######## serie_paralelo_lane_flat ########
File: src/rtl/serie_paralelo_lane_if.sv
// serie_paralelo_lane_if: serial lane input and the deserialized parallel outputs.
// The master side drives the serial bit stream; the slave side is the deserializer.
`default_nettype none

interface serie_paralelo_lane_if;
  logic       serial_in;
  logic [7:0] data_out;
  logic       valid_out;
  logic       byte_strobe;
  logic       active;

  modport master (
    output serial_in,
    input  data_out,
    input  valid_out,
    input  byte_strobe,
    input  active
  );

  modport slave (
    input  serial_in,
    output data_out,
    output valid_out,
    output byte_strobe,
    output active
  );
endinterface

`default_nettype wire

File: src/rtl/serie_paralelo_lane.sv
// serie_paralelo_lane: single-lane receive deserializer with COM-based byte alignment
// and lock detection; reports payload bytes in parallel once the lane is active.
`default_nettype none

module serie_paralelo_lane #(
  parameter int LOCK_COUNT = 4
) (
  input  wire logic              clk,
  input  wire logic              rst_n,
  serie_paralelo_lane_if.slave   lane
);

  localparam logic [7:0] C_COM    = 8'hBC;
  localparam logic [7:0] C_IDL    = 8'h7C;
  localparam logic [4:0] C_LOCK_W = 5'(LOCK_COUNT);

  typedef enum logic [1:0] {
    HUNT   = 2'd0,
    ALIGN  = 2'd1,
    ACTIVE = 2'd2
  } state_t;

  state_t      state_q;
  logic [7:0]  sr_q;
  logic [2:0]  bitcnt_q;
  logic [3:0]  comcnt_q;
  logic [7:0]  data_q;
  logic        valid_q;
  logic        strobe_q;
  logic        active_q;

  // All decisions look at the byte that includes the bit sampled on this edge.
  logic [7:0]  sr_d;
  logic        w_boundary;
  logic        w_is_com;
  logic        w_lock_next;

  assign sr_d        = {sr_q[6:0], lane.serial_in};
  assign w_boundary  = (bitcnt_q == 3'd7);
  assign w_is_com    = (sr_d == C_COM);
  assign w_lock_next = (({1'b0, comcnt_q} + 5'd1) == C_LOCK_W);

  always_ff @(posedge clk or negedge rst_n) begin
    if (!rst_n) begin
      state_q  <= HUNT;
      sr_q     <= 8'h00;
      bitcnt_q <= 3'd0;
      comcnt_q <= 4'd0;
      data_q   <= 8'h00;
      valid_q  <= 1'b0;
      strobe_q <= 1'b0;
      active_q <= 1'b0;
    end else begin
      sr_q     <= sr_d;
      valid_q  <= 1'b0;
      strobe_q <= 1'b0;
      case (state_q)
        HUNT: begin
          if (w_is_com) begin
            bitcnt_q <= 3'd0;
            comcnt_q <= 4'd1;
            state_q  <= ALIGN;
          end
        end
        ALIGN: begin
          bitcnt_q <= bitcnt_q + 3'd1;
          if (w_boundary) begin
            if (w_is_com) begin
              if (comcnt_q != 4'hF) begin
                comcnt_q <= comcnt_q + 4'd1;
              end
              if (w_lock_next) begin
                state_q  <= ACTIVE;
                active_q <= 1'b1;
              end
            end else begin
              // The failed byte is consumed; hunting resumes on the next bit.
              comcnt_q <= 4'd0;
              state_q  <= HUNT;
            end
          end
        end
        ACTIVE: begin
          bitcnt_q <= bitcnt_q + 3'd1;
          if (w_boundary) begin
            data_q   <= sr_d;
            strobe_q <= 1'b1;
            valid_q  <= (sr_d != C_COM) && (sr_d != C_IDL);
          end
        end
        default: begin
          state_q <= HUNT;
        end
      endcase
    end
  end

  assign lane.data_out    = data_q;
  assign lane.valid_out   = valid_q;
  assign lane.byte_strobe = strobe_q;
  assign lane.active      = active_q;

endmodule

`default_nettype wire

File: src/flat_wrapper.sv
// flat-port wrapper written by rule: the top's interface ports become plain ports
module serie_paralelo_lane_flat 
#(
  parameter int LOCK_COUNT = 4
)
  (clk, rst_n, lane_serial_in, lane_data_out, lane_valid_out, lane_byte_strobe, lane_active);
  serie_paralelo_lane_if lane_i ();
  input  wire logic clk;
  input  wire logic rst_n;
  input wire logic [$bits(lane_i.serial_in)-1:0] lane_serial_in;
  output wire logic [$bits(lane_i.data_out)-1:0] lane_data_out;
  output wire logic [$bits(lane_i.valid_out)-1:0] lane_valid_out;
  output wire logic [$bits(lane_i.byte_strobe)-1:0] lane_byte_strobe;
  output wire logic [$bits(lane_i.active)-1:0] lane_active;
  assign lane_i.serial_in = lane_serial_in;
  assign lane_data_out = lane_i.data_out;
  assign lane_valid_out = lane_i.valid_out;
  assign lane_byte_strobe = lane_i.byte_strobe;
  assign lane_active = lane_i.active;
  serie_paralelo_lane #(.LOCK_COUNT(LOCK_COUNT)) u_core (.clk(clk), .rst_n(rst_n), .lane(lane_i));
endmodule
File: config.mk
export PLATFORM = sky130hd
export DESIGN_NAME = serie_paralelo_lane_flat
export DESIGN_NICKNAME = d
export VERILOG_FILES = /design/src/rtl/serie_paralelo_lane_if.sv /design/src/rtl/serie_paralelo_lane.sv /design/src/flat_wrapper.sv
export SDC_FILE = /design/constraint.sdc
export NUM_CORES = 1
export LEC_CHECK = 0
export ABC_AREA = 1
export CAP_MARGIN = 20
export CORE_AREA = 2 2 62 64
export DETAILED_ROUTE_END_ITERATION = 8
export DIE_AREA = 0 0 64 66
export PLACE_DENSITY = 0.63
export RECOVER_POWER = 25
export SYNTH_ARGS = -nofsm -noshare
export SYNTH_HDL_FRONTEND = slang
export SYNTH_SLANG_ARGS = --single-unit
export TNS_END_PERCENT = 50
File: constraint.sdc
create_clock -name clk -period 1.66 [get_ports clk]
set_input_delay 0.166 -clock clk [delete_from_list [all_inputs] [get_ports clk]]
set_output_delay 0.166 -clock clk [all_outputs]
set_load 0.005 [all_outputs]
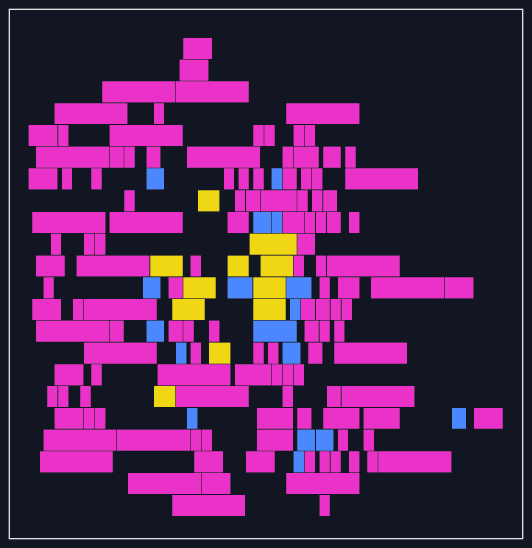
serie_paralelo_lane_flat: drive-strength map
(8 px per µm)
legend:
  x2:
    colour: blue
    cells: 17
    share: 11%
    most_used: inv_2
  x3 and x4:
    colour: yellow
    cells: 11
    share: 7.1%
    most_used: nor2_4
  x1 and smaller:
    colour: magenta
    cells: 128
    share: 82%
    most_used: nand2_1
Final Instance Area: 1510 µm²
smallest setup slack after layout: 0.177 ns
P&R area growth vs syn: 17.8%

==> Changelog: implementation <==
## Implementation

- Status: complete, no violations
- Chip Width: about 64 µm
- Worst reg2reg setup slack: approximately 0.18 ns
- Number of synthesized flops with an enable pin: 0
- Total half-perimeter wirelength after legalization and detailed placement: around 1.7 mm
- Worst setup path endpoint: u_core.comcnt_q[2]$_DFFE_PN0P_
- Antenna Violating Nets Remaining: 0
- Parity-gate share of the synthesized area counting xor and xnor cells: 0.00685
- Row cnt: 22
- Synthesis-stage register bit count: 27
- Min Hold Slack: 0.394 ns
- Yosys stat chip area: roughly 1300 µm²
- Power of the sequential group: 0.779 mW
- Maximum number of pins on one net before global-route repair: 28
- Final count of pins violating max slew: 0
- Number of antenna violations at the first check in global routing: 0
- Reg clk slew, reported paths: 0.14 ns
- Adder and majority cell fraction of the synthesized area: 0.0685
- DP Cell Count: roughly 200
- Cell with the most instances after synthesis: nand2_1
- Nets: 167
- Most instantiated cells after synthesis: 49 x nand2_1, 27 x dfrtp_1, 8 x inv_1, 7 x ha_1
- Relative max-transition margin: 0.553
- Io pins: 14
- Clock Latency Late Sink: 0.32 ns
- End-of-flow core utilization: 0.424
- Post-synth seq share: 0.528
- Cell type with the highest occurrence count on the critical path: inv_2
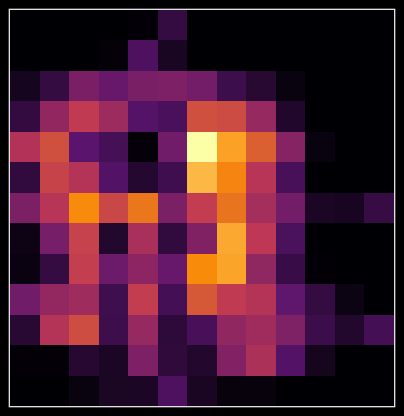
serie_paralelo_lane_flat: signal metal coverage by tile
(6 px per µm) The die is cut into 13 by 13 equal tiles; black is low, pale yellow is high, scaled to the fullest tile. Values are wire area over tile area, all layers added.
tiles over half the peak: 14%
fullest tile: 0.37
densest ninth of the die: centre
nearly empty tiles: 31%
mean over tiles: 0.081
global-route usage over all layers: 0.121
final WL: 2.24 mm

## state kept, by name (all words and copies together), names as in the netlist
name                     cells
u_core.bitcnt_q              3
u_core.comcnt_q              4
u_core.lane.active           1
u_core.lane.byte_strobe      1
u_core.lane.data_out         8
u_core.lane.valid_out        1
u_core.sr_q                  7
u_core.state_q               2
## layout make-up
cell class | count | area (µm²) | share of cell area
repair buffers | 15 | 143 | 0.0947
clock buffers | 4 | 26.3 | 0.0174
flip-flops and latches | 27 | 676 | 0.449
multi-input cells | 96 | 549 | 0.365
inverters | 14 | 52.6 | 0.0349
well taps | 48 | 60.1 | 0.0399

######## spi_slave_mode0 ########
spi_slave_mode0, met3 routing:
(4 px per µm)
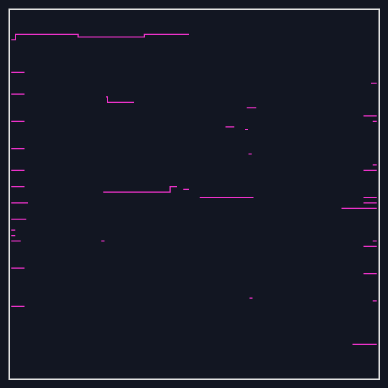
spi_slave_mode0, the clock network:
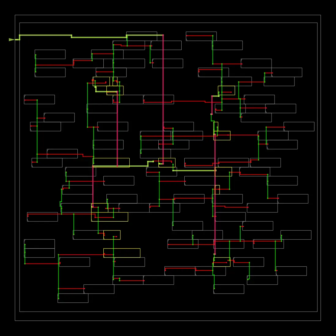
spi_slave_mode0, signal metal coverage by tile:
(4 px per µm) The die is cut into 18 by 18 equal tiles; black is low, pale yellow is high, scaled to the fullest tile. Values are wire area over tile area, all layers added.
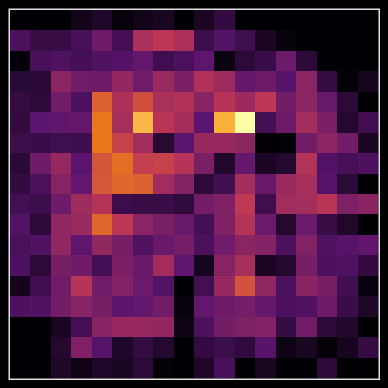
==> src/rtl/spi_slave_mode0.sv <==
// rtl/spi_slave_mode0.sv - SPI mode-0 slave with oversampled pins and one-word TX holding register
//
// Purpose: far-end SPI responder (CPOL=0, CPHA=0). The SPI pins are synchronized
// into clk and edge-detected; one WORD_SIZE-bit word moves in each direction per
// word period, with back-to-back words allowed inside one chip-select frame.
// Optional feature macro: SPI_SLAVE_FRAME_ERR_EN (partial-word frame error strobe).
//
// Ports:
//   clk, reset_n             local clock (>= 4x sclk), async active-low reset
//   spi_sclk, spi_cs_n       serial clock (idles low) and active-low chip select
//   spi_mosi                 master-out data
//   spi_miso, spi_miso_oe    slave-out data and its pad output enable
//   tx_data/tx_valid/tx_ready  one-word TX holding register handshake
//   rx_data/rx_valid         last complete received word and its one-clk strobe
//   busy                     frame in progress
//   underrun                 one-clk strobe: word started with holding register empty
//   frame_err                one-clk strobe: CS released mid-word (0 unless macro defined)
module spi_slave_mode0 #(
    parameter int WORD_SIZE   = 16,
    parameter int SYNC_STAGES = 2
) (
    input  logic                 clk,
    input  logic                 reset_n,
    input  logic                 spi_sclk,
    input  logic                 spi_cs_n,
    input  logic                 spi_mosi,
    output logic                 spi_miso,
    output logic                 spi_miso_oe,
    input  logic [WORD_SIZE-1:0] tx_data,
    input  logic                 tx_valid,
    output logic                 tx_ready,
    output logic [WORD_SIZE-1:0] rx_data,
    output logic                 rx_valid,
    output logic                 busy,
    output logic                 underrun,
    output logic                 frame_err
);

    localparam int CNT_W = (WORD_SIZE > 2) ? $clog2(WORD_SIZE) : 1;
    localparam logic [CNT_W-1:0] LAST_BIT = CNT_W'(WORD_SIZE - 1);

    typedef enum logic {IDLE, ACTIVE} state_t;

    state_t state_q, state_d;

    logic [SYNC_STAGES-1:0] sclk_sync, cs_sync, mosi_sync;
    logic                   sclk_prev, cs_prev;
    logic                   sclk_cur, cs_cur, mosi_cur;
    logic                   sclk_rise, sclk_fall, cs_rise, cs_fall;

    logic [WORD_SIZE-1:0]   hold, tx_shift, rx_shift;
    logic                   hold_full;
    logic [CNT_W-1:0]       bit_cnt;
    logic                   word_done;
    logic                   word_start, bit_in, bit_out;

    // Sync flops reset to the idle pin levels so no edge is seen out of reset.
    always_ff @(posedge clk or negedge reset_n) begin
        if (!reset_n) begin
            sclk_sync <= '0;
            cs_sync   <= '1;
            mosi_sync <= '0;
            sclk_prev <= 1'b0;
            cs_prev   <= 1'b1;
        end else begin
            sclk_sync <= {sclk_sync[SYNC_STAGES-2:0], spi_sclk};
            cs_sync   <= {cs_sync[SYNC_STAGES-2:0], spi_cs_n};
            mosi_sync <= {mosi_sync[SYNC_STAGES-2:0], spi_mosi};
            sclk_prev <= sclk_cur;
            cs_prev   <= cs_cur;
        end
    end

    assign sclk_cur  = sclk_sync[SYNC_STAGES-1];
    assign cs_cur    = cs_sync[SYNC_STAGES-1];
    assign mosi_cur  = mosi_sync[SYNC_STAGES-1];
    assign sclk_rise = sclk_cur & ~sclk_prev;
    assign sclk_fall = ~sclk_cur & sclk_prev;
    assign cs_rise   = cs_cur & ~cs_prev;
    assign cs_fall   = ~cs_cur & cs_prev;

    always_ff @(posedge clk or negedge reset_n) begin
        if (!reset_n) state_q <= IDLE;
        else          state_q <= state_d;
    end

    // CS release wins over any sclk activity seen in the same cycle.
    always_comb begin
        state_d     = state_q;
        word_start  = 1'b0;
        bit_in      = 1'b0;
        bit_out     = 1'b0;
        busy        = 1'b0;
        spi_miso_oe = 1'b0;
        case (state_q)
            IDLE: begin
                if (cs_fall) begin
                    state_d    = ACTIVE;
                    word_start = 1'b1;
                end
            end
            ACTIVE: begin
                busy        = 1'b1;
                spi_miso_oe = 1'b1;
                bit_in      = sclk_rise;
                // A counter of zero on a falling edge means a word just wrapped:
                // the first edge of every word in mode 0 is a rise.
                if (sclk_fall && bit_cnt == '0) word_start = 1'b1;
                else                            bit_out    = sclk_fall;
            end
            default: state_d = IDLE;
        endcase
        if (cs_rise) begin
            state_d    = IDLE;
            word_start = 1'b0;
            bit_in     = 1'b0;
            bit_out    = 1'b0;
        end
    end

    always_ff @(posedge clk or negedge reset_n) begin
        if (!reset_n) begin
            hold      <= '0;
            hold_full <= 1'b0;
            tx_shift  <= '0;
            rx_shift  <= '0;
            rx_data   <= '0;
            rx_valid  <= 1'b0;
            underrun  <= 1'b0;
            bit_cnt   <= '0;
            word_done <= 1'b0;
        end else begin
            rx_valid  <= 1'b0;
            underrun  <= 1'b0;
            word_done <= 1'b0;

            if (cs_rise) begin
                bit_cnt <= '0;
            end else if (bit_in) begin
                rx_shift  <= {rx_shift[WORD_SIZE-2:0], mosi_cur};
                bit_cnt   <= (bit_cnt == LAST_BIT) ? '0 : bit_cnt + 1'b1;
                word_done <= (bit_cnt == LAST_BIT);
            end

            if (word_done) begin
                rx_data  <= rx_shift;
                rx_valid <= 1'b1;
            end

            if (word_start) begin
                if (hold_full) begin
                    tx_shift  <= hold;
                    hold_full <= 1'b0;
                end else begin
                    tx_shift <= '0;
                    underrun <= 1'b1;
                end
            end else if (bit_out) begin
                tx_shift <= {tx_shift[WORD_SIZE-2:0], 1'b0};
            end

            // Only accepted while empty, so this never collides with a consume.
            if (tx_valid && !hold_full) begin
                hold      <= tx_data;
                hold_full <= 1'b1;
            end
        end
    end

    assign spi_miso = tx_shift[WORD_SIZE-1];
    assign tx_ready = ~hold_full;

`ifdef SPI_SLAVE_FRAME_ERR_EN
    logic frame_err_q;

    always_ff @(posedge clk or negedge reset_n) begin
        if (!reset_n) frame_err_q <= 1'b0;
        else          frame_err_q <= cs_rise && (bit_cnt != '0);
    end

    assign frame_err = frame_err_q;
`else
    assign frame_err = 1'b0;
`endif

endmodule
==> config.mk <==
export PLATFORM = sky130hd
export DESIGN_NAME = spi_slave_mode0
export DESIGN_NICKNAME = d
export VERILOG_FILES = /design/src/rtl/spi_slave_mode0.sv
export SDC_FILE = /design/constraint.sdc
export NUM_CORES = 1
export LEC_CHECK = 0
export CORE_UTILIZATION = 40
export CTS_CLUSTER_DIAMETER = 150
export DETAILED_ROUTE_END_ITERATION = 10
export HOLD_SLACK_MARGIN = 0.08
export PLACE_DENSITY_LB_ADDON = 0.12
export SETUP_SLACK_MARGIN = 0.4
export SYNTH_ARGS = -nofsm -noshare
export SYNTH_HDL_FRONTEND = slang
export SYNTH_SLANG_ARGS = --single-unit
==> constraint.sdc <==
create_clock -name clk -period 4.1 [get_ports clk]
set_input_delay 0.41 -clock clk [delete_from_list [all_inputs] [get_ports clk]]
set_output_delay 0.41 -clock clk [all_outputs]
set_load 0.01 [all_outputs]
==> Changelog: implementation <==
## Implementation

- Antenna Violating Nets Remaining: 0
- Total number of cells along the worst setup path: 6
- Floorplan core density: 0.416
- Biggest Area Class: sequential cells
- RD Place Congestion: 0.790
- Pleak: 1.82 nW
- Status: complete, no violations
- Main kind of combinational logic by area: multiplexers
- Number of port buffers: ~43
- Sum of negative setup slack: 0 ns
- Power Total: 2.13 mW
- Most common cell after layout, fill and taps aside: dfrtp_1
- Element type at the critical path end: register
- Chip area: 8480 µm²
- Root Driver: clkbuf_8
- Yosys stat chip area: about 3200 µm²
- Max Clock Freq: around 430 MHz
- Layout clock buffer count: 12
- Register area: 2030 µm²
- Cell with the most instances after synthesis: dfrtp_1
- Worst setup path endpoint: tx_shift[8]$_DFFE_PN0P_
- Cell-internal power: between 1.5 and 2 mW
- P_comb: 0.349 mW
- Final setup fails: 0
About 'met3 routing' of spi_slave_mode0:
share of all routed wire: 3.4%
main direction: horizontal
wire length on this layer: 164 µm
nets with wire on the layer: 29
via count: 1861
met3 Usage GRT: 0.0299
final WL: 4.87 mm

About 'the clock network' of spi_slave_mode0:
number of sinks on the clock net: 81
Clock Latency Late Sink: 0.34 ns
Inserted Clock Buffers: 9
Flops: 81

About 'signal metal coverage by tile' of spi_slave_mode0:
tiles over half the peak: 5.6%
nearly empty tiles: 14%
mean over tiles: 0.090
fullest tile: 0.37
emptiest ninth of the die: upper right
WL/cell: 12.9 µm
global-route usage over all layers: 0.135

-- through the flow --
stage	setup slack, ns	cell area (µm²)	hold WS (ns)
after CTS	1.77	3960	0.273
after floorplan	2.31	3250	0.114
final	1.79	3960	0.231
after detailed placement	1.79	3730	0.336
after global placement	1.82	3730	0.335
after global routing	1.58	3960	0.310
-- routing by layer --
layer | global-route usage | vias up
met5 | 0 | -
met4 | 0.0781 | 0
met3 | 0.0299 | 11
met2 | 0.207 | 39
met1 | 0.176 | 925
li1 | - | 886

######## store_drain_arbiter ########
store_drain_arbiter, met3 routing:
(2 px per µm)
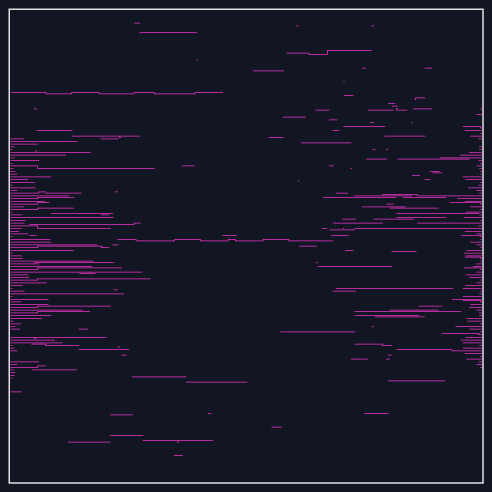
store_drain_arbiter, the clock network:
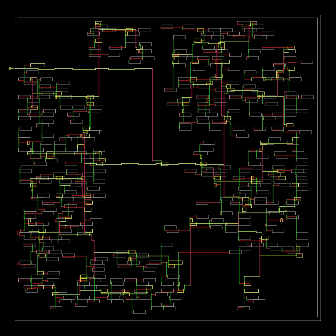
## config.mk

```make
export PLATFORM = sky130hd
export DESIGN_NAME = store_drain_arbiter
export DESIGN_NICKNAME = d
export VERILOG_FILES = /design/src/rtl/store_drain_arbiter_pkg.sv /design/src/rtl/store_drain_arbiter_fifo.sv /design/src/rtl/store_drain_arbiter.sv
export SDC_FILE = /design/constraint.sdc
export NUM_CORES = 1
export LEC_CHECK = 0
export CORE_MARGIN = 2
export CORE_UTILIZATION = 30
export CTS_BUF_LIST = sky130_fd_sc_hd__clkbuf_8
export DETAILED_ROUTE_END_ITERATION = 16
export SETUP_SLACK_MARGIN = 0.15
export SLEW_MARGIN = 20
export SYNTH_ARGS = -nofsm -noshare
export SYNTH_HDL_FRONTEND = slang
export SYNTH_SLANG_ARGS = --single-unit
```

## constraint.sdc

```tcl
create_clock -name clock -period 12.6 [get_ports clock]
set_clock_uncertainty 0.05 [all_clocks]
set_input_delay 1.26 -clock clock [delete_from_list [all_inputs] [get_ports clock]]
set_output_delay 1.26 -clock clock [all_outputs]
set_load 0.005 [all_outputs]
```

## src/rtl/store_drain_arbiter_pkg.sv

```systemverilog
// Shared types for the store drain path: memory access size, drain FSM
// states and the buffered store entry.
package store_drain_arbiter_pkg;

  localparam int DRAIN_XLEN  = 32;
  localparam int DRAIN_N_SQ  = 8;
  localparam int DRAIN_POS_W = $clog2(DRAIN_N_SQ) + 1;

  typedef enum logic [1:0] {
    BYTE = 2'd0,
    HALF = 2'd1,
    WORD = 2'd2
  } mem_size_e;

  typedef enum logic [1:0] {
    IDLE,
    ARB,
    ISSUE
  } drain_state_e;

  typedef struct packed {
    logic [DRAIN_XLEN-1:0]  addr;
    logic [DRAIN_XLEN-1:0]  data;
    mem_size_e              size;
    logic [DRAIN_POS_W-1:0] pos;
  } drain_entry_t;

  // True when two addresses fall in the same 32-bit word; the low two bits
  // are masked by shifting the xor so every bit of both operands is consumed.
  function automatic logic same_word(input logic [DRAIN_XLEN-1:0] a,
                                     input logic [DRAIN_XLEN-1:0] b);
    return ((a ^ b) >> 2) == '0;
  endfunction

endpackage

```

## src/rtl/store_drain_arbiter_fifo.sv

```systemverilog
// N_WAY-push / 1-pop circular buffer of retired stores. Valid push lanes are
// compacted in lane order at the tail; the head is exposed for issue and all
// addresses plus per-slot occupancy are exposed for the load hazard compare.
module store_drain_fifo
  import store_drain_arbiter_pkg::*;
#(
  parameter int N_WAY = 2,
  parameter int DEPTH = 4,
  localparam int IDX_W = (DEPTH > 1) ? $clog2(DEPTH) : 1,
  localparam int CNT_W = $clog2(DEPTH) + 1
) (
  input  logic                                 clock,
  input  logic                                 reset,
  input  logic [N_WAY-1:0]                     push_valid,
  input  drain_entry_t [N_WAY-1:0]             push_entry,
  input  logic                                 pop,
  output drain_entry_t                         head_entry,
  output logic [CNT_W-1:0]                     count,
  output logic [DEPTH-1:0][DRAIN_XLEN-1:0]     entry_addr,
  output logic [DEPTH-1:0]                     entry_valid
);

  drain_entry_t [DEPTH-1:0] mem_q, mem_d;
  logic [IDX_W-1:0]         head_q, head_d;
  logic [IDX_W-1:0]         tail_q, tail_d;
  logic [CNT_W-1:0]         count_q, count_d;
  int                       n_push;
  int                       slot;

  // Compact valid lanes into the tail, advance head on pop, update occupancy.
  always_comb begin
    mem_d  = mem_q;
    n_push = 0;
    slot   = 0;
    for (int i = 0; i < N_WAY; i++) begin
      if (push_valid[i]) begin
        slot = (int'(tail_q) + n_push) % DEPTH;
        mem_d[IDX_W'(slot)] = push_entry[i];
        n_push = n_push + 1;
      end
    end
    tail_d  = IDX_W'((int'(tail_q) + n_push) % DEPTH);
    head_d  = pop ? IDX_W'((int'(head_q) + 1) % DEPTH) : head_q;
    count_d = CNT_W'(int'(count_q) + n_push - (pop ? 1 : 0));
  end

  // Storage, pointers and count; the buffer contents are cleared on reset.
  always_ff @(posedge clock or posedge reset) begin
    if (reset) begin
      mem_q   <= '0;
      head_q  <= '0;
      tail_q  <= '0;
      count_q <= '0;
    end else begin
      mem_q   <= mem_d;
      head_q  <= head_d;
      tail_q  <= tail_d;
      count_q <= count_d;
    end
  end

  // Mark which physical slots hold live entries, measured from the head.
  always_comb begin
    entry_valid = '0;
    entry_addr  = '0;
    for (int k = 0; k < DEPTH; k++) begin
      entry_addr[k]  = mem_q[k].addr;
      entry_valid[k] = ((k - int'(head_q) + DEPTH) % DEPTH) < int'(count_q);
    end
  end

  assign head_entry = mem_q[head_q];
  assign count      = count_q;

endmodule

```

## src/rtl/store_drain_arbiter.sv

```systemverilog
// Drains retired stores one per cycle into the single dcache write port,
// sharing that port with load-miss requests. Loads win by default unless the
// buffer is near full, a store has starved too long, or the load hits a
// buffered store's word. Each completed write is acknowledged to the store
// queue one cycle after its handshake.
module store_drain_arbiter
  import store_drain_arbiter_pkg::*;
#(
  parameter int N_WAY      = 2,
  parameter int N_SQ       = DRAIN_N_SQ,
  parameter int DEPTH      = 4,
  parameter int XLEN       = DRAIN_XLEN,
  parameter int STARVE_MAX = 4,
  localparam int POS_W     = $clog2(N_SQ) + 1,
  localparam int CNT_W     = $clog2(DEPTH) + 1,
  localparam int STV_W     = $clog2(STARVE_MAX + 1)
) (
  input  logic                    clock,
  input  logic                    reset,
  input  logic [N_WAY-1:0]        ret_valid,
  input  logic [N_WAY*XLEN-1:0]   ret_addr,
  input  logic [N_WAY*XLEN-1:0]   ret_data,
  input  logic [N_WAY*2-1:0]      ret_size,
  input  logic [N_WAY*POS_W-1:0]  ret_pos,
  output logic                    ret_ready,
  input  logic                    ld_req_valid,
  input  logic [XLEN-1:0]         ld_req_addr,
  output logic                    ld_grant,
  output logic                    dc_wr_valid,
  output logic [XLEN-1:0]         dc_wr_addr,
  output logic [XLEN-1:0]         dc_wr_data,
  output logic [1:0]              dc_wr_size,
  input  logic                    dc_wr_ready,
  output logic                    dc_ack_valid,
  output logic [XLEN-1:0]         dc_ack_addr,
  output logic [POS_W-1:0]        dc_ack_pos,
  output logic                    drain_empty,
  output logic                    err_overflow
);

  drain_state_e               state_q, state_d;
  logic [STV_W-1:0]           starve_q, starve_d;
  logic                       ack_valid_q, ack_valid_d;
  logic [XLEN-1:0]            ack_addr_q, ack_addr_d;
  logic [POS_W-1:0]           ack_pos_q, ack_pos_d;
  logic                       err_overflow_q, err_overflow_d;

  logic [N_WAY-1:0]           push_valid;
  drain_entry_t [N_WAY-1:0]   push_entry;
  int                         push_cnt;
  logic                       pop;
  drain_entry_t               head_entry;
  logic [CNT_W-1:0]           fifo_count;
  logic [DEPTH-1:0][DRAIN_XLEN-1:0] entry_addr;
  logic [DEPTH-1:0]           entry_valid;
  logic                       raw_hazard;

  assign ret_ready  = (DEPTH - int'(fifo_count)) >= N_WAY;
  assign push_valid = ret_valid & {N_WAY{ret_ready}};

  // Unpack the flat retirement lanes into entries and count accepted pushes.
  always_comb begin
    push_entry = '0;
    push_cnt   = 0;
    for (int i = 0; i < N_WAY; i++) begin
      push_entry[i].addr = ret_addr[i*XLEN +: XLEN];
      push_entry[i].data = ret_data[i*XLEN +: XLEN];
      push_entry[i].size = mem_size_e'(ret_size[i*2 +: 2]);
      push_entry[i].pos  = ret_pos[i*POS_W +: POS_W];
      if (push_valid[i]) push_cnt = push_cnt + 1;
    end
  end

  store_drain_fifo #(
    .N_WAY (N_WAY),
    .DEPTH (DEPTH)
  ) u_fifo (
    .clock       (clock),
    .reset       (reset),
    .push_valid  (push_valid),
    .push_entry  (push_entry),
    .pop         (pop),
    .head_entry  (head_entry),
    .count       (fifo_count),
    .entry_addr  (entry_addr),
    .entry_valid (entry_valid)
  );

  // A load that touches any buffered store's word must wait behind it.
  always_comb begin
    raw_hazard = 1'b0;
    for (int k = 0; k < DEPTH; k++) begin
      if (entry_valid[k] && same_word(entry_addr[k], ld_req_addr)) raw_hazard = 1'b1;
    end
  end

  // Port arbitration FSM: grant loads, pick a store, hold the write until accepted.
  always_comb begin
    state_d        = state_q;
    starve_d       = starve_q;
    ld_grant       = 1'b0;
    dc_wr_valid    = 1'b0;
    pop            = 1'b0;
    ack_valid_d    = 1'b0;
    ack_addr_d     = ack_addr_q;
    ack_pos_d      = ack_pos_q;
    err_overflow_d = err_overflow_q | ((|ret_valid) & ~ret_ready);
    case (state_q)
      IDLE: begin
        ld_grant = ld_req_valid;
        if (push_cnt != 0) state_d = ARB;
      end
      ARB: begin
        if (!ld_req_valid || starve_q == STV_W'(STARVE_MAX) ||
            int'(fifo_count) >= DEPTH - 1 || raw_hazard) begin
          state_d  = ISSUE;
          starve_d = '0;
        end else begin
          ld_grant = 1'b1;
          if (starve_q != STV_W'(STARVE_MAX)) starve_d = starve_q + STV_W'(1);
        end
      end
      ISSUE: begin
        dc_wr_valid = 1'b1;
        if (dc_wr_ready) begin
          pop         = 1'b1;
          ack_valid_d = 1'b1;
          ack_addr_d  = head_entry.addr;
          ack_pos_d   = head_entry.pos;
          state_d     = (int'(fifo_count) + push_cnt > 1) ? ARB : IDLE;
        end
      end
      default: state_d = IDLE;
    endcase
  end

  // FSM, starvation counter, completion pulse and sticky overflow flag.
  always_ff @(posedge clock or posedge reset) begin
    if (reset) begin
      state_q        <= IDLE;
      starve_q       <= '0;
      ack_valid_q    <= 1'b0;
      ack_addr_q     <= '0;
      ack_pos_q      <= '0;
      err_overflow_q <= 1'b0;
    end else begin
      state_q        <= state_d;
      starve_q       <= starve_d;
      ack_valid_q    <= ack_valid_d;
      ack_addr_q     <= ack_addr_d;
      ack_pos_q      <= ack_pos_d;
      err_overflow_q <= err_overflow_d;
    end
  end

  assign dc_wr_addr   = head_entry.addr;
  assign dc_wr_data   = head_entry.data;
  assign dc_wr_size   = head_entry.size;
  assign dc_ack_valid = ack_valid_q;
  assign dc_ack_addr  = ack_addr_q;
  assign dc_ack_pos   = ack_pos_q;
  assign drain_empty  = (fifo_count == '0) && !dc_wr_valid;
  assign err_overflow = err_overflow_q;

endmodule

```

==> Changelog: implementation <==
## Implementation

- Core Region: 53500 µm²
- Status: complete, no violations
- Category of the critical setup timing path: reg -> out
- DP Cell Count: 2091
- Max Fanout on Critical Path: 38
- Most common cell after layout, fill and taps aside: dfrtp_1
- Area fraction in compound gates: 0.0533
- Max Clock Freq: 169 MHz
- Antenna Violating Nets Remaining: 0
- Slowest Stage Delay on Critical Path: approximately 0.94 ns
- Worst reg2reg setup slack: between 8 and 9 ns
- Maximum number of pins on one net before global-route repair: roughly 120
- Post-CTS Resized: 0
- Root Driver: clkbuf_8
- Final count of pins violating max slew: 0
- Global-route wire length before repair: 69.6 mm
- RD Place Congestion: between 0.8 and 0.9
- Chip Width: 236 µm
- Fin crit share: 0.469
- Worst path slowest cell: dfrtp_4
- Post-Syn Area: 16200 µm²
- Io pins: around 290
- Log Warnings: 34
- Adder and majority cell fraction of the synthesized area: 0.0105
- Number of sinks on the clock net: 330
- Startpoint Class: register
About 'met3 routing' of store_drain_arbiter:
main direction: horizontal
share of all routed wire: 8.3%
longest straight run: 65.6 µm
final WL: 45.9 mm
via count: 10300
met3 Usage GRT: 0.0566

About 'the clock network' of store_drain_arbiter:
Inserted Clock Buffers: 59
layout clock buffer count: 73
Flops: 330
Clock Latency Late Sink: 0.66 ns
Clk. pwr: 1.08 mW

[layout make-up]
type / count / area [µm²]
inverters: 13 / 56.3
flip-flops and latches: 330 / 8270
clock buffers: 73 / 1000
repair buffers: 294 / 2920
well taps: 696 / 871
diodes: 3 / 7.51
multi-input cells: 758 / 6520
fillers: 5207 / 33600
clock inverters: 35 / 279
[stage by stage]
step                      total power [mW]  worst slack, ns
after global routing                  4.86             6.24
final                                 4.57             6.69
after global placement                3.49             7.20
after detailed placement              3.53             7.17
after CTS                             4.65             6.50
after floorplan                       2.84             2.15

######## gcm_tag_engine ########
gcm_tag_engine, clock network drawn from the DEF:
(1 px per µm)
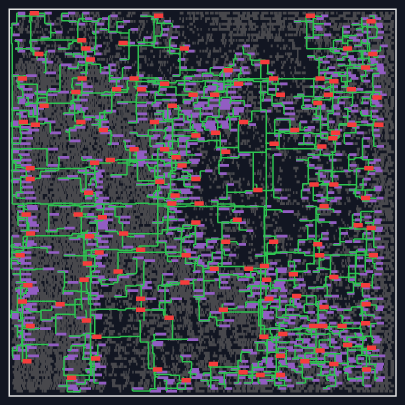
gcm_tag_engine, signal metal coverage by tile:
(1 px per µm) The die is cut into 39 by 39 equal tiles; black is low, pale yellow is high, scaled to the fullest tile. Values are wire area over tile area, all layers added.
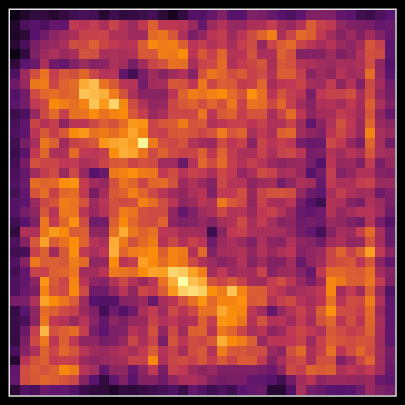
--- config.mk ---
export PLATFORM = sky130hd
export DESIGN_NAME = gcm_tag_engine
export DESIGN_NICKNAME = d
export VERILOG_FILES = /design/src/rtl/gcm_pkg.sv /design/src/rtl/gcm_tag_engine_gfm.sv /design/src/rtl/gcm_tag_engine.sv
export SDC_FILE = /design/constraint.sdc
export NUM_CORES = 2
export LEC_CHECK = 0
export ABC_AREA = 1
export ABC_CLOCK_PERIOD_IN_PS = 44600
export CAP_MARGIN = 20
export CORE_UTILIZATION = 55
export DETAILED_ROUTE_END_ITERATION = 7
export PLACE_DENSITY = 0.84
export RECOVER_POWER = 100
export SLEW_MARGIN = 20
export SYNTH_ARGS = -nofsm -noshare
export SYNTH_HDL_FRONTEND = slang
export SYNTH_SLANG_ARGS = --single-unit
--- constraint.sdc ---
create_clock -name clk -period 44.6 [get_ports clk]
set_clock_uncertainty 0.1 [all_clocks]
set_input_delay 8.92 -clock clk [delete_from_list [all_inputs] [get_ports clk]]
set_output_delay 8.92 -clock clk [all_outputs]
set_load 0.02 [all_outputs]
--- src/rtl/gcm_pkg.sv ---
// Shared types and helpers for the GCM tag engine: block/length widths,
// sequencer states, block-type codes, byte masking and the length block.
package gcm_pkg;

    localparam int GCM_BLK_BITS = 128;
    localparam int LEN_BITS     = 64;

    localparam logic BLK_AAD = 1'b0;
    localparam logic BLK_CT  = 1'b1;

    typedef enum logic [2:0] {
        ST_IDLE,
        ST_AAD,
        ST_CT,
        ST_LEN,
        ST_FINAL
    } state_t;

    // Byte 0 sits in bits 127:120, so valid bytes fill the mask from the MSB down.
    function automatic logic [GCM_BLK_BITS-1:0] byte_mask(input logic [4:0] nbytes);
        logic [GCM_BLK_BITS-1:0] m;
        m = '0;
        for (int i = 0; i < GCM_BLK_BITS / 8; i++) begin
            if (5'(i) < nbytes) m[GCM_BLK_BITS-1-8*i -: 8] = 8'hff;
        end
        return m;
    endfunction

    function automatic logic [GCM_BLK_BITS-1:0] len_block(input logic [LEN_BITS-1:0] a_bytes,
                                                          input logic [LEN_BITS-1:0] c_bytes);
        return {a_bytes << 3, c_bytes << 3};
    endfunction

endpackage

--- src/rtl/gcm_tag_engine_gfm.sv ---
// Digit-serial GF(2^128) multiplier in GCM bit order: one en pulse loads a/b,
// result is valid while done pulses GFM_CYCLES+1 cycles later.
module gfm #(
    parameter int                  GFM_BITS   = 128,
    parameter logic [GFM_BITS-1:0] POLYNOMIAL = 128'he1 << 120,
    parameter int                  GFM_CYCLES = 8
) (
    input  logic                clk,
    input  logic                reset,
    input  logic                en,
    input  logic [GFM_BITS-1:0] a,
    input  logic [GFM_BITS-1:0] b,
    output logic [GFM_BITS-1:0] result,
    output logic                done
);

    localparam int DIGIT = GFM_BITS / GFM_CYCLES;
    localparam int CW    = $clog2(GFM_CYCLES + 1);

    logic                busy_q, busy_d;
    logic                done_q, done_d;
    logic [CW-1:0]       cnt_q, cnt_d;
    logic [GFM_BITS-1:0] x_q, x_d;
    logic [GFM_BITS-1:0] v_q, v_d;
    logic [GFM_BITS-1:0] z_q, z_d;

    always_comb begin
        busy_d = busy_q;
        done_d = 1'b0;
        cnt_d  = cnt_q;
        x_d    = x_q;
        v_d    = v_q;
        z_d    = z_q;
        if (busy_q) begin
            // NOTE: blocking '=' here lets each loop step build on the previous one within
            // the cycle; only the always_ff blocks use '<='.
            for (int i = 0; i < DIGIT; i++) begin
                if (x_d[GFM_BITS-1]) z_d = z_d ^ v_d;
                v_d = v_d[0] ? ((v_d >> 1) ^ POLYNOMIAL) : (v_d >> 1);
                x_d = x_d << 1;
            end
            cnt_d = cnt_q + CW'(1);
            if (cnt_q == CW'(GFM_CYCLES - 1)) begin
                busy_d = 1'b0;
                done_d = 1'b1;
            end
        end else if (en) begin
            x_d    = a;
            v_d    = b;
            z_d    = '0;
            cnt_d  = '0;
            busy_d = 1'b1;
        end
    end

    always_ff @(posedge clk) begin
        if (reset) begin
            busy_q <= 1'b0;
            done_q <= 1'b0;
            cnt_q  <= '0;
        end else begin
            busy_q <= busy_d;
            done_q <= done_d;
            cnt_q  <= cnt_d;
        end
    end

    // NOTE: operand/accumulator registers carry no reset; they are always loaded by en
    // before being read, and done (which qualifies result) is reset.
    always_ff @(posedge clk) begin
        x_q <= x_d;
        v_q <= v_d;
        z_q <= z_d;
    end

    assign result = z_q;
    assign done   = done_q;

endmodule

--- src/rtl/gcm_tag_engine.sv ---
// GHASH sequencer for one AES-GCM message: hashes AAD then ciphertext blocks,
// folds in the length block, XORs E(K,J0) and emits or verifies the tag.
module gcm_tag_engine
    import gcm_pkg::*;
#(
    parameter int GFM_CYCLES = 8,
    parameter int TAG_BITS   = 128
) (
    input  logic                    clk,
    input  logic                    reset,
    input  logic                    start,
    input  logic                    mode,
    input  logic [GCM_BLK_BITS-1:0] subkey_H,
    input  logic [GCM_BLK_BITS-1:0] ek_j0,
    input  logic [GCM_BLK_BITS-1:0] exp_tag,
    input  logic                    blk_valid,
    output logic                    blk_ready,
    input  logic [GCM_BLK_BITS-1:0] blk_data,
    input  logic                    blk_type,
    input  logic [4:0]              blk_bytes,
    input  logic                    blk_last,
    output logic                    busy,
    output logic [GCM_BLK_BITS-1:0] tag_out,
    output logic                    tag_valid,
    output logic                    tag_match,
    output logic                    err
);

    localparam logic [GCM_BLK_BITS-1:0] TAG_MASK = {GCM_BLK_BITS{1'b1}} << (GCM_BLK_BITS - TAG_BITS);

    state_t                  state_q, state_d;
    logic                    mode_q, mode_d;
    logic [GCM_BLK_BITS-1:0] h_q, h_d;
    logic [GCM_BLK_BITS-1:0] ekj0_q, ekj0_d;
    logic [GCM_BLK_BITS-1:0] exp_q, exp_d;
    logic [GCM_BLK_BITS-1:0] acc_q, acc_d;
    logic [LEN_BITS-1:0]     lena_q, lena_d;
    logic [LEN_BITS-1:0]     lenc_q, lenc_d;
    logic                    pend_q, pend_d;
    logic                    last_pend_q, last_pend_d;
    logic                    ready_q, ready_d;
    logic                    busy_q, busy_d;
    logic [GCM_BLK_BITS-1:0] tag_out_q, tag_out_d;
    logic                    tag_valid_q, tag_valid_d;
    logic                    tag_match_q, tag_match_d;
    logic                    err_q, err_d;

    logic                    gfm_en;
    logic [GCM_BLK_BITS-1:0] gfm_a;
    logic [GCM_BLK_BITS-1:0] gfm_result;
    logic                    gfm_done;

    logic                    accept;
    logic                    blk_ok;
    logic [GCM_BLK_BITS-1:0] masked_blk;

    assign accept     = blk_valid & ready_q;
    assign masked_blk = blk_data & byte_mask(blk_bytes);
    assign blk_ok     = (blk_bytes <= 5'd16)
                     && ((blk_bytes == 5'd16) || blk_last)
                     && !((state_q == ST_CT) && (blk_type == BLK_AAD));

    gfm #(
        .GFM_BITS   (GCM_BLK_BITS),
        .POLYNOMIAL (128'he1 << 120),
        .GFM_CYCLES (GFM_CYCLES)
    ) u_gfm (
        .clk    (clk),
        .reset  (reset),
        .en     (gfm_en),
        .a      (gfm_a),
        .b      (h_q),
        .result (gfm_result),
        .done   (gfm_done)
    );

    always_comb begin
        // NOTE: every signal gets its hold value first so no path through the case infers a latch.
        state_d     = state_q;
        mode_d      = mode_q;
        h_d         = h_q;
        ekj0_d      = ekj0_q;
        exp_d       = exp_q;
        acc_d       = acc_q;
        lena_d      = lena_q;
        lenc_d      = lenc_q;
        pend_d      = pend_q;
        last_pend_d = last_pend_q;
        tag_out_d   = tag_out_q;
        tag_valid_d = 1'b0;
        tag_match_d = tag_match_q;
        err_d       = err_q;
        gfm_en      = 1'b0;
        gfm_a       = acc_q ^ masked_blk;

        case (state_q)
            ST_IDLE: begin
                if (start) begin
                    mode_d      = mode;
                    h_d         = subkey_H;
                    ekj0_d      = ek_j0;
                    exp_d       = exp_tag;
                    acc_d       = '0;
                    lena_d      = '0;
                    lenc_d      = '0;
                    pend_d      = 1'b0;
                    last_pend_d = 1'b0;
                    tag_out_d   = '0;
                    tag_match_d = 1'b0;
                    err_d       = 1'b0;
                    state_d     = ST_AAD;
                end
            end
            ST_AAD, ST_CT: begin
                if (pend_q) begin
                    if (gfm_done) begin
                        acc_d       = gfm_result;
                        pend_d      = 1'b0;
                        last_pend_d = 1'b0;
                        if (last_pend_q) state_d = ST_LEN;
                    end
                end else if (accept) begin
                    if (!blk_ok) begin
                        err_d   = 1'b1;
                        state_d = ST_IDLE;
                    end else begin
                        if (blk_type == BLK_CT) begin
                            state_d = ST_CT;
                            lenc_d  = lenc_q + LEN_BITS'(blk_bytes);
                        end else begin
                            lena_d  = lena_q + LEN_BITS'(blk_bytes);
                        end
                        if (blk_bytes != 5'd0) begin
                            gfm_en      = 1'b1;
                            pend_d      = 1'b1;
                            last_pend_d = blk_last;
                        end else begin
                            state_d = ST_LEN;   // empty terminator: blk_ok already implies blk_last
                        end
                    end
                end
            end
            ST_LEN: begin
                gfm_a = acc_q ^ len_block(lena_q, lenc_q);
                if (!pend_q) begin
                    gfm_en = 1'b1;
                    pend_d = 1'b1;
                end else if (gfm_done) begin
                    acc_d   = gfm_result;
                    pend_d  = 1'b0;
                    state_d = ST_FINAL;
                end
            end
            ST_FINAL: begin
                // Two cycles: compute, then hold FINAL while the tag_valid pulse is visible.
                if (!tag_valid_q) begin
                    tag_out_d   = acc_q ^ ekj0_q;
                    tag_valid_d = 1'b1;
                    tag_match_d = mode_q && ((tag_out_d & TAG_MASK) == (exp_q & TAG_MASK));
                end else begin
                    state_d = ST_IDLE;
                end
            end
            default: state_d = ST_IDLE;
        endcase

        ready_d = ((state_d == ST_AAD) || (state_d == ST_CT)) && !pend_d;
        busy_d  = (state_d != ST_IDLE);
    end

    always_ff @(posedge clk) begin
        if (reset) begin
            state_q     <= ST_IDLE;
            mode_q      <= 1'b0;
            h_q         <= '0;
            ekj0_q      <= '0;
            exp_q       <= '0;
            acc_q       <= '0;
            lena_q      <= '0;
            lenc_q      <= '0;
            pend_q      <= 1'b0;
            last_pend_q <= 1'b0;
            ready_q     <= 1'b0;
            busy_q      <= 1'b0;
            tag_out_q   <= '0;
            tag_valid_q <= 1'b0;
            tag_match_q <= 1'b0;
            err_q       <= 1'b0;
        end else begin
            state_q     <= state_d;
            mode_q      <= mode_d;
            h_q         <= h_d;
            ekj0_q      <= ekj0_d;
            exp_q       <= exp_d;
            acc_q       <= acc_d;
            lena_q      <= lena_d;
            lenc_q      <= lenc_d;
            pend_q      <= pend_d;
            last_pend_q <= last_pend_d;
            ready_q     <= ready_d;
            busy_q      <= busy_d;
            tag_out_q   <= tag_out_d;
            tag_valid_q <= tag_valid_d;
            tag_match_q <= tag_match_d;
            err_q       <= err_d;
        end
    end

    assign blk_ready = ready_q;
    assign busy      = busy_q;
    assign tag_out   = tag_out_q;
    assign tag_valid = tag_valid_q;
    assign tag_match = tag_match_q;
    assign err       = err_q;

endmodule

==> Changelog: implementation <==
## Implementation

- Status: complete, but fails checks
- Violated checks: DRC, capacitance limit, slew limit
- Max cap viols: 23
- Core Region: 146000 µm²
- DP Cell Count: 13300
- Clock network contribution to total cell area: 0.0525
- P&R area growth vs syn: 13.7%
- Count of unresolved DRC violations after routing: 7
- Chip Width: 385 µm
- Floorplan core density: 0.554
- Number of antenna violations at the first check in global routing: 19
- RD Place Congestion: 1.04
- Met1 layer wirelength in the final routing: ~130 mm
- Cell Count, Final, Fillers Out: 13600
- Post-synth seq share: 0.334
- Total power density per cell area: roughly 30 nW/µm²
- Number of DRC markers after the initial detailed-route iteration: 13400
- Switch share: 0.283
- Critical path buffers and inverters: 4
- Min Hold Slack: 0.347 ns
- Total half-perimeter wirelength after legalization and detailed placement: 259 mm
- H-tree levels: 4
- Root Driver: clkbuf_16
- Number of port buffers: 656
- Net Sw Power: between 0.7 and 0.8 mW
- Clock Path Buffers: 3
- Total number of cells along the worst setup path: 5
- Final count of pins violating max slew: 1842
- Footprint of the multi-input gates: 47900 µm²
## Picture notes: 'clock network drawn from the DEF' of gcm_tag_engine
legend:
  flip-flops:
    colour: purple
    count: 1163
  clock wires:
    colour: green
    length: 16600 µm
  clock-net drivers:
    colour: red
    count: 137
flops lie: widely spread
Clock Latency Late Sink: 0.85 ns
Clk. pwr: 1.21 mW
Clk pwr share: 0.452

## Picture notes: 'signal metal coverage by tile' of gcm_tag_engine
mean over tiles: 0.45
fullest tile: 0.94
tiles over half the peak: 44%
via count: 83300
WL/cell: 27.0 µm
global-route usage over all layers: 0.475
final WL: 366 mm

## cell usage after synthesis, drive strengths merged (2+ instances only)
cell     number
nand3b       17
nor3         96
o21ai       652
nand3       562
a21oi       825
o211a        21
o211ai        5
a22oi         2
nand2      3684
nor4b         2
xor2        875
nor4         22
clkbuf      520
dfxtp       795
nand4        89
edfxtp      368
or2          20
inv         677
ha           11
o21a         44
nor3b         3
o22ai        52
o2111ai      17
o221ai        6
buf         311
nor2        489
o31ai         2
xnor2      1287
clkinv        5
a31oi        10
a211oi        8
fa            2

######## serial_subtractor ########
## src/rtl/serial_subtractor.sv

```systemverilog
// Purpose: 32-bit subtractor computing diff = a - b - b_in in eight 4-bit slices, one slice per clock.
// Latency: accept edge E, then done=1 in the cycle after edge E+8 (9 edges per operation).
// Backpressure: none; start is honoured only in IDLE/DONE and ignored while busy.
//
// Ports:
//   clk    - core clock, all state changes on the rising edge
//   rst_n  - asynchronous active-low reset
//   start  - operation request, accepted in IDLE or DONE
//   a, b   - 32-bit minuend / subtrahend, latched on the accepting edge
//   b_in   - borrow-in, latched on the accepting edge
//   diff   - registered result a - b - b_in (mod 2^32)
//   b_out  - registered borrow-out (unsigned a < b + b_in)
//   ovf    - registered two's-complement overflow flag
//   zero   - registered flag, diff == 0
//   busy   - high while slices are being computed
//   done   - one-cycle completion pulse
module serial_subtractor (
  input  logic        clk,
  input  logic        rst_n,
  input  logic        start,
  input  logic [31:0] a,
  input  logic [31:0] b,
  input  logic        b_in,
  output logic [31:0] diff,
  output logic        b_out,
  output logic        ovf,
  output logic        zero,
  output logic        busy,
  output logic        done
);

  localparam logic [1:0] ST_IDLE = 2'd0;
  localparam logic [1:0] ST_BUSY = 2'd1;
  localparam logic [1:0] ST_DONE = 2'd2;

  logic [1:0]  r_state;
  logic [31:0] r_a;
  logic [31:0] r_bn;      // subtrahend stored inverted: a - b = a + ~b + 1
  logic        r_carry;   // running carry; carry-in is ~b_in
  logic [2:0]  r_cnt;
  logic [31:0] r_res;
  logic [31:0] r_diff;
  logic        r_b_out;
  logic        r_ovf;
  logic        r_zero;

  logic [4:0]  w_idx;
  logic [3:0]  w_a_nib;
  logic [3:0]  w_b_nib;
  logic [4:0]  w_s;
  logic [31:0] w_res_nxt;

  assign w_idx = {r_cnt, 2'b00};

  always_comb begin
    w_a_nib   = r_a[w_idx +: 4];
    w_b_nib   = r_bn[w_idx +: 4];
    w_s       = {1'b0, w_a_nib} + {1'b0, w_b_nib} + {4'b0000, r_carry};
    w_res_nxt = r_res;
    w_res_nxt[w_idx +: 4] = w_s[3:0];
  end

  always_ff @(posedge clk or negedge rst_n) begin
    if (!rst_n) begin
      r_state <= ST_IDLE;
      r_a     <= '0;
      r_bn    <= '0;
      r_carry <= 1'b0;
      r_cnt   <= '0;
      r_res   <= '0;
      r_diff  <= '0;
      r_b_out <= 1'b0;
      r_ovf   <= 1'b0;
      r_zero  <= 1'b0;
    end else begin
      case (r_state)
        ST_IDLE, ST_DONE: begin
          if (start) begin
            r_a     <= a;
            r_bn    <= ~b;
            r_carry <= ~b_in;
            r_cnt   <= '0;
            r_state <= ST_BUSY;
          end else begin
            r_state <= ST_IDLE;
          end
        end
        ST_BUSY: begin
          r_res   <= w_res_nxt;
          r_carry <= w_s[4];
          if (r_cnt == 3'd7) begin
            // Last slice: publish all outputs together so they never show partial results.
            r_state <= ST_DONE;
            r_diff  <= w_res_nxt;
            r_b_out <= ~w_s[4];
            // Operand signs differ (a[31] == ~b[31]) and result sign differs from a.
            r_ovf   <= (r_a[31] == r_bn[31]) && (w_s[3] != r_a[31]);
            r_zero  <= (w_res_nxt == 32'h0);
          end else begin
            r_cnt   <= r_cnt + 3'd1;
          end
        end
        default: r_state <= ST_IDLE;
      endcase
    end
  end

  assign diff  = r_diff;
  assign b_out = r_b_out;
  assign ovf   = r_ovf;
  assign zero  = r_zero;
  assign busy  = (r_state == ST_BUSY);
  assign done  = (r_state == ST_DONE);

endmodule

```

## config.mk

```make
export PLATFORM = sky130hd
export DESIGN_NAME = serial_subtractor
export DESIGN_NICKNAME = d
export VERILOG_FILES = /design/src/rtl/serial_subtractor.sv
export SDC_FILE = /design/constraint.sdc
export NUM_CORES = 1
export LEC_CHECK = 0
export CAP_MARGIN = 20
export CORE_MARGIN = 1.5
export CORE_UTILIZATION = 35
export CTS_BUF_LIST = sky130_fd_sc_hd__clkbuf_4
export CTS_CLUSTER_SIZE = 16
export DETAILED_ROUTE_END_ITERATION = 10
export GPL_TIMING_DRIVEN = 0
export PLACE_DENSITY_LB_ADDON = 0.12
export SLEW_MARGIN = 20
export SYNTH_ARGS = -nofsm -noshare
export SYNTH_HDL_FRONTEND = slang
export SYNTH_SLANG_ARGS = --single-unit
```

## constraint.sdc

```tcl
create_clock -name clk -period 7.8 [get_ports clk]
set_input_delay 1.56 -clock clk [delete_from_list [all_inputs] [get_ports clk]]
set_output_delay 1.56 -clock clk [all_outputs]
set_load 0.02 [all_outputs]
```

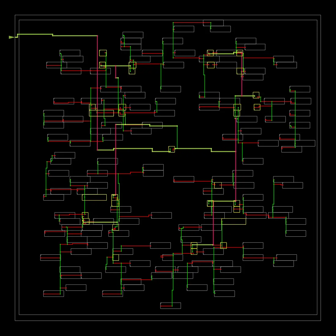
serial_subtractor: the clock network
Inserted Clock Buffers: 17
number of sinks on the clock net: 137
Flops: 137

==> Changelog: implementation <==
## Implementation

- Inverters, non-clock: 12
- Nets: approximately 850
- Remaining Overflow, GRT: 0
- GR peak layer: met2
- Worst reg2reg startpoint: r_cnt[0]$_DFFE_PN0P_
- Non-clock buffer share: 0.156
- Number of antenna violations at the first check in global routing: 0
- Fraction of area in multi-input gates: 0.339
- DP Cell Count: 980
- Layout clock buffer count: 17
- Basic-gate share of the synthesized area counting and, or, nand and nor cells: 0.177
- Status: complete, no violations
- Share of cells above drive strength 1: 0.117
- Area fraction in mux cells: 0.123
- Total number of cells along the worst setup path: 14
- Worst min-delay path endpoint: r_a[9]$_DFFE_PN0P_
- Parity-gate share of the synthesized area counting xor and xnor cells: 0.00547
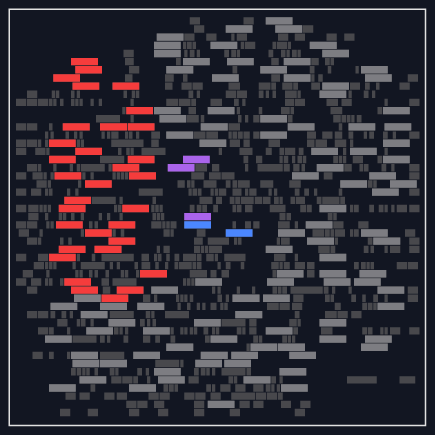
serial_subtractor: register map, names as in the netlist
(3 px per µm) Other sequential cells in the stronger grey, the rest of the logic in the fainter grey.
legend:
  r_state:
    colour: blue
    flops: 2
  r_cnt:
    colour: purple
    flops: 3
  r_a:
    colour: red
    flops: 32
end-of-flow core utilization: 0.450
power of the sequential group: 1.24 mW
register area: 3430 µm²
share of cell area taken by flip-flops and latches: 0.424

==> cell usage in the layout, fill, tap and decap left out, drive strengths merged, types with 4 or more instances in the layout <==
cell           instances
mux4                  16
o21ai                 83
clkdlybuf4s50        103
nor2b                  5
clkinvlp               4
ha                     7
inv                   16
nand3                  8
mux2i                 19
nand4                  4
buf                   15
dfrtp                137
clkinv                 4
a21oi                 19
nand2                207
mux2                  21
nor2                  23
clkbuf                46
==> sequential cells by signal (all words and copies together) (netlist names) <==
signal	count
diff	32
r_a	32
r_carry	1
zero	1
r_bn	32
ovf	1
r_state	2
r_res	32
b_out	1
r_cnt	3

######## usb_tx_line_flat ########
$ cat config.mk
export PLATFORM = sky130hd
export DESIGN_NAME = usb_tx_line_flat
export DESIGN_NICKNAME = d
export VERILOG_FILES = /design/src/rtl/usb_tx_line_if.sv /design/src/rtl/usb_tx_line.sv /design/src/flat_wrapper.sv
export SDC_FILE = /design/constraint.sdc
export NUM_CORES = 1
export LEC_CHECK = 0
export CAP_MARGIN = 20
export CORE_ASPECT_RATIO = 0.8
export CORE_UTILIZATION = 61
export CTS_CLUSTER_SIZE = 10
export DETAILED_ROUTE_END_ITERATION = 7
export DONT_BUFFER_PORTS = 1
export GPL_TIMING_DRIVEN = 1
export PLACE_DENSITY = 0.77
export SYNTH_ARGS = -nofsm -noshare
export SYNTH_HDL_FRONTEND = slang
export SYNTH_SLANG_ARGS = --single-unit
$ cat constraint.sdc
create_clock -name clk -period 5 [get_ports clk]
set_input_delay 0.75 -clock clk [delete_from_list [all_inputs] [get_ports clk]]
set_output_delay 0.75 -clock clk [all_outputs]
set_load 0.05 [all_outputs]
$ cat src/rtl/usb_tx_line_if.sv
// Packet handshake between the CRC encoder and the USB line encoder.
// The master offers a complete packet word plus its bit length; the slave
// (usb_tx_line) raises pkt_ready while it is free to take one.
interface usb_tx_line_if #(
    parameter int PKT_W = 99,
    parameter int LEN_W = $clog2(PKT_W + 1)
);
    logic [PKT_W-1:0] pkt_in;
    logic [LEN_W-1:0] pkt_len;
    logic             pkt_valid;
    logic             pkt_ready;

    modport master (
        output pkt_in,
        output pkt_len,
        output pkt_valid,
        input  pkt_ready
    );

    modport slave (
        input  pkt_in,
        input  pkt_len,
        input  pkt_valid,
        output pkt_ready
    );
endinterface

$ cat src/rtl/usb_tx_line.sv
// USB outbound line encoder: takes one assembled packet, sends SYNC, the
// packet bits LSB first with bit stuffing, NRZI-codes them onto dp/dm and
// closes with SE0 cycles plus one J cycle.
// Optional feature macro: USB_TX_STUFF_STATS_EN adds the stuff_count output.
module usb_tx_line #(
    parameter int PKT_W     = 99,
    parameter int LEN_W     = $clog2(PKT_W + 1),
    parameter int STUFF_RUN = 6,
    parameter int EOP_SE0   = 2
) (
    input  logic           clk,
    input  logic           rst_b,
    usb_tx_line_if.slave   pktIf,
    output logic           dp_w,
    output logic           dm_w,
    output logic           line_oe,
    output logic           busy,
    output logic           done
`ifdef USB_TX_STUFF_STATS_EN
    ,
    output logic [7:0]     stuff_count
`endif
);

    typedef enum logic [2:0] {
        ST_IDLE,
        ST_SYNC,
        ST_DATA,
        ST_STUFF,
        ST_EOP_SE0,
        ST_EOP_J
    } state_t;

    state_t           r_state;
    state_t           w_nextState;
    logic [PKT_W-1:0] r_data;
    logic [LEN_W-1:0] r_len;
    logic [LEN_W-1:0] r_idx;
    logic [3:0]       r_run;
    logic [2:0]       r_cnt;
    logic             r_level;
    logic             r_done;

    logic             w_accept;
    logic             w_drive;
    logic             w_se0;
    logic             w_bit;
    logic             w_lineLevel;
    logic [3:0]       w_runAfter;
    logic [LEN_W-1:0] w_lenClamped;

    // Oversized lengths are limited to the word width so idx can never run past the data.
    assign w_lenClamped = (pktIf.pkt_len > LEN_W'(PKT_W)) ? LEN_W'(PKT_W) : pktIf.pkt_len;

    // r_data shifts right as bits go out, so the current data bit is always bit 0.
    assign w_runAfter  = r_data[0] ? (r_run + 4'd1) : 4'd0;
    assign w_lineLevel = w_bit ? r_level : ~r_level;

    // State register; reset aborts any packet instantly with no EOP.
    always_ff @(posedge clk or negedge rst_b) begin
        if (!rst_b) begin
            r_state <= ST_IDLE;
        end else begin
            r_state <= w_nextState;
        end
    end

    // Next-state decode plus the line drive for the bit being sent this cycle.
    always_comb begin
        w_nextState     = r_state;
        w_accept        = 1'b0;
        w_drive         = 1'b0;
        w_se0           = 1'b0;
        w_bit           = 1'b1;
        pktIf.pkt_ready = 1'b0;
        case (r_state)
            ST_IDLE: begin
                pktIf.pkt_ready = 1'b1;
                if (pktIf.pkt_valid) begin
                    w_accept    = 1'b1;
                    w_nextState = ST_SYNC;
                end
            end
            ST_SYNC: begin
                w_drive = 1'b1;
                w_bit   = (r_cnt == 3'd7);
                if (r_cnt == 3'd7) begin
                    w_nextState = (r_len == '0) ? ST_EOP_SE0 : ST_DATA;
                end
            end
            ST_DATA: begin
                w_drive = 1'b1;
                w_bit   = r_data[0];
                if (w_runAfter == 4'(STUFF_RUN)) begin
                    w_nextState = ST_STUFF;
                end else if ((r_idx + LEN_W'(1)) == r_len) begin
                    w_nextState = ST_EOP_SE0;
                end
            end
            ST_STUFF: begin
                w_drive     = 1'b1;
                w_bit       = 1'b0;
                w_nextState = (r_idx == r_len) ? ST_EOP_SE0 : ST_DATA;
            end
            ST_EOP_SE0: begin
                w_se0 = 1'b1;
                if (r_cnt == 3'(EOP_SE0 - 1)) begin
                    w_nextState = ST_EOP_J;
                end
            end
            ST_EOP_J: begin
                w_nextState = ST_IDLE;
            end
            default: begin
                w_nextState = ST_IDLE;
            end
        endcase
        dp_w    = w_drive ? w_lineLevel : ~w_se0;
        dm_w    = w_drive ? ~w_lineLevel : 1'b0;
        line_oe = (r_state != ST_IDLE);
        busy    = (r_state != ST_IDLE);
        done    = r_done;
    end

    // Datapath: packet latch, bit index, ones-run tracking, NRZI level and phase counter.
    always_ff @(posedge clk or negedge rst_b) begin
        if (!rst_b) begin
            r_data  <= '0;
            r_len   <= '0;
            r_idx   <= '0;
            r_run   <= 4'd0;
            r_cnt   <= 3'd0;
            r_level <= 1'b1;
            r_done  <= 1'b0;
        end else begin
            r_done <= (r_state == ST_EOP_J);
            if (w_drive) begin
                r_level <= w_lineLevel;
            end
            case (r_state)
                ST_IDLE: begin
                    if (w_accept) begin
                        r_data  <= pktIf.pkt_in;
                        r_len   <= w_lenClamped;
                        r_idx   <= '0;
                        r_run   <= 4'd0;
                        r_cnt   <= 3'd0;
                        r_level <= 1'b1;
                    end
                end
                ST_SYNC: begin
                    r_cnt <= r_cnt + 3'd1;
                    if (r_cnt == 3'd7) begin
                        r_run <= 4'd1;
                    end
                end
                ST_DATA: begin
                    r_data <= r_data >> 1;
                    r_idx  <= r_idx + LEN_W'(1);
                    r_run  <= w_runAfter;
                end
                ST_STUFF: begin
                    r_run <= 4'd0;
                end
                ST_EOP_SE0: begin
                    r_cnt <= (r_cnt == 3'(EOP_SE0 - 1)) ? 3'd0 : (r_cnt + 3'd1);
                end
                default: begin
                end
            endcase
        end
    end

`ifdef USB_TX_STUFF_STATS_EN
    logic [7:0] r_stuffCount;

    // Per-packet stuffed-bit tally, saturating, kept after done until the next accept.
    always_ff @(posedge clk or negedge rst_b) begin
        if (!rst_b) begin
            r_stuffCount <= 8'd0;
        end else if (w_accept) begin
            r_stuffCount <= 8'd0;
        end else if ((r_state == ST_STUFF) && (r_stuffCount != 8'hFF)) begin
            r_stuffCount <= r_stuffCount + 8'd1;
        end
    end

    assign stuff_count = r_stuffCount;
`endif

endmodule

$ cat src/flat_wrapper.sv
// flat-port wrapper written by rule: the top's interface ports become plain ports
module usb_tx_line_flat 
#(
    parameter int PKT_W     = 99,
    parameter int LEN_W     = $clog2(PKT_W + 1),
    parameter int STUFF_RUN = 6,
    parameter int EOP_SE0   = 2
)
  (clk, rst_b, dp_w, dm_w, line_oe, busy, done, pktIf_pkt_in, pktIf_pkt_len, pktIf_pkt_valid, pktIf_pkt_ready);
  usb_tx_line_if #(.PKT_W(PKT_W), .LEN_W(LEN_W)) pktIf_i ();
  input  logic clk;
  input  logic rst_b;
  output logic dp_w;
  output logic dm_w;
  output logic line_oe;
  output logic busy;
  output logic done;
  input wire logic [$bits(pktIf_i.pkt_in)-1:0] pktIf_pkt_in;
  input wire logic [$bits(pktIf_i.pkt_len)-1:0] pktIf_pkt_len;
  input wire logic [$bits(pktIf_i.pkt_valid)-1:0] pktIf_pkt_valid;
  output wire logic [$bits(pktIf_i.pkt_ready)-1:0] pktIf_pkt_ready;
  assign pktIf_i.pkt_in = pktIf_pkt_in;
  assign pktIf_i.pkt_len = pktIf_pkt_len;
  assign pktIf_i.pkt_valid = pktIf_pkt_valid;
  assign pktIf_pkt_ready = pktIf_i.pkt_ready;
  usb_tx_line #(.PKT_W(PKT_W), .LEN_W(LEN_W), .STUFF_RUN(STUFF_RUN), .EOP_SE0(EOP_SE0)) u_core (.clk(clk), .rst_b(rst_b), .pktIf(pktIf_i), .dp_w(dp_w), .dm_w(dm_w), .line_oe(line_oe), .busy(busy), .done(done));
endmodule
==> Changelog: implementation <==
## Implementation

- Status: complete, no violations
- Final WL: 12.9 mm
- Pleak: 3.01 nW
- Worst setup path endpoint: dp_w
- Critical path buffers and inverters: 1
- Die H: 90.5 µm
- WL/cell: 15.7 µm
- Main kind of combinational logic by area: simple AND/OR/NAND/NOR gates
- Log Warnings: 30
- Element type at the critical path end: output pin
- Req. time, crit path: 4.25 ns
- Slowest Stage Delay on Critical Path: 0.83 ns
- Topmost layer with routed signal wires: met4
- Number of distinct library cells after synthesis: 49
- Worst reg2reg startpoint: u_core.r_state[0]$_DFFE_PN0P_
-- registers in the layout, summed over array words and instances (netlist names) --
register and count:
u_core.done 1, u_core.r_cnt 3, u_core.r_data 99, u_core.r_idx 7
u_core.r_len 7, u_core.r_level 1, u_core.r_run 4, u_core.r_state 3
-- cell type report --
class,instances,share of cell area
clock buffers,21,0.0699
inverters,4,0.00228
flip-flops and latches,125,0.475
clock inverters,11,0.0215
multi-input cells,537,0.401
well taps,115,0.0218
repair buffers,5,0.00874
-- where the power goes --
group	switching (mW)	internal, mW	leakage [nW]
clock	0.437	0.806	0.289
sequential	0.340	1.51	1.54
combinational	1.03	0.630	1.18
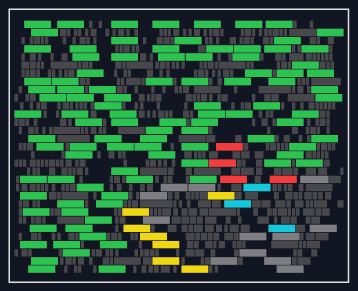
usb_tx_line_flat: register map, names as in the netlist
(3 px per µm) Other sequential cells in the stronger grey, the rest of the logic in the fainter grey.
legend:
  u_core.r_run:
    colour: red
    flops: 4
  u_core.r_len:
    colour: yellow
    flops: 7
    where: bottom centre
  u_core.r_data:
    colour: green
    flops: 99
    where: widely spread
  u_core.r_state:
    colour: cyan
    flops: 3
not coloured: 12
share of cell area taken by flip-flops and latches: 0.475
register area: 3130 µm²
end-of-flow core utilization: 0.710

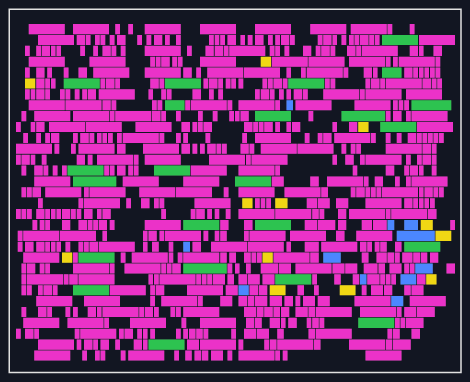
usb_tx_line_flat: drive-strength map
(4 px per µm)
legend:
  x3 and x4:
    colour: yellow
    cells: 12
    share: 1.7%
    most_used: buf_4
  x6 and larger:
    colour: green
    cells: 23
    share: 3.3%
    most_used: clkbuf_16
  x1 and smaller:
    colour: magenta
    cells: 657
    share: 93%
    most_used: nand2_1
  x2:
    colour: blue
    cells: 11
    share: 1.6%
    most_used: clkinv_2
P&R area growth vs syn: 10.4%
smallest setup slack after layout: 1.43 ns
bufs w/o clock: 5
Final Instance Area: 6590 µm²


######## uart_tx_arbiter ########
## config.mk

```make
export PLATFORM = sky130hd
export DESIGN_NAME = uart_tx_arbiter
export DESIGN_NICKNAME = d
export VERILOG_FILES = /design/src/rtl/uart_tx_arbiter.sv
export SDC_FILE = /design/constraint.sdc
export NUM_CORES = 1
export LEC_CHECK = 0
export CELL_PAD_IN_SITES_DETAIL_PLACEMENT = 2
export CELL_PAD_IN_SITES_GLOBAL_PLACEMENT = 2
export CORE_ASPECT_RATIO = 1.75
export CORE_MARGIN = 3
export CORE_UTILIZATION = 28
export CTS_BUF_LIST = sky130_fd_sc_hd__clkbuf_4 sky130_fd_sc_hd__clkbuf_8 sky130_fd_sc_hd__clkbuf_16
export CTS_CLUSTER_DIAMETER = 80
export DETAILED_ROUTE_END_ITERATION = 12
export PLACE_DENSITY = 0.8
export RECOVER_POWER = 100
export SYNTH_ARGS = -nofsm -noshare
export SYNTH_HDL_FRONTEND = slang
export SYNTH_SLANG_ARGS = --single-unit
```

## constraint.sdc

```tcl
create_clock -name clk -period 2.7 [get_ports clk]
set_input_delay 0.27 -clock clk [delete_from_list [all_inputs] [get_ports clk]]
set_output_delay 0.27 -clock clk [all_outputs]
set_load 0.005 [all_outputs]
```

## src/rtl/uart_tx_arbiter.sv

```systemverilog
// Round-robin arbiter that shares one UART transmitter between NUM_REQ byte producers.
// The transmitter has no done flag, so each frame is timed with an internal down-counter.
module uart_tx_arbiter #(
  parameter int unsigned NUM_REQ        = 4,
  parameter int unsigned CYCLES_PER_BIT = 21812,
  parameter int unsigned GUARD_CYCLES   = 2
) (
  input  logic                       clk,
  input  logic                       r_reset,
  input  logic [NUM_REQ-1:0]         i_req,
  input  logic [8*NUM_REQ-1:0]       i_data,
  output logic [NUM_REQ-1:0]         o_ack,
  output logic                       o_tx_start,
  output logic [7:0]                 o_tx_data,
  output logic [$clog2(NUM_REQ)-1:0] o_grant_id,
  output logic                       o_busy
);

  localparam int unsigned FRAME_CYCLES = 10 * CYCLES_PER_BIT + GUARD_CYCLES;
  localparam int unsigned CNT_W        = $clog2(FRAME_CYCLES);
  localparam int unsigned ID_W         = $clog2(NUM_REQ);

  typedef enum logic [1:0] {
    S_IDLE   = 2'd0,
    S_LAUNCH = 2'd1,
    S_WAIT   = 2'd2
  } state_e;

  state_e             state_q, state_d;
  logic [CNT_W-1:0]   cnt_q, cnt_d;
  logic [ID_W-1:0]    ptr_q, ptr_d;
  logic [ID_W-1:0]    grant_q, grant_d;
  logic [NUM_REQ-1:0] ack_q, ack_d;
  logic               start_q, start_d;
  logic               busy_q, busy_d;
  logic [7:0]         data_q, data_d;

  logic               found;
  logic [ID_W-1:0]    sel;
  logic [7:0]         data_pick;

  // First set request at or after ptr_q, wrapping modulo NUM_REQ.
  always_comb begin : pick
    int unsigned    idx32;
    logic [ID_W-1:0] idx;
    found = 1'b0;
    sel   = '0;
    idx32 = 0;
    idx   = '0;
    for (int unsigned i = 0; i < NUM_REQ; i++) begin
      idx32 = 32'(ptr_q) + i;
      if (idx32 >= NUM_REQ) begin
        idx32 = idx32 - NUM_REQ;
      end
      idx = ID_W'(idx32);
      if (!found && i_req[idx]) begin
        found = 1'b1;
        sel   = idx;
      end
    end
    data_pick = '0;
    for (int unsigned k = 0; k < NUM_REQ; k++) begin
      if (ID_W'(k) == sel) begin
        data_pick = i_data[8*k +: 8];
      end
    end
  end

  always_comb begin
    state_d = state_q;
    cnt_d   = cnt_q;
    ptr_d   = ptr_q;
    grant_d = grant_q;
    data_d  = data_q;
    ack_d   = '0;
    start_d = 1'b0;
    case (state_q)
      S_IDLE: begin
        if (found) begin
          state_d = S_LAUNCH;
          grant_d = sel;
          data_d  = data_pick;
          ack_d   = NUM_REQ'(1) << sel;
          start_d = 1'b1;
        end
      end
      S_LAUNCH: begin
        ptr_d   = (grant_q == ID_W'(NUM_REQ - 1)) ? '0 : grant_q + 1'b1;
        cnt_d   = CNT_W'(FRAME_CYCLES - 1);
        state_d = S_WAIT;
      end
      S_WAIT: begin
        if (cnt_q == '0) begin
          state_d = S_IDLE;
        end else begin
          cnt_d = cnt_q - 1'b1;
        end
      end
      default: state_d = S_IDLE;
    endcase
    // Registered so o_busy tracks the state the flops are about to enter.
    busy_d = (state_d != S_IDLE);
  end

  always_ff @(posedge clk) begin
    if (r_reset) begin
      state_q <= S_IDLE;
      cnt_q   <= '0;
      ptr_q   <= '0;
      grant_q <= '0;
      data_q  <= '0;
      ack_q   <= '0;
      start_q <= 1'b0;
      busy_q  <= 1'b0;
    end else begin
      state_q <= state_d;
      cnt_q   <= cnt_d;
      ptr_q   <= ptr_d;
      grant_q <= grant_d;
      data_q  <= data_d;
      ack_q   <= ack_d;
      start_q <= start_d;
      busy_q  <= busy_d;
    end
  end

  assign o_ack      = ack_q;
  assign o_tx_start = start_q;
  assign o_tx_data  = data_q;
  assign o_grant_id = grant_q;
  assign o_busy     = busy_q;

endmodule

```

==> Changelog: implementation <==
## Implementation

- Chip Width: 69.7 µm
- Floorplan core density: 0.288
- End-of-flow core utilization: 0.403
- Bufs w/o clock: 56
- Worst Hold Depth: 2
- Maximum number of pins on one net before global-route repair: 27
- Async SR Flop Fraction: 0
- Register area: 761 µm²
- Critical path buffers and inverters: 2
- RSZ-0062 raised after global routing: no
- Post-detailed-route via-to-cell ratio: 5.38
- Worst reg2reg setup slack: 0.52 ns
- Final-report hold violation count: 0
- Post-placement cell area: 2600 µm²
- Root Driver: clkbuf_16
- Global-route usage over all layers: 0.179
- Crit. Startpoint: i_req[0]
- Min Hold Slack: 0.476 ns
- Io pins: 54
- Pre-antenna DRT Iters: 4
- Status: complete, no violations
- Adder and majority cell fraction of the synthesized area: 0.0189
- Element type at the critical path end: register
- Met3 wire length: ~230 µm
- Reg clk slew, reported paths: 0.06 ns
- Final count of pins violating max slew: 0
- Cell Count, Final, Fillers Out: roughly 370
- Number of port buffers: 53
- Clock network contribution to total cell area: 0.0715
-- state kept, by name, summed over array words and instances (netlist names) --
register / flops
state_q: 2
o_tx_start: 1
o_grant_id: 2
o_busy: 1
cnt_q: 18
o_ack: 4
o_tx_data: 8
ptr_q: 2
-- power by group through the flow --
stage	combinational [mW]	clock, mW	sequential [mW]
2_1_floorplan	0.366	0	0.705
3_3_place_gp	0.582	0	0.717
3_5_place_dp	0.601	0	0.721
4_1_cts	0.608	0.817	0.710
5_1_grt	0.637	0.836	0.719
6_report	0.568	0.797	0.707
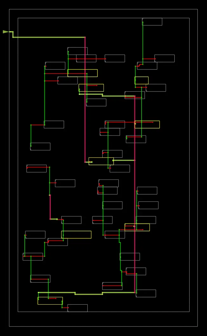
uart_tx_arbiter: the clock network
number of sinks on the clock net: 38
Clk. pwr: 0.797 mW
Clock Latency Late Sink: 0.29 ns
Inserted Clock Buffers: 5
layout clock buffer count: 6


######## lsu_mem_if ########
### src/rtl/lsu_mem_if.sv
// ------------------------------------------------------------------
// lsu_mem_if : RV32 load/store initiator to a word-organised memory
// Rev 1.0
// ------------------------------------------------------------------
`default_nettype none

module lsu_mem_if #(
    parameter bit ALLOW_MISALIGNED = 1'b1,
    parameter int MEM_TIMEOUT      = 255
) (
    input  logic        clk,
    input  logic        reset,
    input  logic        core_valid_i,
    output logic        core_ready_o,
    input  logic        core_we_i,
    input  logic [2:0]  core_funct3_i,
    input  logic [31:0] core_addr_i,
    input  logic [31:0] core_wdata_i,
    output logic        resp_valid_o,
    output logic [31:0] resp_rdata_o,
    output logic        resp_err_o,
    output logic        mem_req_o,
    input  logic        mem_gnt_i,
    output logic [31:0] mem_addr_o,
    output logic        mem_we_o,
    output logic [3:0]  mem_be_o,
    output logic [31:0] mem_wdata_o,
    input  logic        mem_rvalid_i,
    input  logic [31:0] mem_rdata_i
);

    localparam int TW = (MEM_TIMEOUT > 1) ? $clog2(MEM_TIMEOUT) : 1;
    localparam logic [TW-1:0] TMO_LAST = TW'((MEM_TIMEOUT > 0) ? MEM_TIMEOUT - 1 : 0);

    typedef enum logic [2:0] {
        IDLE  = 3'd0,
        REQ0  = 3'd1,
        WAIT0 = 3'd2,
        REQ1  = 3'd3,
        WAIT1 = 3'd4,
        DONE  = 3'd5
    } state_e;

    state_e        state_q, state_d;
    logic [29:0]   waddr_q;
    logic [1:0]    off_q;
    logic [2:0]    funct3_q;
    logic          we_q;
    logic [7:0]    lanes_q;
    logic [63:0]   wdata_q;
    logic [31:0]   rdata0_q, rdata1_q;
    logic [TW-1:0] tmo_q;

    logic          mem_req_q, mem_req_d;
    logic [31:0]   mem_addr_q, mem_addr_d;
    logic          mem_we_q, mem_we_d;
    logic [3:0]    mem_be_q, mem_be_d;
    logic [31:0]   mem_wdata_q, mem_wdata_d;
    logic          resp_valid_q;
    logic [31:0]   resp_rdata_q, resp_rdata_d;
    logic          resp_err_q;

    logic          w_accept, w_legal, w_cross_in, w_split, w_tmo, w_err, w_cap0, w_cap1;
    logic [3:0]    w_mask_in;
    logic [7:0]    w_lanes_in, w_lanes_nx;
    logic [63:0]   w_wdata_in, w_wdata_nx;
    logic [29:0]   w_waddr_nx;
    logic          w_we_nx;
    logic [31:0]   w_rd0, w_rd1, w_ld_raw, w_ld_ext;

    // Request decode straight from the core inputs, used on the accept cycle
    always_comb begin
        case (core_funct3_i[1:0])
            2'b00:   w_mask_in = 4'b0001;
            2'b01:   w_mask_in = 4'b0011;
            default: w_mask_in = 4'b1111;
        endcase
        case (core_funct3_i)
            3'b000, 3'b001, 3'b010: w_legal = 1'b1;
            3'b100, 3'b101:         w_legal = !core_we_i;
            default:                w_legal = 1'b0;
        endcase
    end

    assign w_lanes_in = {4'b0000, w_mask_in} << core_addr_i[1:0];
    assign w_wdata_in = {32'h0, core_wdata_i} << {core_addr_i[1:0], 3'b000};
    assign w_cross_in = |w_lanes_in[7:4];
    assign w_split    = |lanes_q[7:4];
    assign w_accept   = core_valid_i && (state_q == IDLE);
    assign w_tmo      = (MEM_TIMEOUT != 0) && (tmo_q == TMO_LAST);

    assign w_lanes_nx = w_accept ? w_lanes_in : lanes_q;
    assign w_wdata_nx = w_accept ? w_wdata_in : wdata_q;
    assign w_waddr_nx = w_accept ? core_addr_i[31:2] : waddr_q;
    assign w_we_nx    = w_accept ? core_we_i : we_q;

    always_comb begin
        state_d = state_q;
        w_err   = 1'b0;
        w_cap0  = 1'b0;
        w_cap1  = 1'b0;
        case (state_q)
            IDLE: begin
                if (core_valid_i) begin
                    if (!w_legal || (w_cross_in && !ALLOW_MISALIGNED)) begin
                        state_d = DONE;
                        w_err   = 1'b1;
                    end else begin
                        state_d = REQ0;
                    end
                end
            end
            REQ0, WAIT0: begin
                if (mem_rvalid_i && (mem_gnt_i || state_q == WAIT0)) begin
                    w_cap0  = 1'b1;
                    state_d = w_split ? REQ1 : DONE;
                end else if (mem_gnt_i && state_q == REQ0) begin
                    state_d = WAIT0;
                end else if (w_tmo) begin
                    state_d = DONE;
                    w_err   = 1'b1;
                end
            end
            REQ1, WAIT1: begin
                if (mem_rvalid_i && (mem_gnt_i || state_q == WAIT1)) begin
                    w_cap1  = 1'b1;
                    state_d = DONE;
                end else if (mem_gnt_i && state_q == REQ1) begin
                    state_d = WAIT1;
                end else if (w_tmo) begin
                    state_d = DONE;
                    w_err   = 1'b1;
                end
            end
            DONE:    state_d = IDLE;
            default: state_d = IDLE;
        endcase
    end

    // Load merge: data arriving this cycle bypasses the capture buffers
    assign w_rd0    = w_cap0 ? mem_rdata_i : rdata0_q;
    assign w_rd1    = w_cap1 ? mem_rdata_i : rdata1_q;
    assign w_ld_raw = 32'({w_rd1, w_rd0} >> {off_q, 3'b000});

    always_comb begin
        case (funct3_q)
            3'b000:  w_ld_ext = {{24{w_ld_raw[7]}}, w_ld_raw[7:0]};
            3'b001:  w_ld_ext = {{16{w_ld_raw[15]}}, w_ld_raw[15:0]};
            3'b100:  w_ld_ext = {24'h0, w_ld_raw[7:0]};
            3'b101:  w_ld_ext = {16'h0, w_ld_raw[15:0]};
            default: w_ld_ext = w_ld_raw;
        endcase
    end

    always_comb begin
        resp_rdata_d = resp_rdata_q;
        if (state_d == DONE) begin
            resp_rdata_d = (w_err || we_q) ? 32'h0 : w_ld_ext;
        end
    end

    // Memory outputs follow the state being entered so they are registered
    always_comb begin
        mem_req_d   = (state_d == REQ0) || (state_d == REQ1);
        mem_addr_d  = mem_addr_q;
        mem_we_d    = 1'b0;
        mem_be_d    = 4'b0000;
        mem_wdata_d = 32'h0;
        if (state_d == REQ0) begin
            mem_addr_d  = {w_waddr_nx, 2'b00};
            mem_we_d    = w_we_nx;
            mem_be_d    = w_lanes_nx[3:0];
            mem_wdata_d = w_wdata_nx[31:0];
        end else if (state_d == REQ1) begin
            mem_addr_d  = {w_waddr_nx, 2'b00} + 32'd4;
            mem_we_d    = w_we_nx;
            mem_be_d    = w_lanes_nx[7:4];
            mem_wdata_d = w_wdata_nx[63:32];
        end
    end

    always_ff @(posedge clk or posedge reset) begin
        if (reset) begin
            state_q      <= IDLE;
            waddr_q      <= '0;
            off_q        <= '0;
            funct3_q     <= '0;
            we_q         <= 1'b0;
            lanes_q      <= '0;
            wdata_q      <= '0;
            rdata0_q     <= '0;
            rdata1_q     <= '0;
            tmo_q        <= '0;
            mem_req_q    <= 1'b0;
            mem_addr_q   <= '0;
            mem_we_q     <= 1'b0;
            mem_be_q     <= '0;
            mem_wdata_q  <= '0;
            resp_valid_q <= 1'b0;
            resp_rdata_q <= '0;
            resp_err_q   <= 1'b0;
        end else begin
            state_q <= state_d;
            if (w_accept) begin
                waddr_q  <= core_addr_i[31:2];
                off_q    <= core_addr_i[1:0];
                funct3_q <= core_funct3_i;
                we_q     <= core_we_i;
                lanes_q  <= w_lanes_in;
                wdata_q  <= w_wdata_in;
            end
            if (w_cap0) rdata0_q <= mem_rdata_i;
            if (w_cap1) rdata1_q <= mem_rdata_i;
            if (state_d != state_q) begin
                tmo_q <= '0;
            end else if (state_q inside {REQ0, WAIT0, REQ1, WAIT1}) begin
                tmo_q <= tmo_q + TW'(1);
            end
            mem_req_q    <= mem_req_d;
            mem_addr_q   <= mem_addr_d;
            mem_we_q     <= mem_we_d;
            mem_be_q     <= mem_be_d;
            mem_wdata_q  <= mem_wdata_d;
            resp_valid_q <= (state_d == DONE);
            resp_rdata_q <= resp_rdata_d;
            resp_err_q   <= (state_d == DONE) && w_err;
        end
    end

    assign core_ready_o = (state_q == IDLE);
    assign resp_valid_o = resp_valid_q;
    assign resp_rdata_o = resp_rdata_q;
    assign resp_err_o   = resp_err_q;
    assign mem_req_o    = mem_req_q;
    assign mem_addr_o   = mem_addr_q;
    assign mem_we_o     = mem_we_q;
    assign mem_be_o     = mem_be_q;
    assign mem_wdata_o  = mem_wdata_q;

endmodule

`default_nettype wire

### config.mk
export PLATFORM = sky130hd
export DESIGN_NAME = lsu_mem_if
export DESIGN_NICKNAME = d
export VERILOG_FILES = /design/src/rtl/lsu_mem_if.sv
export SDC_FILE = /design/constraint.sdc
export NUM_CORES = 1
export LEC_CHECK = 0
export CORE_MARGIN = 5
export CORE_UTILIZATION = 42
export DETAILED_ROUTE_END_ITERATION = 10
export PLACE_DENSITY = 0.71
export SLEW_MARGIN = 0
export SYNTH_ARGS = -nofsm -noshare
export SYNTH_HDL_FRONTEND = slang
export SYNTH_SLANG_ARGS = --single-unit
### constraint.sdc
create_clock -name clk -period 10.65 [get_ports clk]
set_input_delay 1.5975 -clock clk [delete_from_list [all_inputs] [get_ports clk]]
set_output_delay 1.5975 -clock clk [all_outputs]
set_load 0.005 [all_outputs]
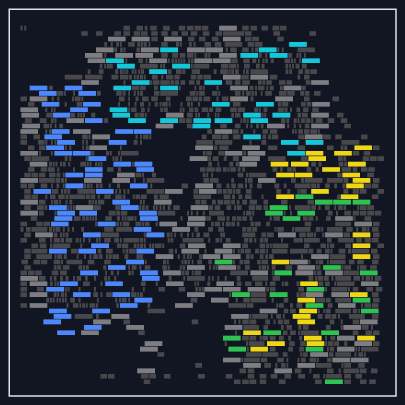
lsu_mem_if: register map, names as in the netlist
(2 px per µm) Other sequential cells in the stronger grey, the rest of the logic in the fainter grey.
legend:
  waddr_q:
    colour: cyan
    flops: 30
  rdata1_q:
    colour: green
    flops: 24
  resp_rdata_o:
    colour: yellow
    flops: 32
  wdata_q:
    colour: blue
    flops: 64
not coloured: 127
end-of-flow core utilization: 0.533
power of the sequential group: 1.70 mW

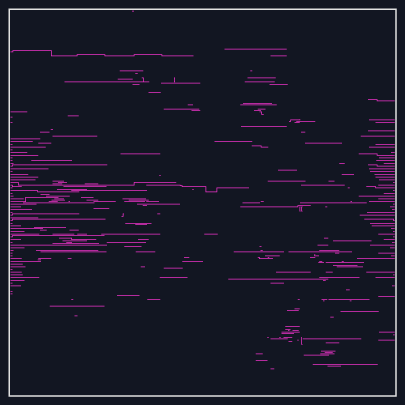
lsu_mem_if: met3 routing
(2 px per µm)
main direction: horizontal
nets with wire on the layer: 206
longest straight run: 58.0 µm
wire length on this layer: 2910 µm
share of all routed wire: 7.2%
final WL: 40.6 mm
via count: 11400
met3 Usage GRT: 0.0414

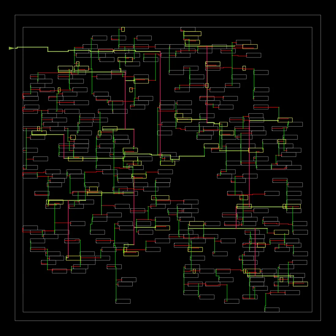
lsu_mem_if: the clock network
Flops: 277
Clk. pwr: 1.05 mW
clock skew after layout: 0.0117 ns

[flip-flops by register name, summed over array words and instances (netlist names), 2 cells and up]
register / count
state_q: 3
wdata_q: 64
off_q: 2
funct3_q: 3
mem_wdata_o: 32
resp_rdata_o: 32
mem_be_o: 4
rdata1_q: 24
lanes_q: 8
rdata0_q: 32
tmo_q: 8
waddr_q: 30
mem_addr_o: 30
[metal layers]
layer | GRT usage | routed length (µm)
met5 | 0 | 29
met4 | 0.0570 | 1060
met3 | 0.0414 | 2910
met2 | 0.351 | 19500
met1 | 0.296 | 17100
==> Changelog: implementation <==
## Implementation

- Group drawing the most power: combinational logic
- Post-placement cell area: 16400 µm²
- Clock network contribution to total cell area: 0.0577
- Footprint of the multi-input gates: 6340 µm²
- Net Sw Power: 2.01 mW
- Parity-gate share of the synthesized area counting xor and xnor cells: 0.0144
- Nets: about 1700
- Count of unresolved DRC violations after routing: 0
- Pre-antenna DRT Iters: 5
- RSZ-0062 raised after global routing: no
- Share of cell area taken by flip-flops and latches: 0.398
- Total number of cells along the worst setup path: 7
- Min Hold Slack: 0.464 ns
- Number of cells in Yosys stat: 1396
- Status: complete, no violations
- Sum of negative setup slack: 0 ns
- Row cnt: 66
- Switch share: 0.393

######## inagu_nd ########
inagu_nd, flops by top-level scope:
(1.5 px per µm) Other sequential cells in the stronger grey, the rest of the logic in the fainter grey.
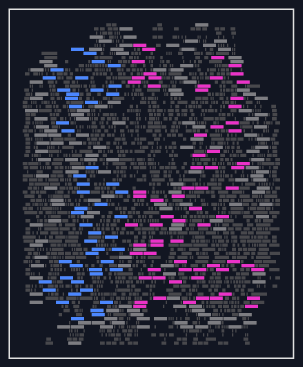
inagu_nd, signal metal coverage by tile:
(1.5 px per µm) The die is cut into 19 by 23 equal tiles; black is low, pale yellow is high, scaled to the fullest tile. Values are wire area over tile area, all layers added.
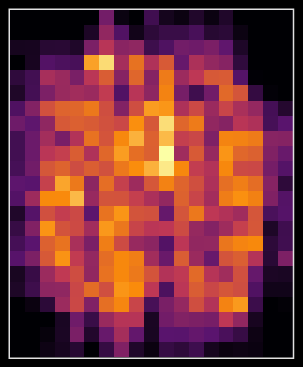
inagu_nd, the clock network:
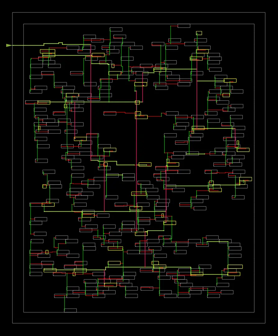
$ cat src/rtl/inagu_nd_pkg.sv
// Shared types and default widths for the nested-loop address generator.
package inagu_nd_pkg;

  typedef enum logic [1:0] {
    StIdle = 2'd0,
    StRun  = 2'd1,
    StDone = 2'd2
  } state_e;

  localparam int DefBprec    = 6;
  localparam int DefBdbanka  = 15;
  localparam int DefBwbanka  = 9;
  localparam int DefBwlength = 8;
  localparam int DefNdim     = 3;

endpackage

$ cat src/rtl/agu_loop_nd.sv
// NDIM-deep wrapping loop counter with per-dim stride accumulators.
// Dim 0 steps on i_inc0; dims 1..NDIM-1 form a carry chain stepped by i_inc_outer.
module agu_loop_nd
  import inagu_nd_pkg::*;
#(
  parameter int NDIM  = DefNdim,
  parameter int BADDR = DefBdbanka,
  parameter int BLEN  = DefBwlength
) (
  input  logic                  clk,
  input  logic                  rst_n,
  input  logic                  i_load,
  input  logic                  i_inc0,
  input  logic                  i_inc_outer,
  input  logic [NDIM*BLEN-1:0]  i_length,
  input  logic [NDIM*BADDR-1:0] i_stride,
  output logic [BADDR-1:0]      o_offset,
  output logic [NDIM-1:0]       o_last,
  output logic                  o_first0
);

  logic [BLEN-1:0]  r_idx [NDIM];
  logic [BADDR-1:0] r_acc [NDIM];
  logic [NDIM-1:0]  w_step;
  logic             w_carry;

  always_comb begin
    o_last   = '0;
    o_offset = '0;
    for (int k = 0; k < NDIM; k++) begin
      o_last[k] = (r_idx[k] == i_length[k*BLEN +: BLEN]);
      o_offset  = o_offset + r_acc[k];
    end
    o_first0 = (r_idx[0] == '0);
  end

  always_comb begin
    w_step    = '0;
    w_step[0] = i_inc0;
    w_carry   = i_inc_outer;
    for (int k = 1; k < NDIM; k++) begin
      w_step[k] = w_carry;
      w_carry   = w_carry & o_last[k];
    end
  end

  always_ff @(posedge clk or negedge rst_n) begin
    if (!rst_n) begin
      for (int k = 0; k < NDIM; k++) begin
        r_idx[k] <= '0;
        r_acc[k] <= '0;
      end
    end else if (i_load) begin
      for (int k = 0; k < NDIM; k++) begin
        r_idx[k] <= '0;
        r_acc[k] <= '0;
      end
    end else begin
      for (int k = 0; k < NDIM; k++) begin
        if (w_step[k]) begin
          if (o_last[k]) begin
            r_idx[k] <= '0;
            r_acc[k] <= '0;
          end else begin
            r_idx[k] <= r_idx[k] + 1'b1;
            r_acc[k] <= r_acc[k] + i_stride[k*BADDR +: BADDR];
          end
        end
      end
    end
  end

endmodule

$ cat src/rtl/inagu_nd.sv
// Bit-serial input/weight address generator: dim-0 loop inside a zig-zag over
// (weight, data) bit-plane pairs, inside the remaining element loops.
module inagu_nd
  import inagu_nd_pkg::*;
#(
  parameter int BPREC    = DefBprec,
  parameter int BDBANKA  = DefBdbanka,
  parameter int BWBANKA  = DefBwbanka,
  parameter int BWLENGTH = DefBwlength,
  parameter int NDIM     = DefNdim
) (
  input  logic                     clk,
  input  logic                     rst_n,
  input  logic                     clr,
  input  logic                     start,
  input  logic                     ready,
  input  logic [BPREC-1:0]         iprecision,
  input  logic [BPREC-1:0]         wprecision,
  input  logic [NDIM*BDBANKA-1:0]  istride,
  input  logic [NDIM*BWBANKA-1:0]  wstride,
  input  logic [NDIM*BWLENGTH-1:0] ilength,
  input  logic [NDIM*BWLENGTH-1:0] wlength,
  input  logic [BDBANKA-1:0]       ibaseaddr,
  input  logic [BWBANKA-1:0]       wbaseaddr,
  output logic                     valid,
  output logic [BDBANKA-1:0]       iaddr_out,
  output logic [BWBANKA-1:0]       waddr_out,
  output logic                     sh_out,
  output logic                     shacc_done,
  output logic                     busy,
  output logic                     done
);

  state_e r_state, w_state_next;

  logic [BPREC-1:0]         r_pw, r_pd, r_w, r_d, w_w_next, w_d_next, w_pw_in, w_pd_in;
  logic [NDIM*BDBANKA-1:0]  r_istride;
  logic [NDIM*BWBANKA-1:0]  r_wstride;
  logic [NDIM*BWLENGTH-1:0] r_wlen;
  logic [BDBANKA-1:0]       r_ibase, w_ioff;
  logic [BWBANKA-1:0]       r_wbase, w_woff;
  logic [NDIM-1:0]          w_ilast, w_wlast, w_last;
  logic [BPREC:0]           w_s1, w_pdm1;
  logic w_launch, w_xfer, w_zz_last, w_zz_inner, w_zz_top, w_inc_outer, w_final;
  logic w_ifirst0, w_wfirst0, w_unused;

  // Data loop wraps on wlength; ilength is accepted on the interface only.
  assign w_unused = ^ilength;

  assign valid    = (r_state == StRun);
  assign busy     = (r_state != StIdle);
  assign done     = (r_state == StDone);
  assign w_xfer   = valid & ready;
  assign w_launch = (r_state == StIdle) & start & ~clr;
  assign w_pw_in  = (wprecision == '0) ? BPREC'(1) : wprecision;
  assign w_pd_in  = (iprecision == '0) ? BPREC'(1) : iprecision;

  // Both loops share wlength, so their wrap flags are identical.
  assign w_last      = w_ilast & w_wlast;
  assign w_zz_last   = (r_w == '0) && (r_d == '0);
  assign w_zz_top    = (r_w == r_pw - 1'b1) && (r_d == r_pd - 1'b1);
  assign w_zz_inner  = (r_w != r_pw - 1'b1) && (r_d != '0);
  assign w_inc_outer = w_xfer & w_last[0] & w_zz_last;
  assign w_final     = w_inc_outer & (&w_last[NDIM-1:1]);

  assign w_s1   = {1'b0, r_w} + {1'b0, r_d} - 1'b1;
  assign w_pdm1 = {1'b0, r_pd - 1'b1};

  // Next pair: step along the current diagonal, else start the next lower one.
  always_comb begin
    w_w_next = r_w + 1'b1;
    w_d_next = r_d - 1'b1;
    if (!w_zz_inner) begin
      if (w_s1 >= w_pdm1) begin
        w_w_next = BPREC'(w_s1 - w_pdm1);
        w_d_next = r_pd - 1'b1;
      end else begin
        w_w_next = '0;
        w_d_next = w_s1[BPREC-1:0];
      end
    end
  end

  always_comb begin
    w_state_next = r_state;
    if (clr) begin
      w_state_next = StIdle;
    end else begin
      unique case (r_state)
        StIdle:  if (start) w_state_next = StRun;
        StRun:   if (w_final) w_state_next = StDone;
        StDone:  w_state_next = StIdle;
        default: w_state_next = StIdle;
      endcase
    end
  end

  always_ff @(posedge clk or negedge rst_n) begin
    if (!rst_n) begin
      r_state   <= StIdle;
      r_pw      <= '0;
      r_pd      <= '0;
      r_w       <= '0;
      r_d       <= '0;
      r_istride <= '0;
      r_wstride <= '0;
      r_wlen    <= '0;
      r_ibase   <= '0;
      r_wbase   <= '0;
    end else begin
      r_state <= w_state_next;
      if (w_launch) begin
        r_pw      <= w_pw_in;
        r_pd      <= w_pd_in;
        r_w       <= w_pw_in - 1'b1;
        r_d       <= w_pd_in - 1'b1;
        r_istride <= istride;
        r_wstride <= wstride;
        r_wlen    <= wlength;
        r_ibase   <= ibaseaddr;
        r_wbase   <= wbaseaddr;
      end else if (w_xfer && w_last[0]) begin
        r_w <= w_zz_last ? r_pw - 1'b1 : w_w_next;
        r_d <= w_zz_last ? r_pd - 1'b1 : w_d_next;
      end
    end
  end

  agu_loop_nd #(
    .NDIM (NDIM),
    .BADDR(BDBANKA),
    .BLEN (BWLENGTH)
  ) u_iloop (
    .clk        (clk),
    .rst_n      (rst_n),
    .i_load     (w_launch),
    .i_inc0     (w_xfer),
    .i_inc_outer(w_inc_outer),
    .i_length   (r_wlen),
    .i_stride   (r_istride),
    .o_offset   (w_ioff),
    .o_last     (w_ilast),
    .o_first0   (w_ifirst0)
  );

  agu_loop_nd #(
    .NDIM (NDIM),
    .BADDR(BWBANKA),
    .BLEN (BWLENGTH)
  ) u_wloop (
    .clk        (clk),
    .rst_n      (rst_n),
    .i_load     (w_launch),
    .i_inc0     (w_xfer),
    .i_inc_outer(w_inc_outer),
    .i_length   (r_wlen),
    .i_stride   (r_wstride),
    .o_offset   (w_woff),
    .o_last     (w_wlast),
    .o_first0   (w_wfirst0)
  );

  assign iaddr_out  = r_ibase + w_ioff + BDBANKA'(r_d);
  assign waddr_out  = r_wbase + w_woff + BWBANKA'(r_w);
  // First beat of a diagonal is the pair with d at its top or w at zero.
  assign sh_out     = valid & w_ifirst0 & w_wfirst0 & ((r_d == r_pd - 1'b1) | (r_w == '0))
                      & ~w_zz_top;
  assign shacc_done = valid & w_last[0] & w_zz_last;

endmodule

$ cat config.mk
export PLATFORM = sky130hd
export DESIGN_NAME = inagu_nd
export DESIGN_NICKNAME = d
export VERILOG_FILES = /design/src/rtl/inagu_nd_pkg.sv /design/src/rtl/agu_loop_nd.sv /design/src/rtl/inagu_nd.sv
export SDC_FILE = /design/constraint.sdc
export NUM_CORES = 1
export LEC_CHECK = 0
export CORE_ASPECT_RATIO = 1.25
export CORE_MARGIN = 8
export CORE_UTILIZATION = 48
export CTS_CLUSTER_DIAMETER = 60
export DETAILED_ROUTE_END_ITERATION = 8
export HOLD_SLACK_MARGIN = 0.03
export PLACE_DENSITY = 0.7
export SYNTH_ARGS = -nofsm -noshare
export SYNTH_HDL_FRONTEND = slang
export SYNTH_SLANG_ARGS = --single-unit
$ cat constraint.sdc
create_clock -name clk -period 4.2 [get_ports clk]
set_input_delay 0.42 -clock clk [delete_from_list [all_inputs] [get_ports clk]]
set_output_delay 0.42 -clock clk [all_outputs]
set_load 0.05 [all_outputs]
==> Changelog: implementation <==
## Implementation

- Number of DRC markers after the initial detailed-route iteration: 760
- Fill cell instance count of the final layout: 3203
- Slowest Stage Delay on Critical Path: 0.60 ns
- Non-clock buffer share: 0.111
- Count of unresolved DRC violations after routing: 0
- Status: complete, but fails checks
- Most common flop cell mapped by yosys: dfrtp_1
- # Taps: 486
- Number of distinct library cells after synthesis: roughly 70
- Violated checks: setup timing
- Nets: approximately 2600
- RD Place Congestion: 0.946
- Smallest setup slack after layout: -0.808 ns
- Global-route usage over all layers: 0.221
- Critical R2R Capture: r_d[1]$_DFFE_PN0P_
- H-tree levels: 1
- Remaining Overflow, GRT: 0
- Final setup fails: 15
- Yosys stat chip area: 17900 µm²
- GR peak layer: met2
- Io pins: 190
## Picture notes: 'flops by top-level scope' of inagu_nd
legend:
  u_wloop:
    colour: blue
    flops: 51
    where: a vertical strip on the left
  u_iloop:
    colour: magenta
    flops: 69
not coloured: 146
end-of-flow core utilization: 0.597
Cell Count, Final, Fillers Out: 2724
chip area: 43700 µm²

## Picture notes: 'signal metal coverage by tile' of inagu_nd
tiles over half the peak: 35%
mean over tiles: 0.18
fullest tile: 0.47
emptiest ninth of the die: upper right
nearly empty tiles: 11%
densest ninth of the die: centre
via count: 14700
WL/cell: 17.7 µm
final WL: 48.1 mm

## Picture notes: 'the clock network' of inagu_nd
number of sinks on the clock net: 266
layout clock buffer count: 37
Clock Latency Late Sink: 0.58 ns
Inserted Clock Buffers: 31
Clk. pwr: 2.76 mW

kinds of logic (layout without fill, tap and decap cells):
family	after synthesis	in the layout	share of synthesized area
buffers and inverters	221	446	0.0484
DFF	266	266	0.373
muxes	11	11	0.00638
AOI/OAI and AO/OA	388	388	0.135
and+or+nand+nor	756	756	0.187
xor gates and xnor gates	176	176	0.0880
adders and majority gates	195	195	0.163
where the power goes:
| part | leakage (nW) | internal (mW) | total (mW) | switching (mW) |
|---|---|---|---|---|
| clock network | 0.504 | 1.64 | 2.76 | 1.12 |
| logic | 6.70 | 7.38 | 15.8 | 8.39 |
| registers | 3.41 | 3.07 | 3.62 | 0.553 |

######## hazard_ctrl_flat ########
$ cat src/rtl/hazard_ctrl_if.sv
// hazard_ctrl_if: bundle between the datapath and the hazard controller.
//   master : datapath side. Drives the D/E/M/W register addresses, the
//            write enables, loadE and PCSrcE. Receives the stall, flush and
//            forward controls and the perf counters.
//   slave  : hazard_ctrl side. The directions are the mirror of master.
interface hazard_ctrl_if #(
   parameter int ADW   = 5,
   parameter int CNT_W = 16
);
   logic [ADW-1:0]   Rs1D, Rs2D, Rs1E, Rs2E;
   logic [ADW-1:0]   RdE, RdM, RdW;
   logic             regwriteE, regwriteM, regwriteW;
   logic             loadE, PCSrcE;
   logic             stallF, stallD, flushD, flushE;
   logic [1:0]       fwdAE, fwdBE;
   logic [CNT_W-1:0] stall_cnt, flush_cnt;

   modport master (
      output Rs1D, Rs2D, Rs1E, Rs2E, RdE, RdM, RdW,
             regwriteE, regwriteM, regwriteW, loadE, PCSrcE,
      input  stallF, stallD, flushD, flushE, fwdAE, fwdBE, stall_cnt, flush_cnt
   );
   modport slave (
      input  Rs1D, Rs2D, Rs1E, Rs2E, RdE, RdM, RdW,
             regwriteE, regwriteM, regwriteW, loadE, PCSrcE,
      output stallF, stallD, flushD, flushE, fwdAE, fwdBE, stall_cnt, flush_cnt
   );
endinterface

$ cat src/rtl/hazard_ctrl.sv
// hazard_ctrl: stall, flush and forwarding control for the rv32i 5-stage core.
//   clk, rst_n : clock and synchronous active-low reset
//   hz (slave) : D/E/M/W register addresses, write enables, loadE and PCSrcE
//                come in. stallF/stallD, flushD/flushE, fwdAE/fwdBE and the
//                saturating stall_cnt/flush_cnt go out.
// Every control output is combinational from the inputs and the stall
// countdown, so a hazard is acted on in the cycle it is seen.

// Per-operand E-stage forward select. M has priority over W.
module hazard_fwd_sel #(
   parameter int ADW    = 5,
   parameter bit FWD_EN = 1'b1
) (
   input  logic [ADW-1:0] rsE,
   input  logic [ADW-1:0] RdM,
   input  logic [ADW-1:0] RdW,
   input  logic           regwriteM,
   input  logic           regwriteW,
   output logic [1:0]     fwd
);
   logic matchM, matchW;

   always_comb begin
      matchM = regwriteM && (RdM == rsE) && (rsE != '0);
      matchW = regwriteW && (RdW == rsE) && (rsE != '0);
      fwd    = 2'b00;
      if (FWD_EN) begin
         if (matchM)      fwd = 2'b10;
         else if (matchW) fwd = 2'b01;
      end
   end
endmodule

module hazard_ctrl #(
   parameter int ADW      = 5,
   parameter bit FWD_EN   = 1'b1,
   parameter int LOAD_LAT = 1,
   parameter int CNT_W    = 16
) (
   input logic          clk,
   input logic          rst_n,
   hazard_ctrl_if.slave hz
);
   localparam int NOPS = 2;

   logic [NOPS-1:0][ADW-1:0] rsE;
   logic [NOPS-1:0][1:0]     fwd;

   assign rsE = {hz.Rs2E, hz.Rs1E};

   for (genvar i = 0; i < NOPS; i++) begin : gOp
      hazard_fwd_sel #(.ADW(ADW), .FWD_EN(FWD_EN)) uFwd (
         .rsE       (rsE[i]),
         .RdM       (hz.RdM),
         .RdW       (hz.RdW),
         .regwriteM (hz.regwriteM),
         .regwriteW (hz.regwriteW),
         .fwd       (fwd[i])
      );
   end

   logic [1:0]       cnt;
   logic [1:0]       nLen;
   logic             mE, mM, need, hzNow, stall;
   logic [CNT_W-1:0] stallCnt, flushCnt;

   function automatic logic match(input logic we, input logic [ADW-1:0] rd,
                                  input logic [ADW-1:0] s);
      return we && (rd == s) && (s != '0);
   endfunction

   always_comb begin
      mE = match(hz.regwriteE, hz.RdE, hz.Rs1D) || match(hz.regwriteE, hz.RdE, hz.Rs2D);
      mM = match(hz.regwriteM, hz.RdM, hz.Rs1D) || match(hz.regwriteM, hz.RdM, hz.Rs2D);
      if (FWD_EN) begin
         need = hz.loadE && mE;
         nLen = 2'(LOAD_LAT);
      end else begin
         // A W-stage producer is never a hazard: the regfile writes early in the cycle.
         need = mE || mM;
         nLen = mE ? 2'd2 : 2'd1;
      end
      // A taken branch makes the D instruction wrong-path, so it kills any stall.
      hzNow = need && (cnt == 2'd0) && !hz.PCSrcE;
      stall = hzNow || ((cnt != 2'd0) && !hz.PCSrcE);
   end

   // cnt holds the remaining stall cycles after the current one.
   always_ff @(posedge clk) begin
      if (!rst_n)             cnt <= 2'd0;
      else if (hz.PCSrcE)     cnt <= 2'd0;
      else if (hzNow)         cnt <= nLen - 2'd1;
      else if (cnt != 2'd0)   cnt <= cnt - 2'd1;
   end

   always_ff @(posedge clk) begin
      if (!rst_n) begin
         stallCnt <= '0;
         flushCnt <= '0;
      end else begin
         if (stall && (stallCnt != '1))     stallCnt <= stallCnt + 1'b1;
         if (hz.PCSrcE && (flushCnt != '1)) flushCnt <= flushCnt + 1'b1;
      end
   end

   always_comb begin
      hz.stallF    = 1'b0;
      hz.stallD    = 1'b0;
      hz.flushD    = 1'b1;
      hz.flushE    = 1'b1;
      hz.fwdAE     = 2'b00;
      hz.fwdBE     = 2'b00;
      hz.stall_cnt = stallCnt;
      hz.flush_cnt = flushCnt;
      if (rst_n) begin
         hz.stallF = stall;
         hz.stallD = stall;
         hz.flushD = hz.PCSrcE;
         hz.flushE = stall || hz.PCSrcE;
         hz.fwdAE  = fwd[0];
         hz.fwdBE  = fwd[1];
      end
   end
endmodule
$ cat src/flat_wrapper.sv
// flat-port wrapper written by rule: the top's interface ports become plain ports
module hazard_ctrl_flat 
#(
   parameter int ADW      = 5,
   parameter bit FWD_EN   = 1'b1,
   parameter int LOAD_LAT = 1,
   parameter int CNT_W    = 16
)
  (clk, rst_n, hz_Rs1D, hz_Rs2D, hz_Rs1E, hz_Rs2E, hz_RdE, hz_RdM, hz_RdW, hz_regwriteE, hz_regwriteM, hz_regwriteW, hz_loadE, hz_PCSrcE, hz_stallF, hz_stallD, hz_flushD, hz_flushE, hz_fwdAE, hz_fwdBE, hz_stall_cnt, hz_flush_cnt);
  hazard_ctrl_if #(.ADW(ADW), .CNT_W(CNT_W)) hz_i ();
  input logic clk;
  input logic rst_n;
  input wire logic [$bits(hz_i.Rs1D)-1:0] hz_Rs1D;
  input wire logic [$bits(hz_i.Rs2D)-1:0] hz_Rs2D;
  input wire logic [$bits(hz_i.Rs1E)-1:0] hz_Rs1E;
  input wire logic [$bits(hz_i.Rs2E)-1:0] hz_Rs2E;
  input wire logic [$bits(hz_i.RdE)-1:0] hz_RdE;
  input wire logic [$bits(hz_i.RdM)-1:0] hz_RdM;
  input wire logic [$bits(hz_i.RdW)-1:0] hz_RdW;
  input wire logic [$bits(hz_i.regwriteE)-1:0] hz_regwriteE;
  input wire logic [$bits(hz_i.regwriteM)-1:0] hz_regwriteM;
  input wire logic [$bits(hz_i.regwriteW)-1:0] hz_regwriteW;
  input wire logic [$bits(hz_i.loadE)-1:0] hz_loadE;
  input wire logic [$bits(hz_i.PCSrcE)-1:0] hz_PCSrcE;
  output wire logic [$bits(hz_i.stallF)-1:0] hz_stallF;
  output wire logic [$bits(hz_i.stallD)-1:0] hz_stallD;
  output wire logic [$bits(hz_i.flushD)-1:0] hz_flushD;
  output wire logic [$bits(hz_i.flushE)-1:0] hz_flushE;
  output wire logic [$bits(hz_i.fwdAE)-1:0] hz_fwdAE;
  output wire logic [$bits(hz_i.fwdBE)-1:0] hz_fwdBE;
  output wire logic [$bits(hz_i.stall_cnt)-1:0] hz_stall_cnt;
  output wire logic [$bits(hz_i.flush_cnt)-1:0] hz_flush_cnt;
  assign hz_i.Rs1D = hz_Rs1D;
  assign hz_i.Rs2D = hz_Rs2D;
  assign hz_i.Rs1E = hz_Rs1E;
  assign hz_i.Rs2E = hz_Rs2E;
  assign hz_i.RdE = hz_RdE;
  assign hz_i.RdM = hz_RdM;
  assign hz_i.RdW = hz_RdW;
  assign hz_i.regwriteE = hz_regwriteE;
  assign hz_i.regwriteM = hz_regwriteM;
  assign hz_i.regwriteW = hz_regwriteW;
  assign hz_i.loadE = hz_loadE;
  assign hz_i.PCSrcE = hz_PCSrcE;
  assign hz_stallF = hz_i.stallF;
  assign hz_stallD = hz_i.stallD;
  assign hz_flushD = hz_i.flushD;
  assign hz_flushE = hz_i.flushE;
  assign hz_fwdAE = hz_i.fwdAE;
  assign hz_fwdBE = hz_i.fwdBE;
  assign hz_stall_cnt = hz_i.stall_cnt;
  assign hz_flush_cnt = hz_i.flush_cnt;
  hazard_ctrl #(.ADW(ADW), .FWD_EN(FWD_EN), .LOAD_LAT(LOAD_LAT), .CNT_W(CNT_W)) u_core (.clk(clk), .rst_n(rst_n), .hz(hz_i));
endmodule
$ cat config.mk
export PLATFORM = sky130hd
export DESIGN_NAME = hazard_ctrl_flat
export DESIGN_NICKNAME = d
export VERILOG_FILES = /design/src/rtl/hazard_ctrl_if.sv /design/src/rtl/hazard_ctrl.sv /design/src/flat_wrapper.sv
export SDC_FILE = /design/constraint.sdc
export NUM_CORES = 1
export LEC_CHECK = 0
export CORE_UTILIZATION = 48
export DETAILED_ROUTE_END_ITERATION = 12
export PLACE_DENSITY = 0.86
export SLEW_MARGIN = 0
export SYNTH_ARGS = -nofsm -noshare
export SYNTH_HDL_FRONTEND = slang
export SYNTH_HIERARCHICAL = 1
export SYNTH_SLANG_ARGS = --single-unit
export TNS_END_PERCENT = 10
$ cat constraint.sdc
create_clock -name clk -period 3.6 [get_ports clk]
set_input_delay 0.54 -clock clk [delete_from_list [all_inputs] [get_ports clk]]
set_output_delay 0.54 -clock clk [all_outputs]
set_load 0.01 [all_outputs]
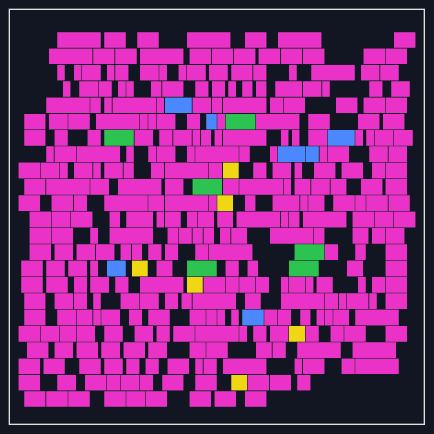
hazard_ctrl_flat: drive-strength map
(6 px per µm)
legend:
  x1 and smaller:
    colour: magenta
    cells: 321
    share: 94%
    most_used: clkdlybuf4s50_1
  x6 and larger:
    colour: green
    cells: 6
    share: 1.8%
    most_used: clkbuf_8
  x2:
    colour: blue
    cells: 7
    share: 2.1%
    most_used: a211oi_2
  x3 and x4:
    colour: yellow
    cells: 6
    share: 1.8%
    most_used: buf_4
P&R area growth vs syn: 43.0%
bufs w/o clock: 86

==> Changelog: implementation <==
## Implementation

- Status: complete, no violations
- Worst Reg-to-Reg Cells: 7
- Pre-CTS WS: 0.391 ns
- Main kind of combinational logic by area: simple AND/OR/NAND/NOR gates
- Area fraction in compound gates: 0.118
- Leading post-synthesis cells by cell area: dfxtp_1 32%, xnor2_1 11%, xor2_1 6.5%
- Number of antenna violations at the first check in global routing: 0
- Via count: 2182
- Worst path slowest cell: clkdlybuf4s50_1
- Number of distinct library cells after synthesis: 43
- WL/cell: 14.0 µm
- Max Fanout on Critical Path: 3
- Count of yosys warnings during synthesis: 6
- Routed wl met2: 2.68 mm
- Gate Count Post-Synth: 258
- Worst reg2reg setup slack: between 0.9 and 1 ns
- Die H: 68.9 µm
- Sequential share of power: 0.475
- Core Region: between 4000 and 5000 µm²
-- metal layers --
metal / up-vias / global-route usage
li1: 1098 / -
met1: 1009 / 0.269
met2: 71 / 0.436
met3: 4 / 0.0510
met4: 0 / 0.0663
met5: - / 0
-- area by class of cell --
| type | instances | area, µm² | share of cell area |
|---|---|---|---|
| tap | 50 | 62.6 | 0.0204 |
| inverter | 5 | 18.8 | 0.00611 |
| clock inverter | 2 | 12.5 | 0.00407 |
| timing repair buffer | 86 | 848 | 0.276 |
| clock buffer | 6 | 82.6 | 0.0269 |
| sequential | 34 | 681 | 0.221 |
| multi-input combinational | 207 | 1370 | 0.445 |

######## bus_arbiter_rr_flat ########
<file path="src/rtl/bus_arb_pkg.sv">
// Shared types and helpers for the round-robin bus arbiter.
package bus_arb_pkg;

  typedef enum logic [0:0] {
    ST_IDLE = 1'b0,
    ST_XFER = 1'b1
  } state_e;

  localparam int unsigned CH_AES = 0;
  localparam int unsigned CH_SHA = 1;

  // Bytes per transfer for an address width plus an 8-bit command byte.
  function automatic int unsigned nbeat_f(input int unsigned addrw);
    return (addrw + 8) / 8;
  endfunction

endpackage

</file>
<file path="src/rtl/bus_arbiter_rr_if.sv">
// Requester/bus bundle for bus_arbiter_rr; timeout_err exists only with BUS_ARB_TIMEOUT_EN.
interface bus_arbiter_rr_if #(
  parameter int unsigned NCH   = 4,
  parameter int unsigned ADDRW = 24
) ();
  import bus_arb_pkg::*;

  localparam int unsigned W     = ADDRW + 8;
  localparam int unsigned NBEAT = nbeat_f(ADDRW);
  localparam int unsigned BCW   = (NBEAT > 1) ? $clog2(NBEAT) : 1;

  logic [NCH-1:0]   req;
  logic [NCH*W-1:0] data_in;
  logic             bus_ready;
  logic [7:0]       data_out;
  logic             valid_out;
  logic [NCH-1:0]   grant;
  logic [NCH-1:0]   done;
  logic [BCW-1:0]   beat_cnt;
  logic             busy;
`ifdef BUS_ARB_TIMEOUT_EN
  logic             timeout_err;

  modport master (
    input  req, data_in, bus_ready,
    output data_out, valid_out, grant, done, beat_cnt, busy, timeout_err
  );
  modport slave (
    output req, data_in, bus_ready,
    input  data_out, valid_out, grant, done, beat_cnt, busy, timeout_err
  );
`else
  modport master (
    input  req, data_in, bus_ready,
    output data_out, valid_out, grant, done, beat_cnt, busy
  );
  modport slave (
    output req, data_in, bus_ready,
    input  data_out, valid_out, grant, done, beat_cnt, busy
  );
`endif

endinterface

</file>
<file path="src/rtl/bus_arbiter_rr_rr_pick.sv">
// Round-robin winner select: lowest request at or above ptr_i, else lowest overall.
module rr_pick #(
  parameter int unsigned NCH = 4
) (
  input  logic [NCH-1:0]         req_i,
  input  logic [$clog2(NCH)-1:0] ptr_i,
  output logic [NCH-1:0]         gnt_c,
  output logic                   found_c
);

  logic [NCH-1:0] hi_mask;
  logic [NCH-1:0] masked;
  logic [NCH-1:0] sel;

  // Channels at or above the pointer get first claim; wrap to the bottom otherwise.
  assign hi_mask = ~((NCH'(1) << ptr_i) - NCH'(1));
  assign masked  = req_i & hi_mask;
  assign sel     = (|masked) ? masked : req_i;
  assign gnt_c   = sel & (~sel + NCH'(1));
  assign found_c = |req_i;

endmodule

</file>
<file path="src/rtl/bus_arbiter_rr.sv">
// N-channel round-robin arbiter serialising one request word per grant as byte beats.
// Optional stall watchdog enabled by defining BUS_ARB_TIMEOUT_EN.
module bus_arbiter_rr
  import bus_arb_pkg::*;
#(
  parameter int unsigned NCH   = 4,
  parameter int unsigned ADDRW = 24
`ifdef BUS_ARB_TIMEOUT_EN
  , parameter int unsigned TIMEOUT = 255
`endif
) (
  input logic              clk,
  input logic              rst_n,
  bus_arbiter_rr_if.master bus
);

  localparam int unsigned W     = ADDRW + 8;
  localparam int unsigned NBEAT = nbeat_f(ADDRW);
  localparam int unsigned BCW   = (NBEAT > 1) ? $clog2(NBEAT) : 1;
  localparam int unsigned PW    = $clog2(NCH);
  localparam int unsigned DW    = $clog2(NCH * W);

  state_e         state_q, state_d;
  logic [NCH-1:0] grant_q, grant_d;
  logic [PW-1:0]  owner_q, owner_d;
  logic [PW-1:0]  ptr_q, ptr_d;
  logic [W-1:0]   shift_q, shift_d;
  logic [BCW-1:0] beat_q, beat_d;

  logic [NCH-1:0] win_c;
  logic           found_c;
  logic [PW-1:0]  win_idx_c;
  logic [W-1:0]   win_word_c;
  logic [PW-1:0]  next_ptr_c;
  logic [PW-1:0]  pick_ptr_c;
  logic           accept_c;
  logic           last_c;

`ifdef BUS_ARB_TIMEOUT_EN
  localparam int unsigned SW = $clog2(TIMEOUT + 1);
  logic [SW-1:0] stall_q, stall_d;
  logic          tmo_q, tmo_d;
`endif

  assign accept_c   = (state_q == ST_XFER) && bus.bus_ready;
  assign last_c     = accept_c && (beat_q == BCW'(NBEAT - 1));
  assign next_ptr_c = (owner_q == PW'(NCH - 1)) ? '0 : owner_q + PW'(1);
  // Re-arbitration on the last beat already sees the advanced pointer.
  assign pick_ptr_c = last_c ? next_ptr_c : ptr_q;

  rr_pick #(.NCH(NCH)) u_pick (
    .req_i   (bus.req),
    .ptr_i   (pick_ptr_c),
    .gnt_c   (win_c),
    .found_c (found_c)
  );

  // Index and request word of the one-hot winner.
  always_comb begin
    win_idx_c  = '0;
    win_word_c = '0;
    for (int i = 0; i < NCH; i++) begin
      if (win_c[PW'(i)]) begin
        win_idx_c  = PW'(i);
        win_word_c = bus.data_in[DW'(i * W) +: W];
      end
    end
  end

  // Next-state logic; the shift register drains LSB byte first.
  always_comb begin
    state_d = state_q;
    grant_d = grant_q;
    owner_d = owner_q;
    ptr_d   = ptr_q;
    shift_d = shift_q;
    beat_d  = beat_q;
`ifdef BUS_ARB_TIMEOUT_EN
    stall_d = stall_q;
    tmo_d   = 1'b0;
`endif
    case (state_q)
      ST_IDLE: begin
        if (found_c) begin
          state_d = ST_XFER;
          grant_d = win_c;
          owner_d = win_idx_c;
          shift_d = win_word_c;
          beat_d  = '0;
        end
      end
      ST_XFER: begin
        if (accept_c) begin
          shift_d = shift_q >> 8;
          beat_d  = beat_q + BCW'(1);
`ifdef BUS_ARB_TIMEOUT_EN
          stall_d = '0;
`endif
          if (last_c) begin
            ptr_d  = next_ptr_c;
            beat_d = '0;
            if (found_c) begin
              grant_d = win_c;
              owner_d = win_idx_c;
              shift_d = win_word_c;
            end else begin
              state_d = ST_IDLE;
              grant_d = '0;
            end
          end
        end
`ifdef BUS_ARB_TIMEOUT_EN
        else if (stall_q == SW'(TIMEOUT - 1)) begin
          // Abandon a stuck owner and give the next channel its turn.
          state_d = ST_IDLE;
          grant_d = '0;
          beat_d  = '0;
          shift_d = '0;
          ptr_d   = next_ptr_c;
          stall_d = '0;
          tmo_d   = 1'b1;
        end else begin
          stall_d = stall_q + SW'(1);
        end
`endif
      end
      default: state_d = ST_IDLE;
    endcase
  end

  always_ff @(posedge clk or negedge rst_n) begin
    if (!rst_n) begin
      state_q <= ST_IDLE;
      grant_q <= '0;
      owner_q <= '0;
      ptr_q   <= '0;
      shift_q <= '0;
      beat_q  <= '0;
`ifdef BUS_ARB_TIMEOUT_EN
      stall_q <= '0;
      tmo_q   <= 1'b0;
`endif
    end else begin
      state_q <= state_d;
      grant_q <= grant_d;
      owner_q <= owner_d;
      ptr_q   <= ptr_d;
      shift_q <= shift_d;
      beat_q  <= beat_d;
`ifdef BUS_ARB_TIMEOUT_EN
      stall_q <= stall_d;
      tmo_q   <= tmo_d;
`endif
    end
  end

  assign bus.data_out  = shift_q[7:0];
  assign bus.valid_out = (state_q == ST_XFER);
  assign bus.busy      = (state_q == ST_XFER);
  assign bus.grant     = grant_q;
  assign bus.beat_cnt  = beat_q;
  // done coincides with the accepted last beat of the owner.
  assign bus.done      = grant_q & {NCH{last_c}};
`ifdef BUS_ARB_TIMEOUT_EN
  assign bus.timeout_err = tmo_q;
`endif

endmodule

</file>
<file path="src/flat_wrapper.sv">
// flat-port wrapper written by rule: the top's interface ports become plain ports
module bus_arbiter_rr_flat import bus_arb_pkg::*;
#(
  parameter int unsigned NCH   = 4,
  parameter int unsigned ADDRW = 24

)
  (clk, rst_n, bus_req, bus_data_in, bus_bus_ready, bus_data_out, bus_valid_out, bus_grant, bus_done, bus_beat_cnt, bus_busy);
  bus_arbiter_rr_if #(.NCH(NCH), .ADDRW(ADDRW)) bus_i ();
  input logic clk;
  input logic rst_n;
  input wire logic [$bits(bus_i.req)-1:0] bus_req;
  input wire logic [$bits(bus_i.data_in)-1:0] bus_data_in;
  input wire logic [$bits(bus_i.bus_ready)-1:0] bus_bus_ready;
  output wire logic [$bits(bus_i.data_out)-1:0] bus_data_out;
  output wire logic [$bits(bus_i.valid_out)-1:0] bus_valid_out;
  output wire logic [$bits(bus_i.grant)-1:0] bus_grant;
  output wire logic [$bits(bus_i.done)-1:0] bus_done;
  output wire logic [$bits(bus_i.beat_cnt)-1:0] bus_beat_cnt;
  output wire logic [$bits(bus_i.busy)-1:0] bus_busy;
  assign bus_i.req = bus_req;
  assign bus_i.data_in = bus_data_in;
  assign bus_i.bus_ready = bus_bus_ready;
  assign bus_data_out = bus_i.data_out;
  assign bus_valid_out = bus_i.valid_out;
  assign bus_grant = bus_i.grant;
  assign bus_done = bus_i.done;
  assign bus_beat_cnt = bus_i.beat_cnt;
  assign bus_busy = bus_i.busy;
  bus_arbiter_rr #(.NCH(NCH), .ADDRW(ADDRW)) u_core (.clk(clk), .rst_n(rst_n), .bus(bus_i));
endmodule
</file>
<file path="config.mk">
export PLATFORM = sky130hd
export DESIGN_NAME = bus_arbiter_rr_flat
export DESIGN_NICKNAME = d
export VERILOG_FILES = /design/src/rtl/bus_arb_pkg.sv /design/src/rtl/bus_arbiter_rr_if.sv /design/src/rtl/bus_arbiter_rr_rr_pick.sv /design/src/rtl/bus_arbiter_rr.sv /design/src/flat_wrapper.sv
export SDC_FILE = /design/constraint.sdc
export NUM_CORES = 1
export LEC_CHECK = 0
export ABC_AREA = 1
export CAP_MARGIN = 15
export CORE_MARGIN = 2
export CORE_UTILIZATION = 38
export CTS_CLUSTER_DIAMETER = 50
export DETAILED_ROUTE_END_ITERATION = 8
export PLACE_DENSITY = 0.83
export SKIP_LAST_GASP = 1
export SLEW_MARGIN = 20
export SYNTH_ARGS = -nofsm -noshare
export SYNTH_HDL_FRONTEND = slang
export SYNTH_HIERARCHICAL = 1
export SYNTH_SLANG_ARGS = --single-unit
export TNS_END_PERCENT = 50
</file>
<file path="constraint.sdc">
create_clock -name clk -period 3.2 [get_ports clk]
set_clock_uncertainty 0.1 [all_clocks]
set_input_delay 0.96 -clock clk [delete_from_list [all_inputs] [get_ports clk]]
set_output_delay 0.96 -clock clk [all_outputs]
set_load 0.01 [all_outputs]
</file>
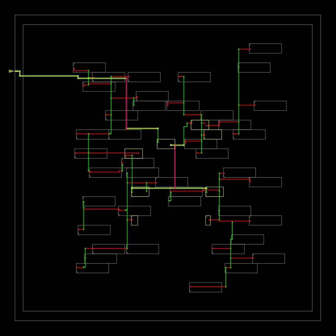
bus_arbiter_rr_flat: the clock network
layout clock buffer count: 7
Clock Latency Late Sink: 0.28 ns
number of sinks on the clock net: 42

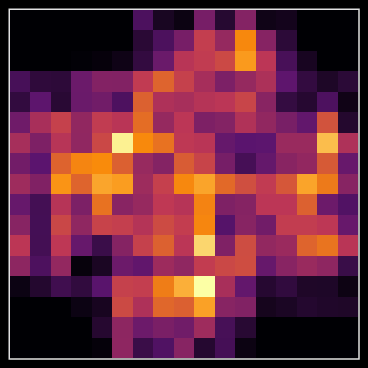
bus_arbiter_rr_flat: signal metal coverage by tile
(4 px per µm) The die is cut into 17 by 17 equal tiles; black is low, pale yellow is high, scaled to the fullest tile. Values are wire area over tile area, all layers added.
mean over tiles: 0.15
fullest tile: 0.47
densest ninth of the die: centre
nearly empty tiles: 17%
tiles over half the peak: 24%
global-route usage over all layers: 0.190
WL/cell: 13.3 µm
via count: 2695
final WL: 7.17 mm

==> Changelog: implementation <==
## Implementation

- Status: complete, no violations
- Cells along the critical path: dlygate4sd2_1, nand3_4, nor2_1, clkdlybuf4s50_1
- Switch share: 0.384
- Pleak: 1.77 nW
- Final antenna diode count: 0
- Register area: 1050 µm²
- Sequential share of power: 0.352
- Area fraction in compound gates: 0.0444
- Fin crit share: 0.979
- Total number of cells along the worst setup path: 4
- Number of distinct library cells after synthesis: 20
- Startpoint Class: input port
- GR peak layer: met2
- Count of hold-fix buffers inserted at cts: 0
- Critical path buffers and inverters: 2
- Number of antenna violations at the first check in global routing: 0
- Adder and majority cell fraction of the synthesized area: 0.00477
- Synth Net Count: ~500
- DP Cell Count: roughly 530
- Synthesis-stage register bit count: between 40 and 50
- Root Driver: clkbuf_8
- Footprint of the multi-input gates: 1230 µm²
- Cell accounting for the most synthesized area: dfrtp_1
- Number of DRC markers after the initial detailed-route iteration: 174
- Cell family with the largest share of critical-path delay: buffers and inverters
==> cell type report <==
type                       instances  area share
multi-input combinational        262       0.338
sequential                        42       0.288
timing repair buffer             106       0.281
inverter                          40      0.0411
tap                               80      0.0274
clock buffer                       7      0.0236
clock inverter                     1     0.00137
==> power by group through the flow <==
| stage | Sequential [mW] | Combinational, mW | Clock [mW] |
|---|---|---|---|
| finish | 0.764 | 1.07 | 0.343 |
| detailed placement | 0.774 | 1.05 | 0 |
| global route | 0.780 | 1.19 | 0.376 |
| CTS | 0.765 | 1.06 | 0.355 |
| floorplan | 0.769 | 0.663 | 0 |
| global placement | 0.769 | 1.02 | 0 |


==> gallery <==
Register map, names as in the netlist.
image #1
(4 px per µm) Other sequential cells in the stronger grey, the rest of the logic in the fainter grey.
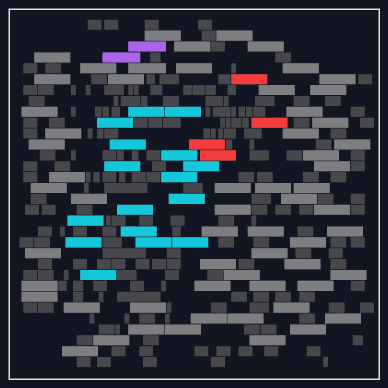
image #2
(1.5 px per µm) Other sequential cells in the stronger grey, the rest of the logic in the fainter grey.
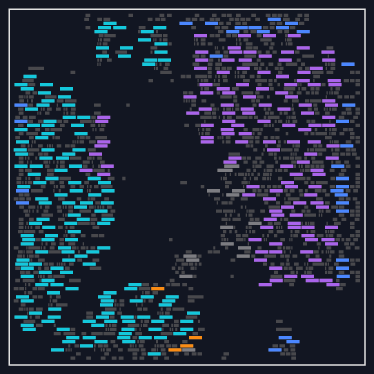
image #3
(4 px per µm) Other sequential cells in the stronger grey, the rest of the logic in the fainter grey.
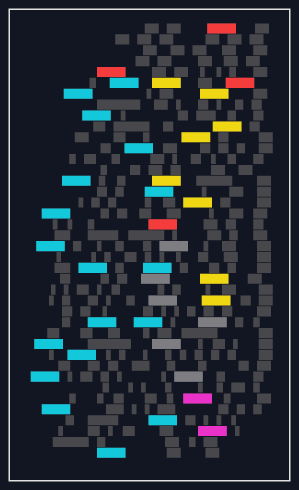
image #4
(6 px per µm) Other sequential cells in the stronger grey, the rest of the logic in the fainter grey.
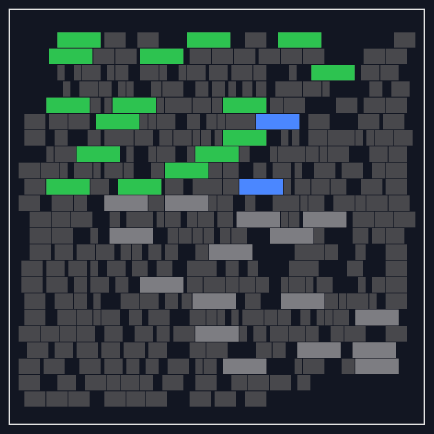
image #5
(6 px per µm) Other sequential cells in the stronger grey, the rest of the logic in the fainter grey.
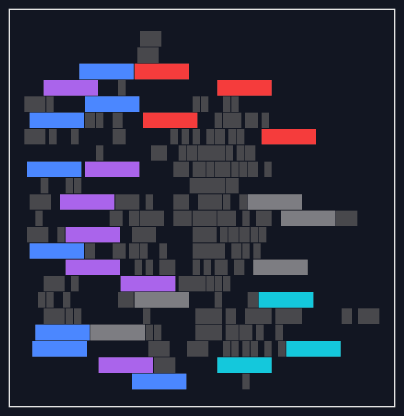
image #6
(1.5 px per µm) Other sequential cells in the stronger grey, the rest of the logic in the fainter grey.
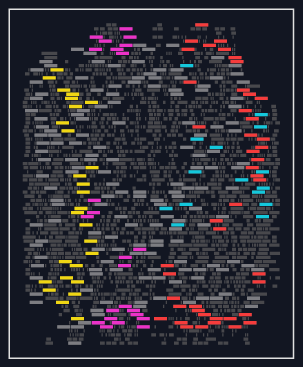
hazard_ctrl_flat: image #4
serie_paralelo_lane_flat: image #5
spi_slave_mode0: image #1
inagu_nd: image #6
store_drain_arbiter: image #2
uart_tx_arbiter: image #3


==> screenshots <==
Drive-strength map.
(a)
(4 px per µm)
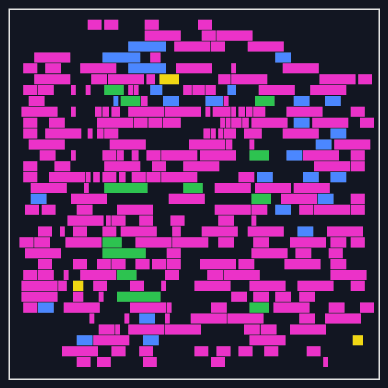
(b)
(6 px per µm)
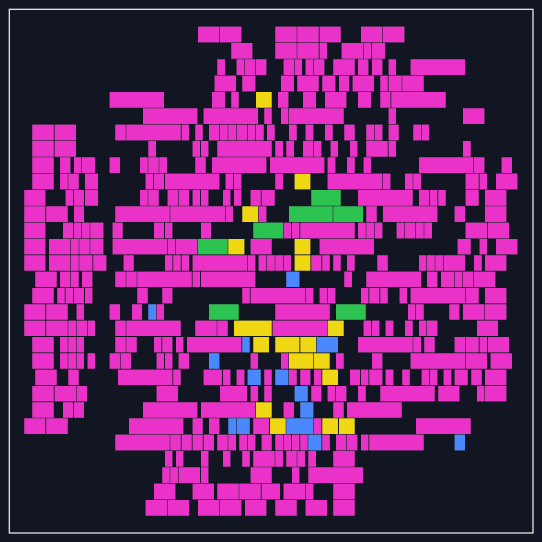
(c)
(3 px per µm)
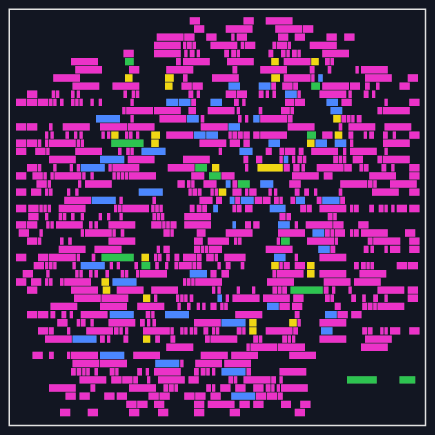
(d)
(6 px per µm)
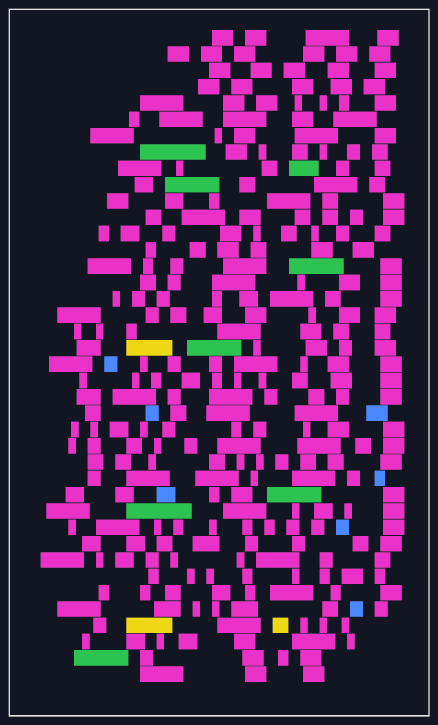
(e)
(2 px per µm)
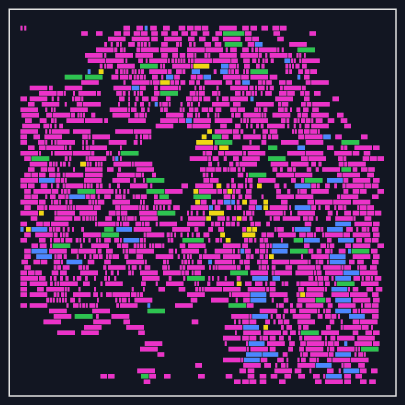
(f)
(2 px per µm)
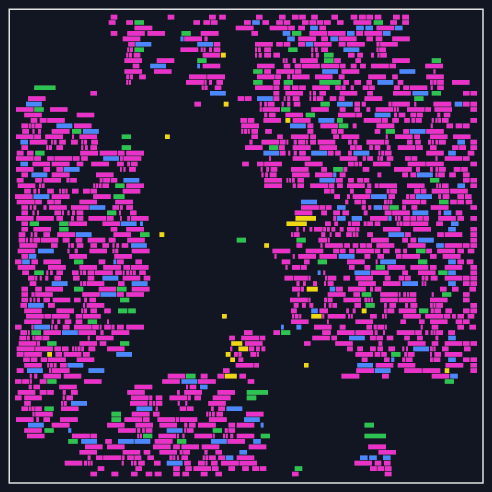
For uart_tx_arbiter, see (d).
For spi_slave_mode0, see (a).
For bus_arbiter_rr_flat, see (b).
For store_drain_arbiter, see (f).
For lsu_mem_if, see (e).
For serial_subtractor, see (c).

Power and IR drop assume default switching activity.
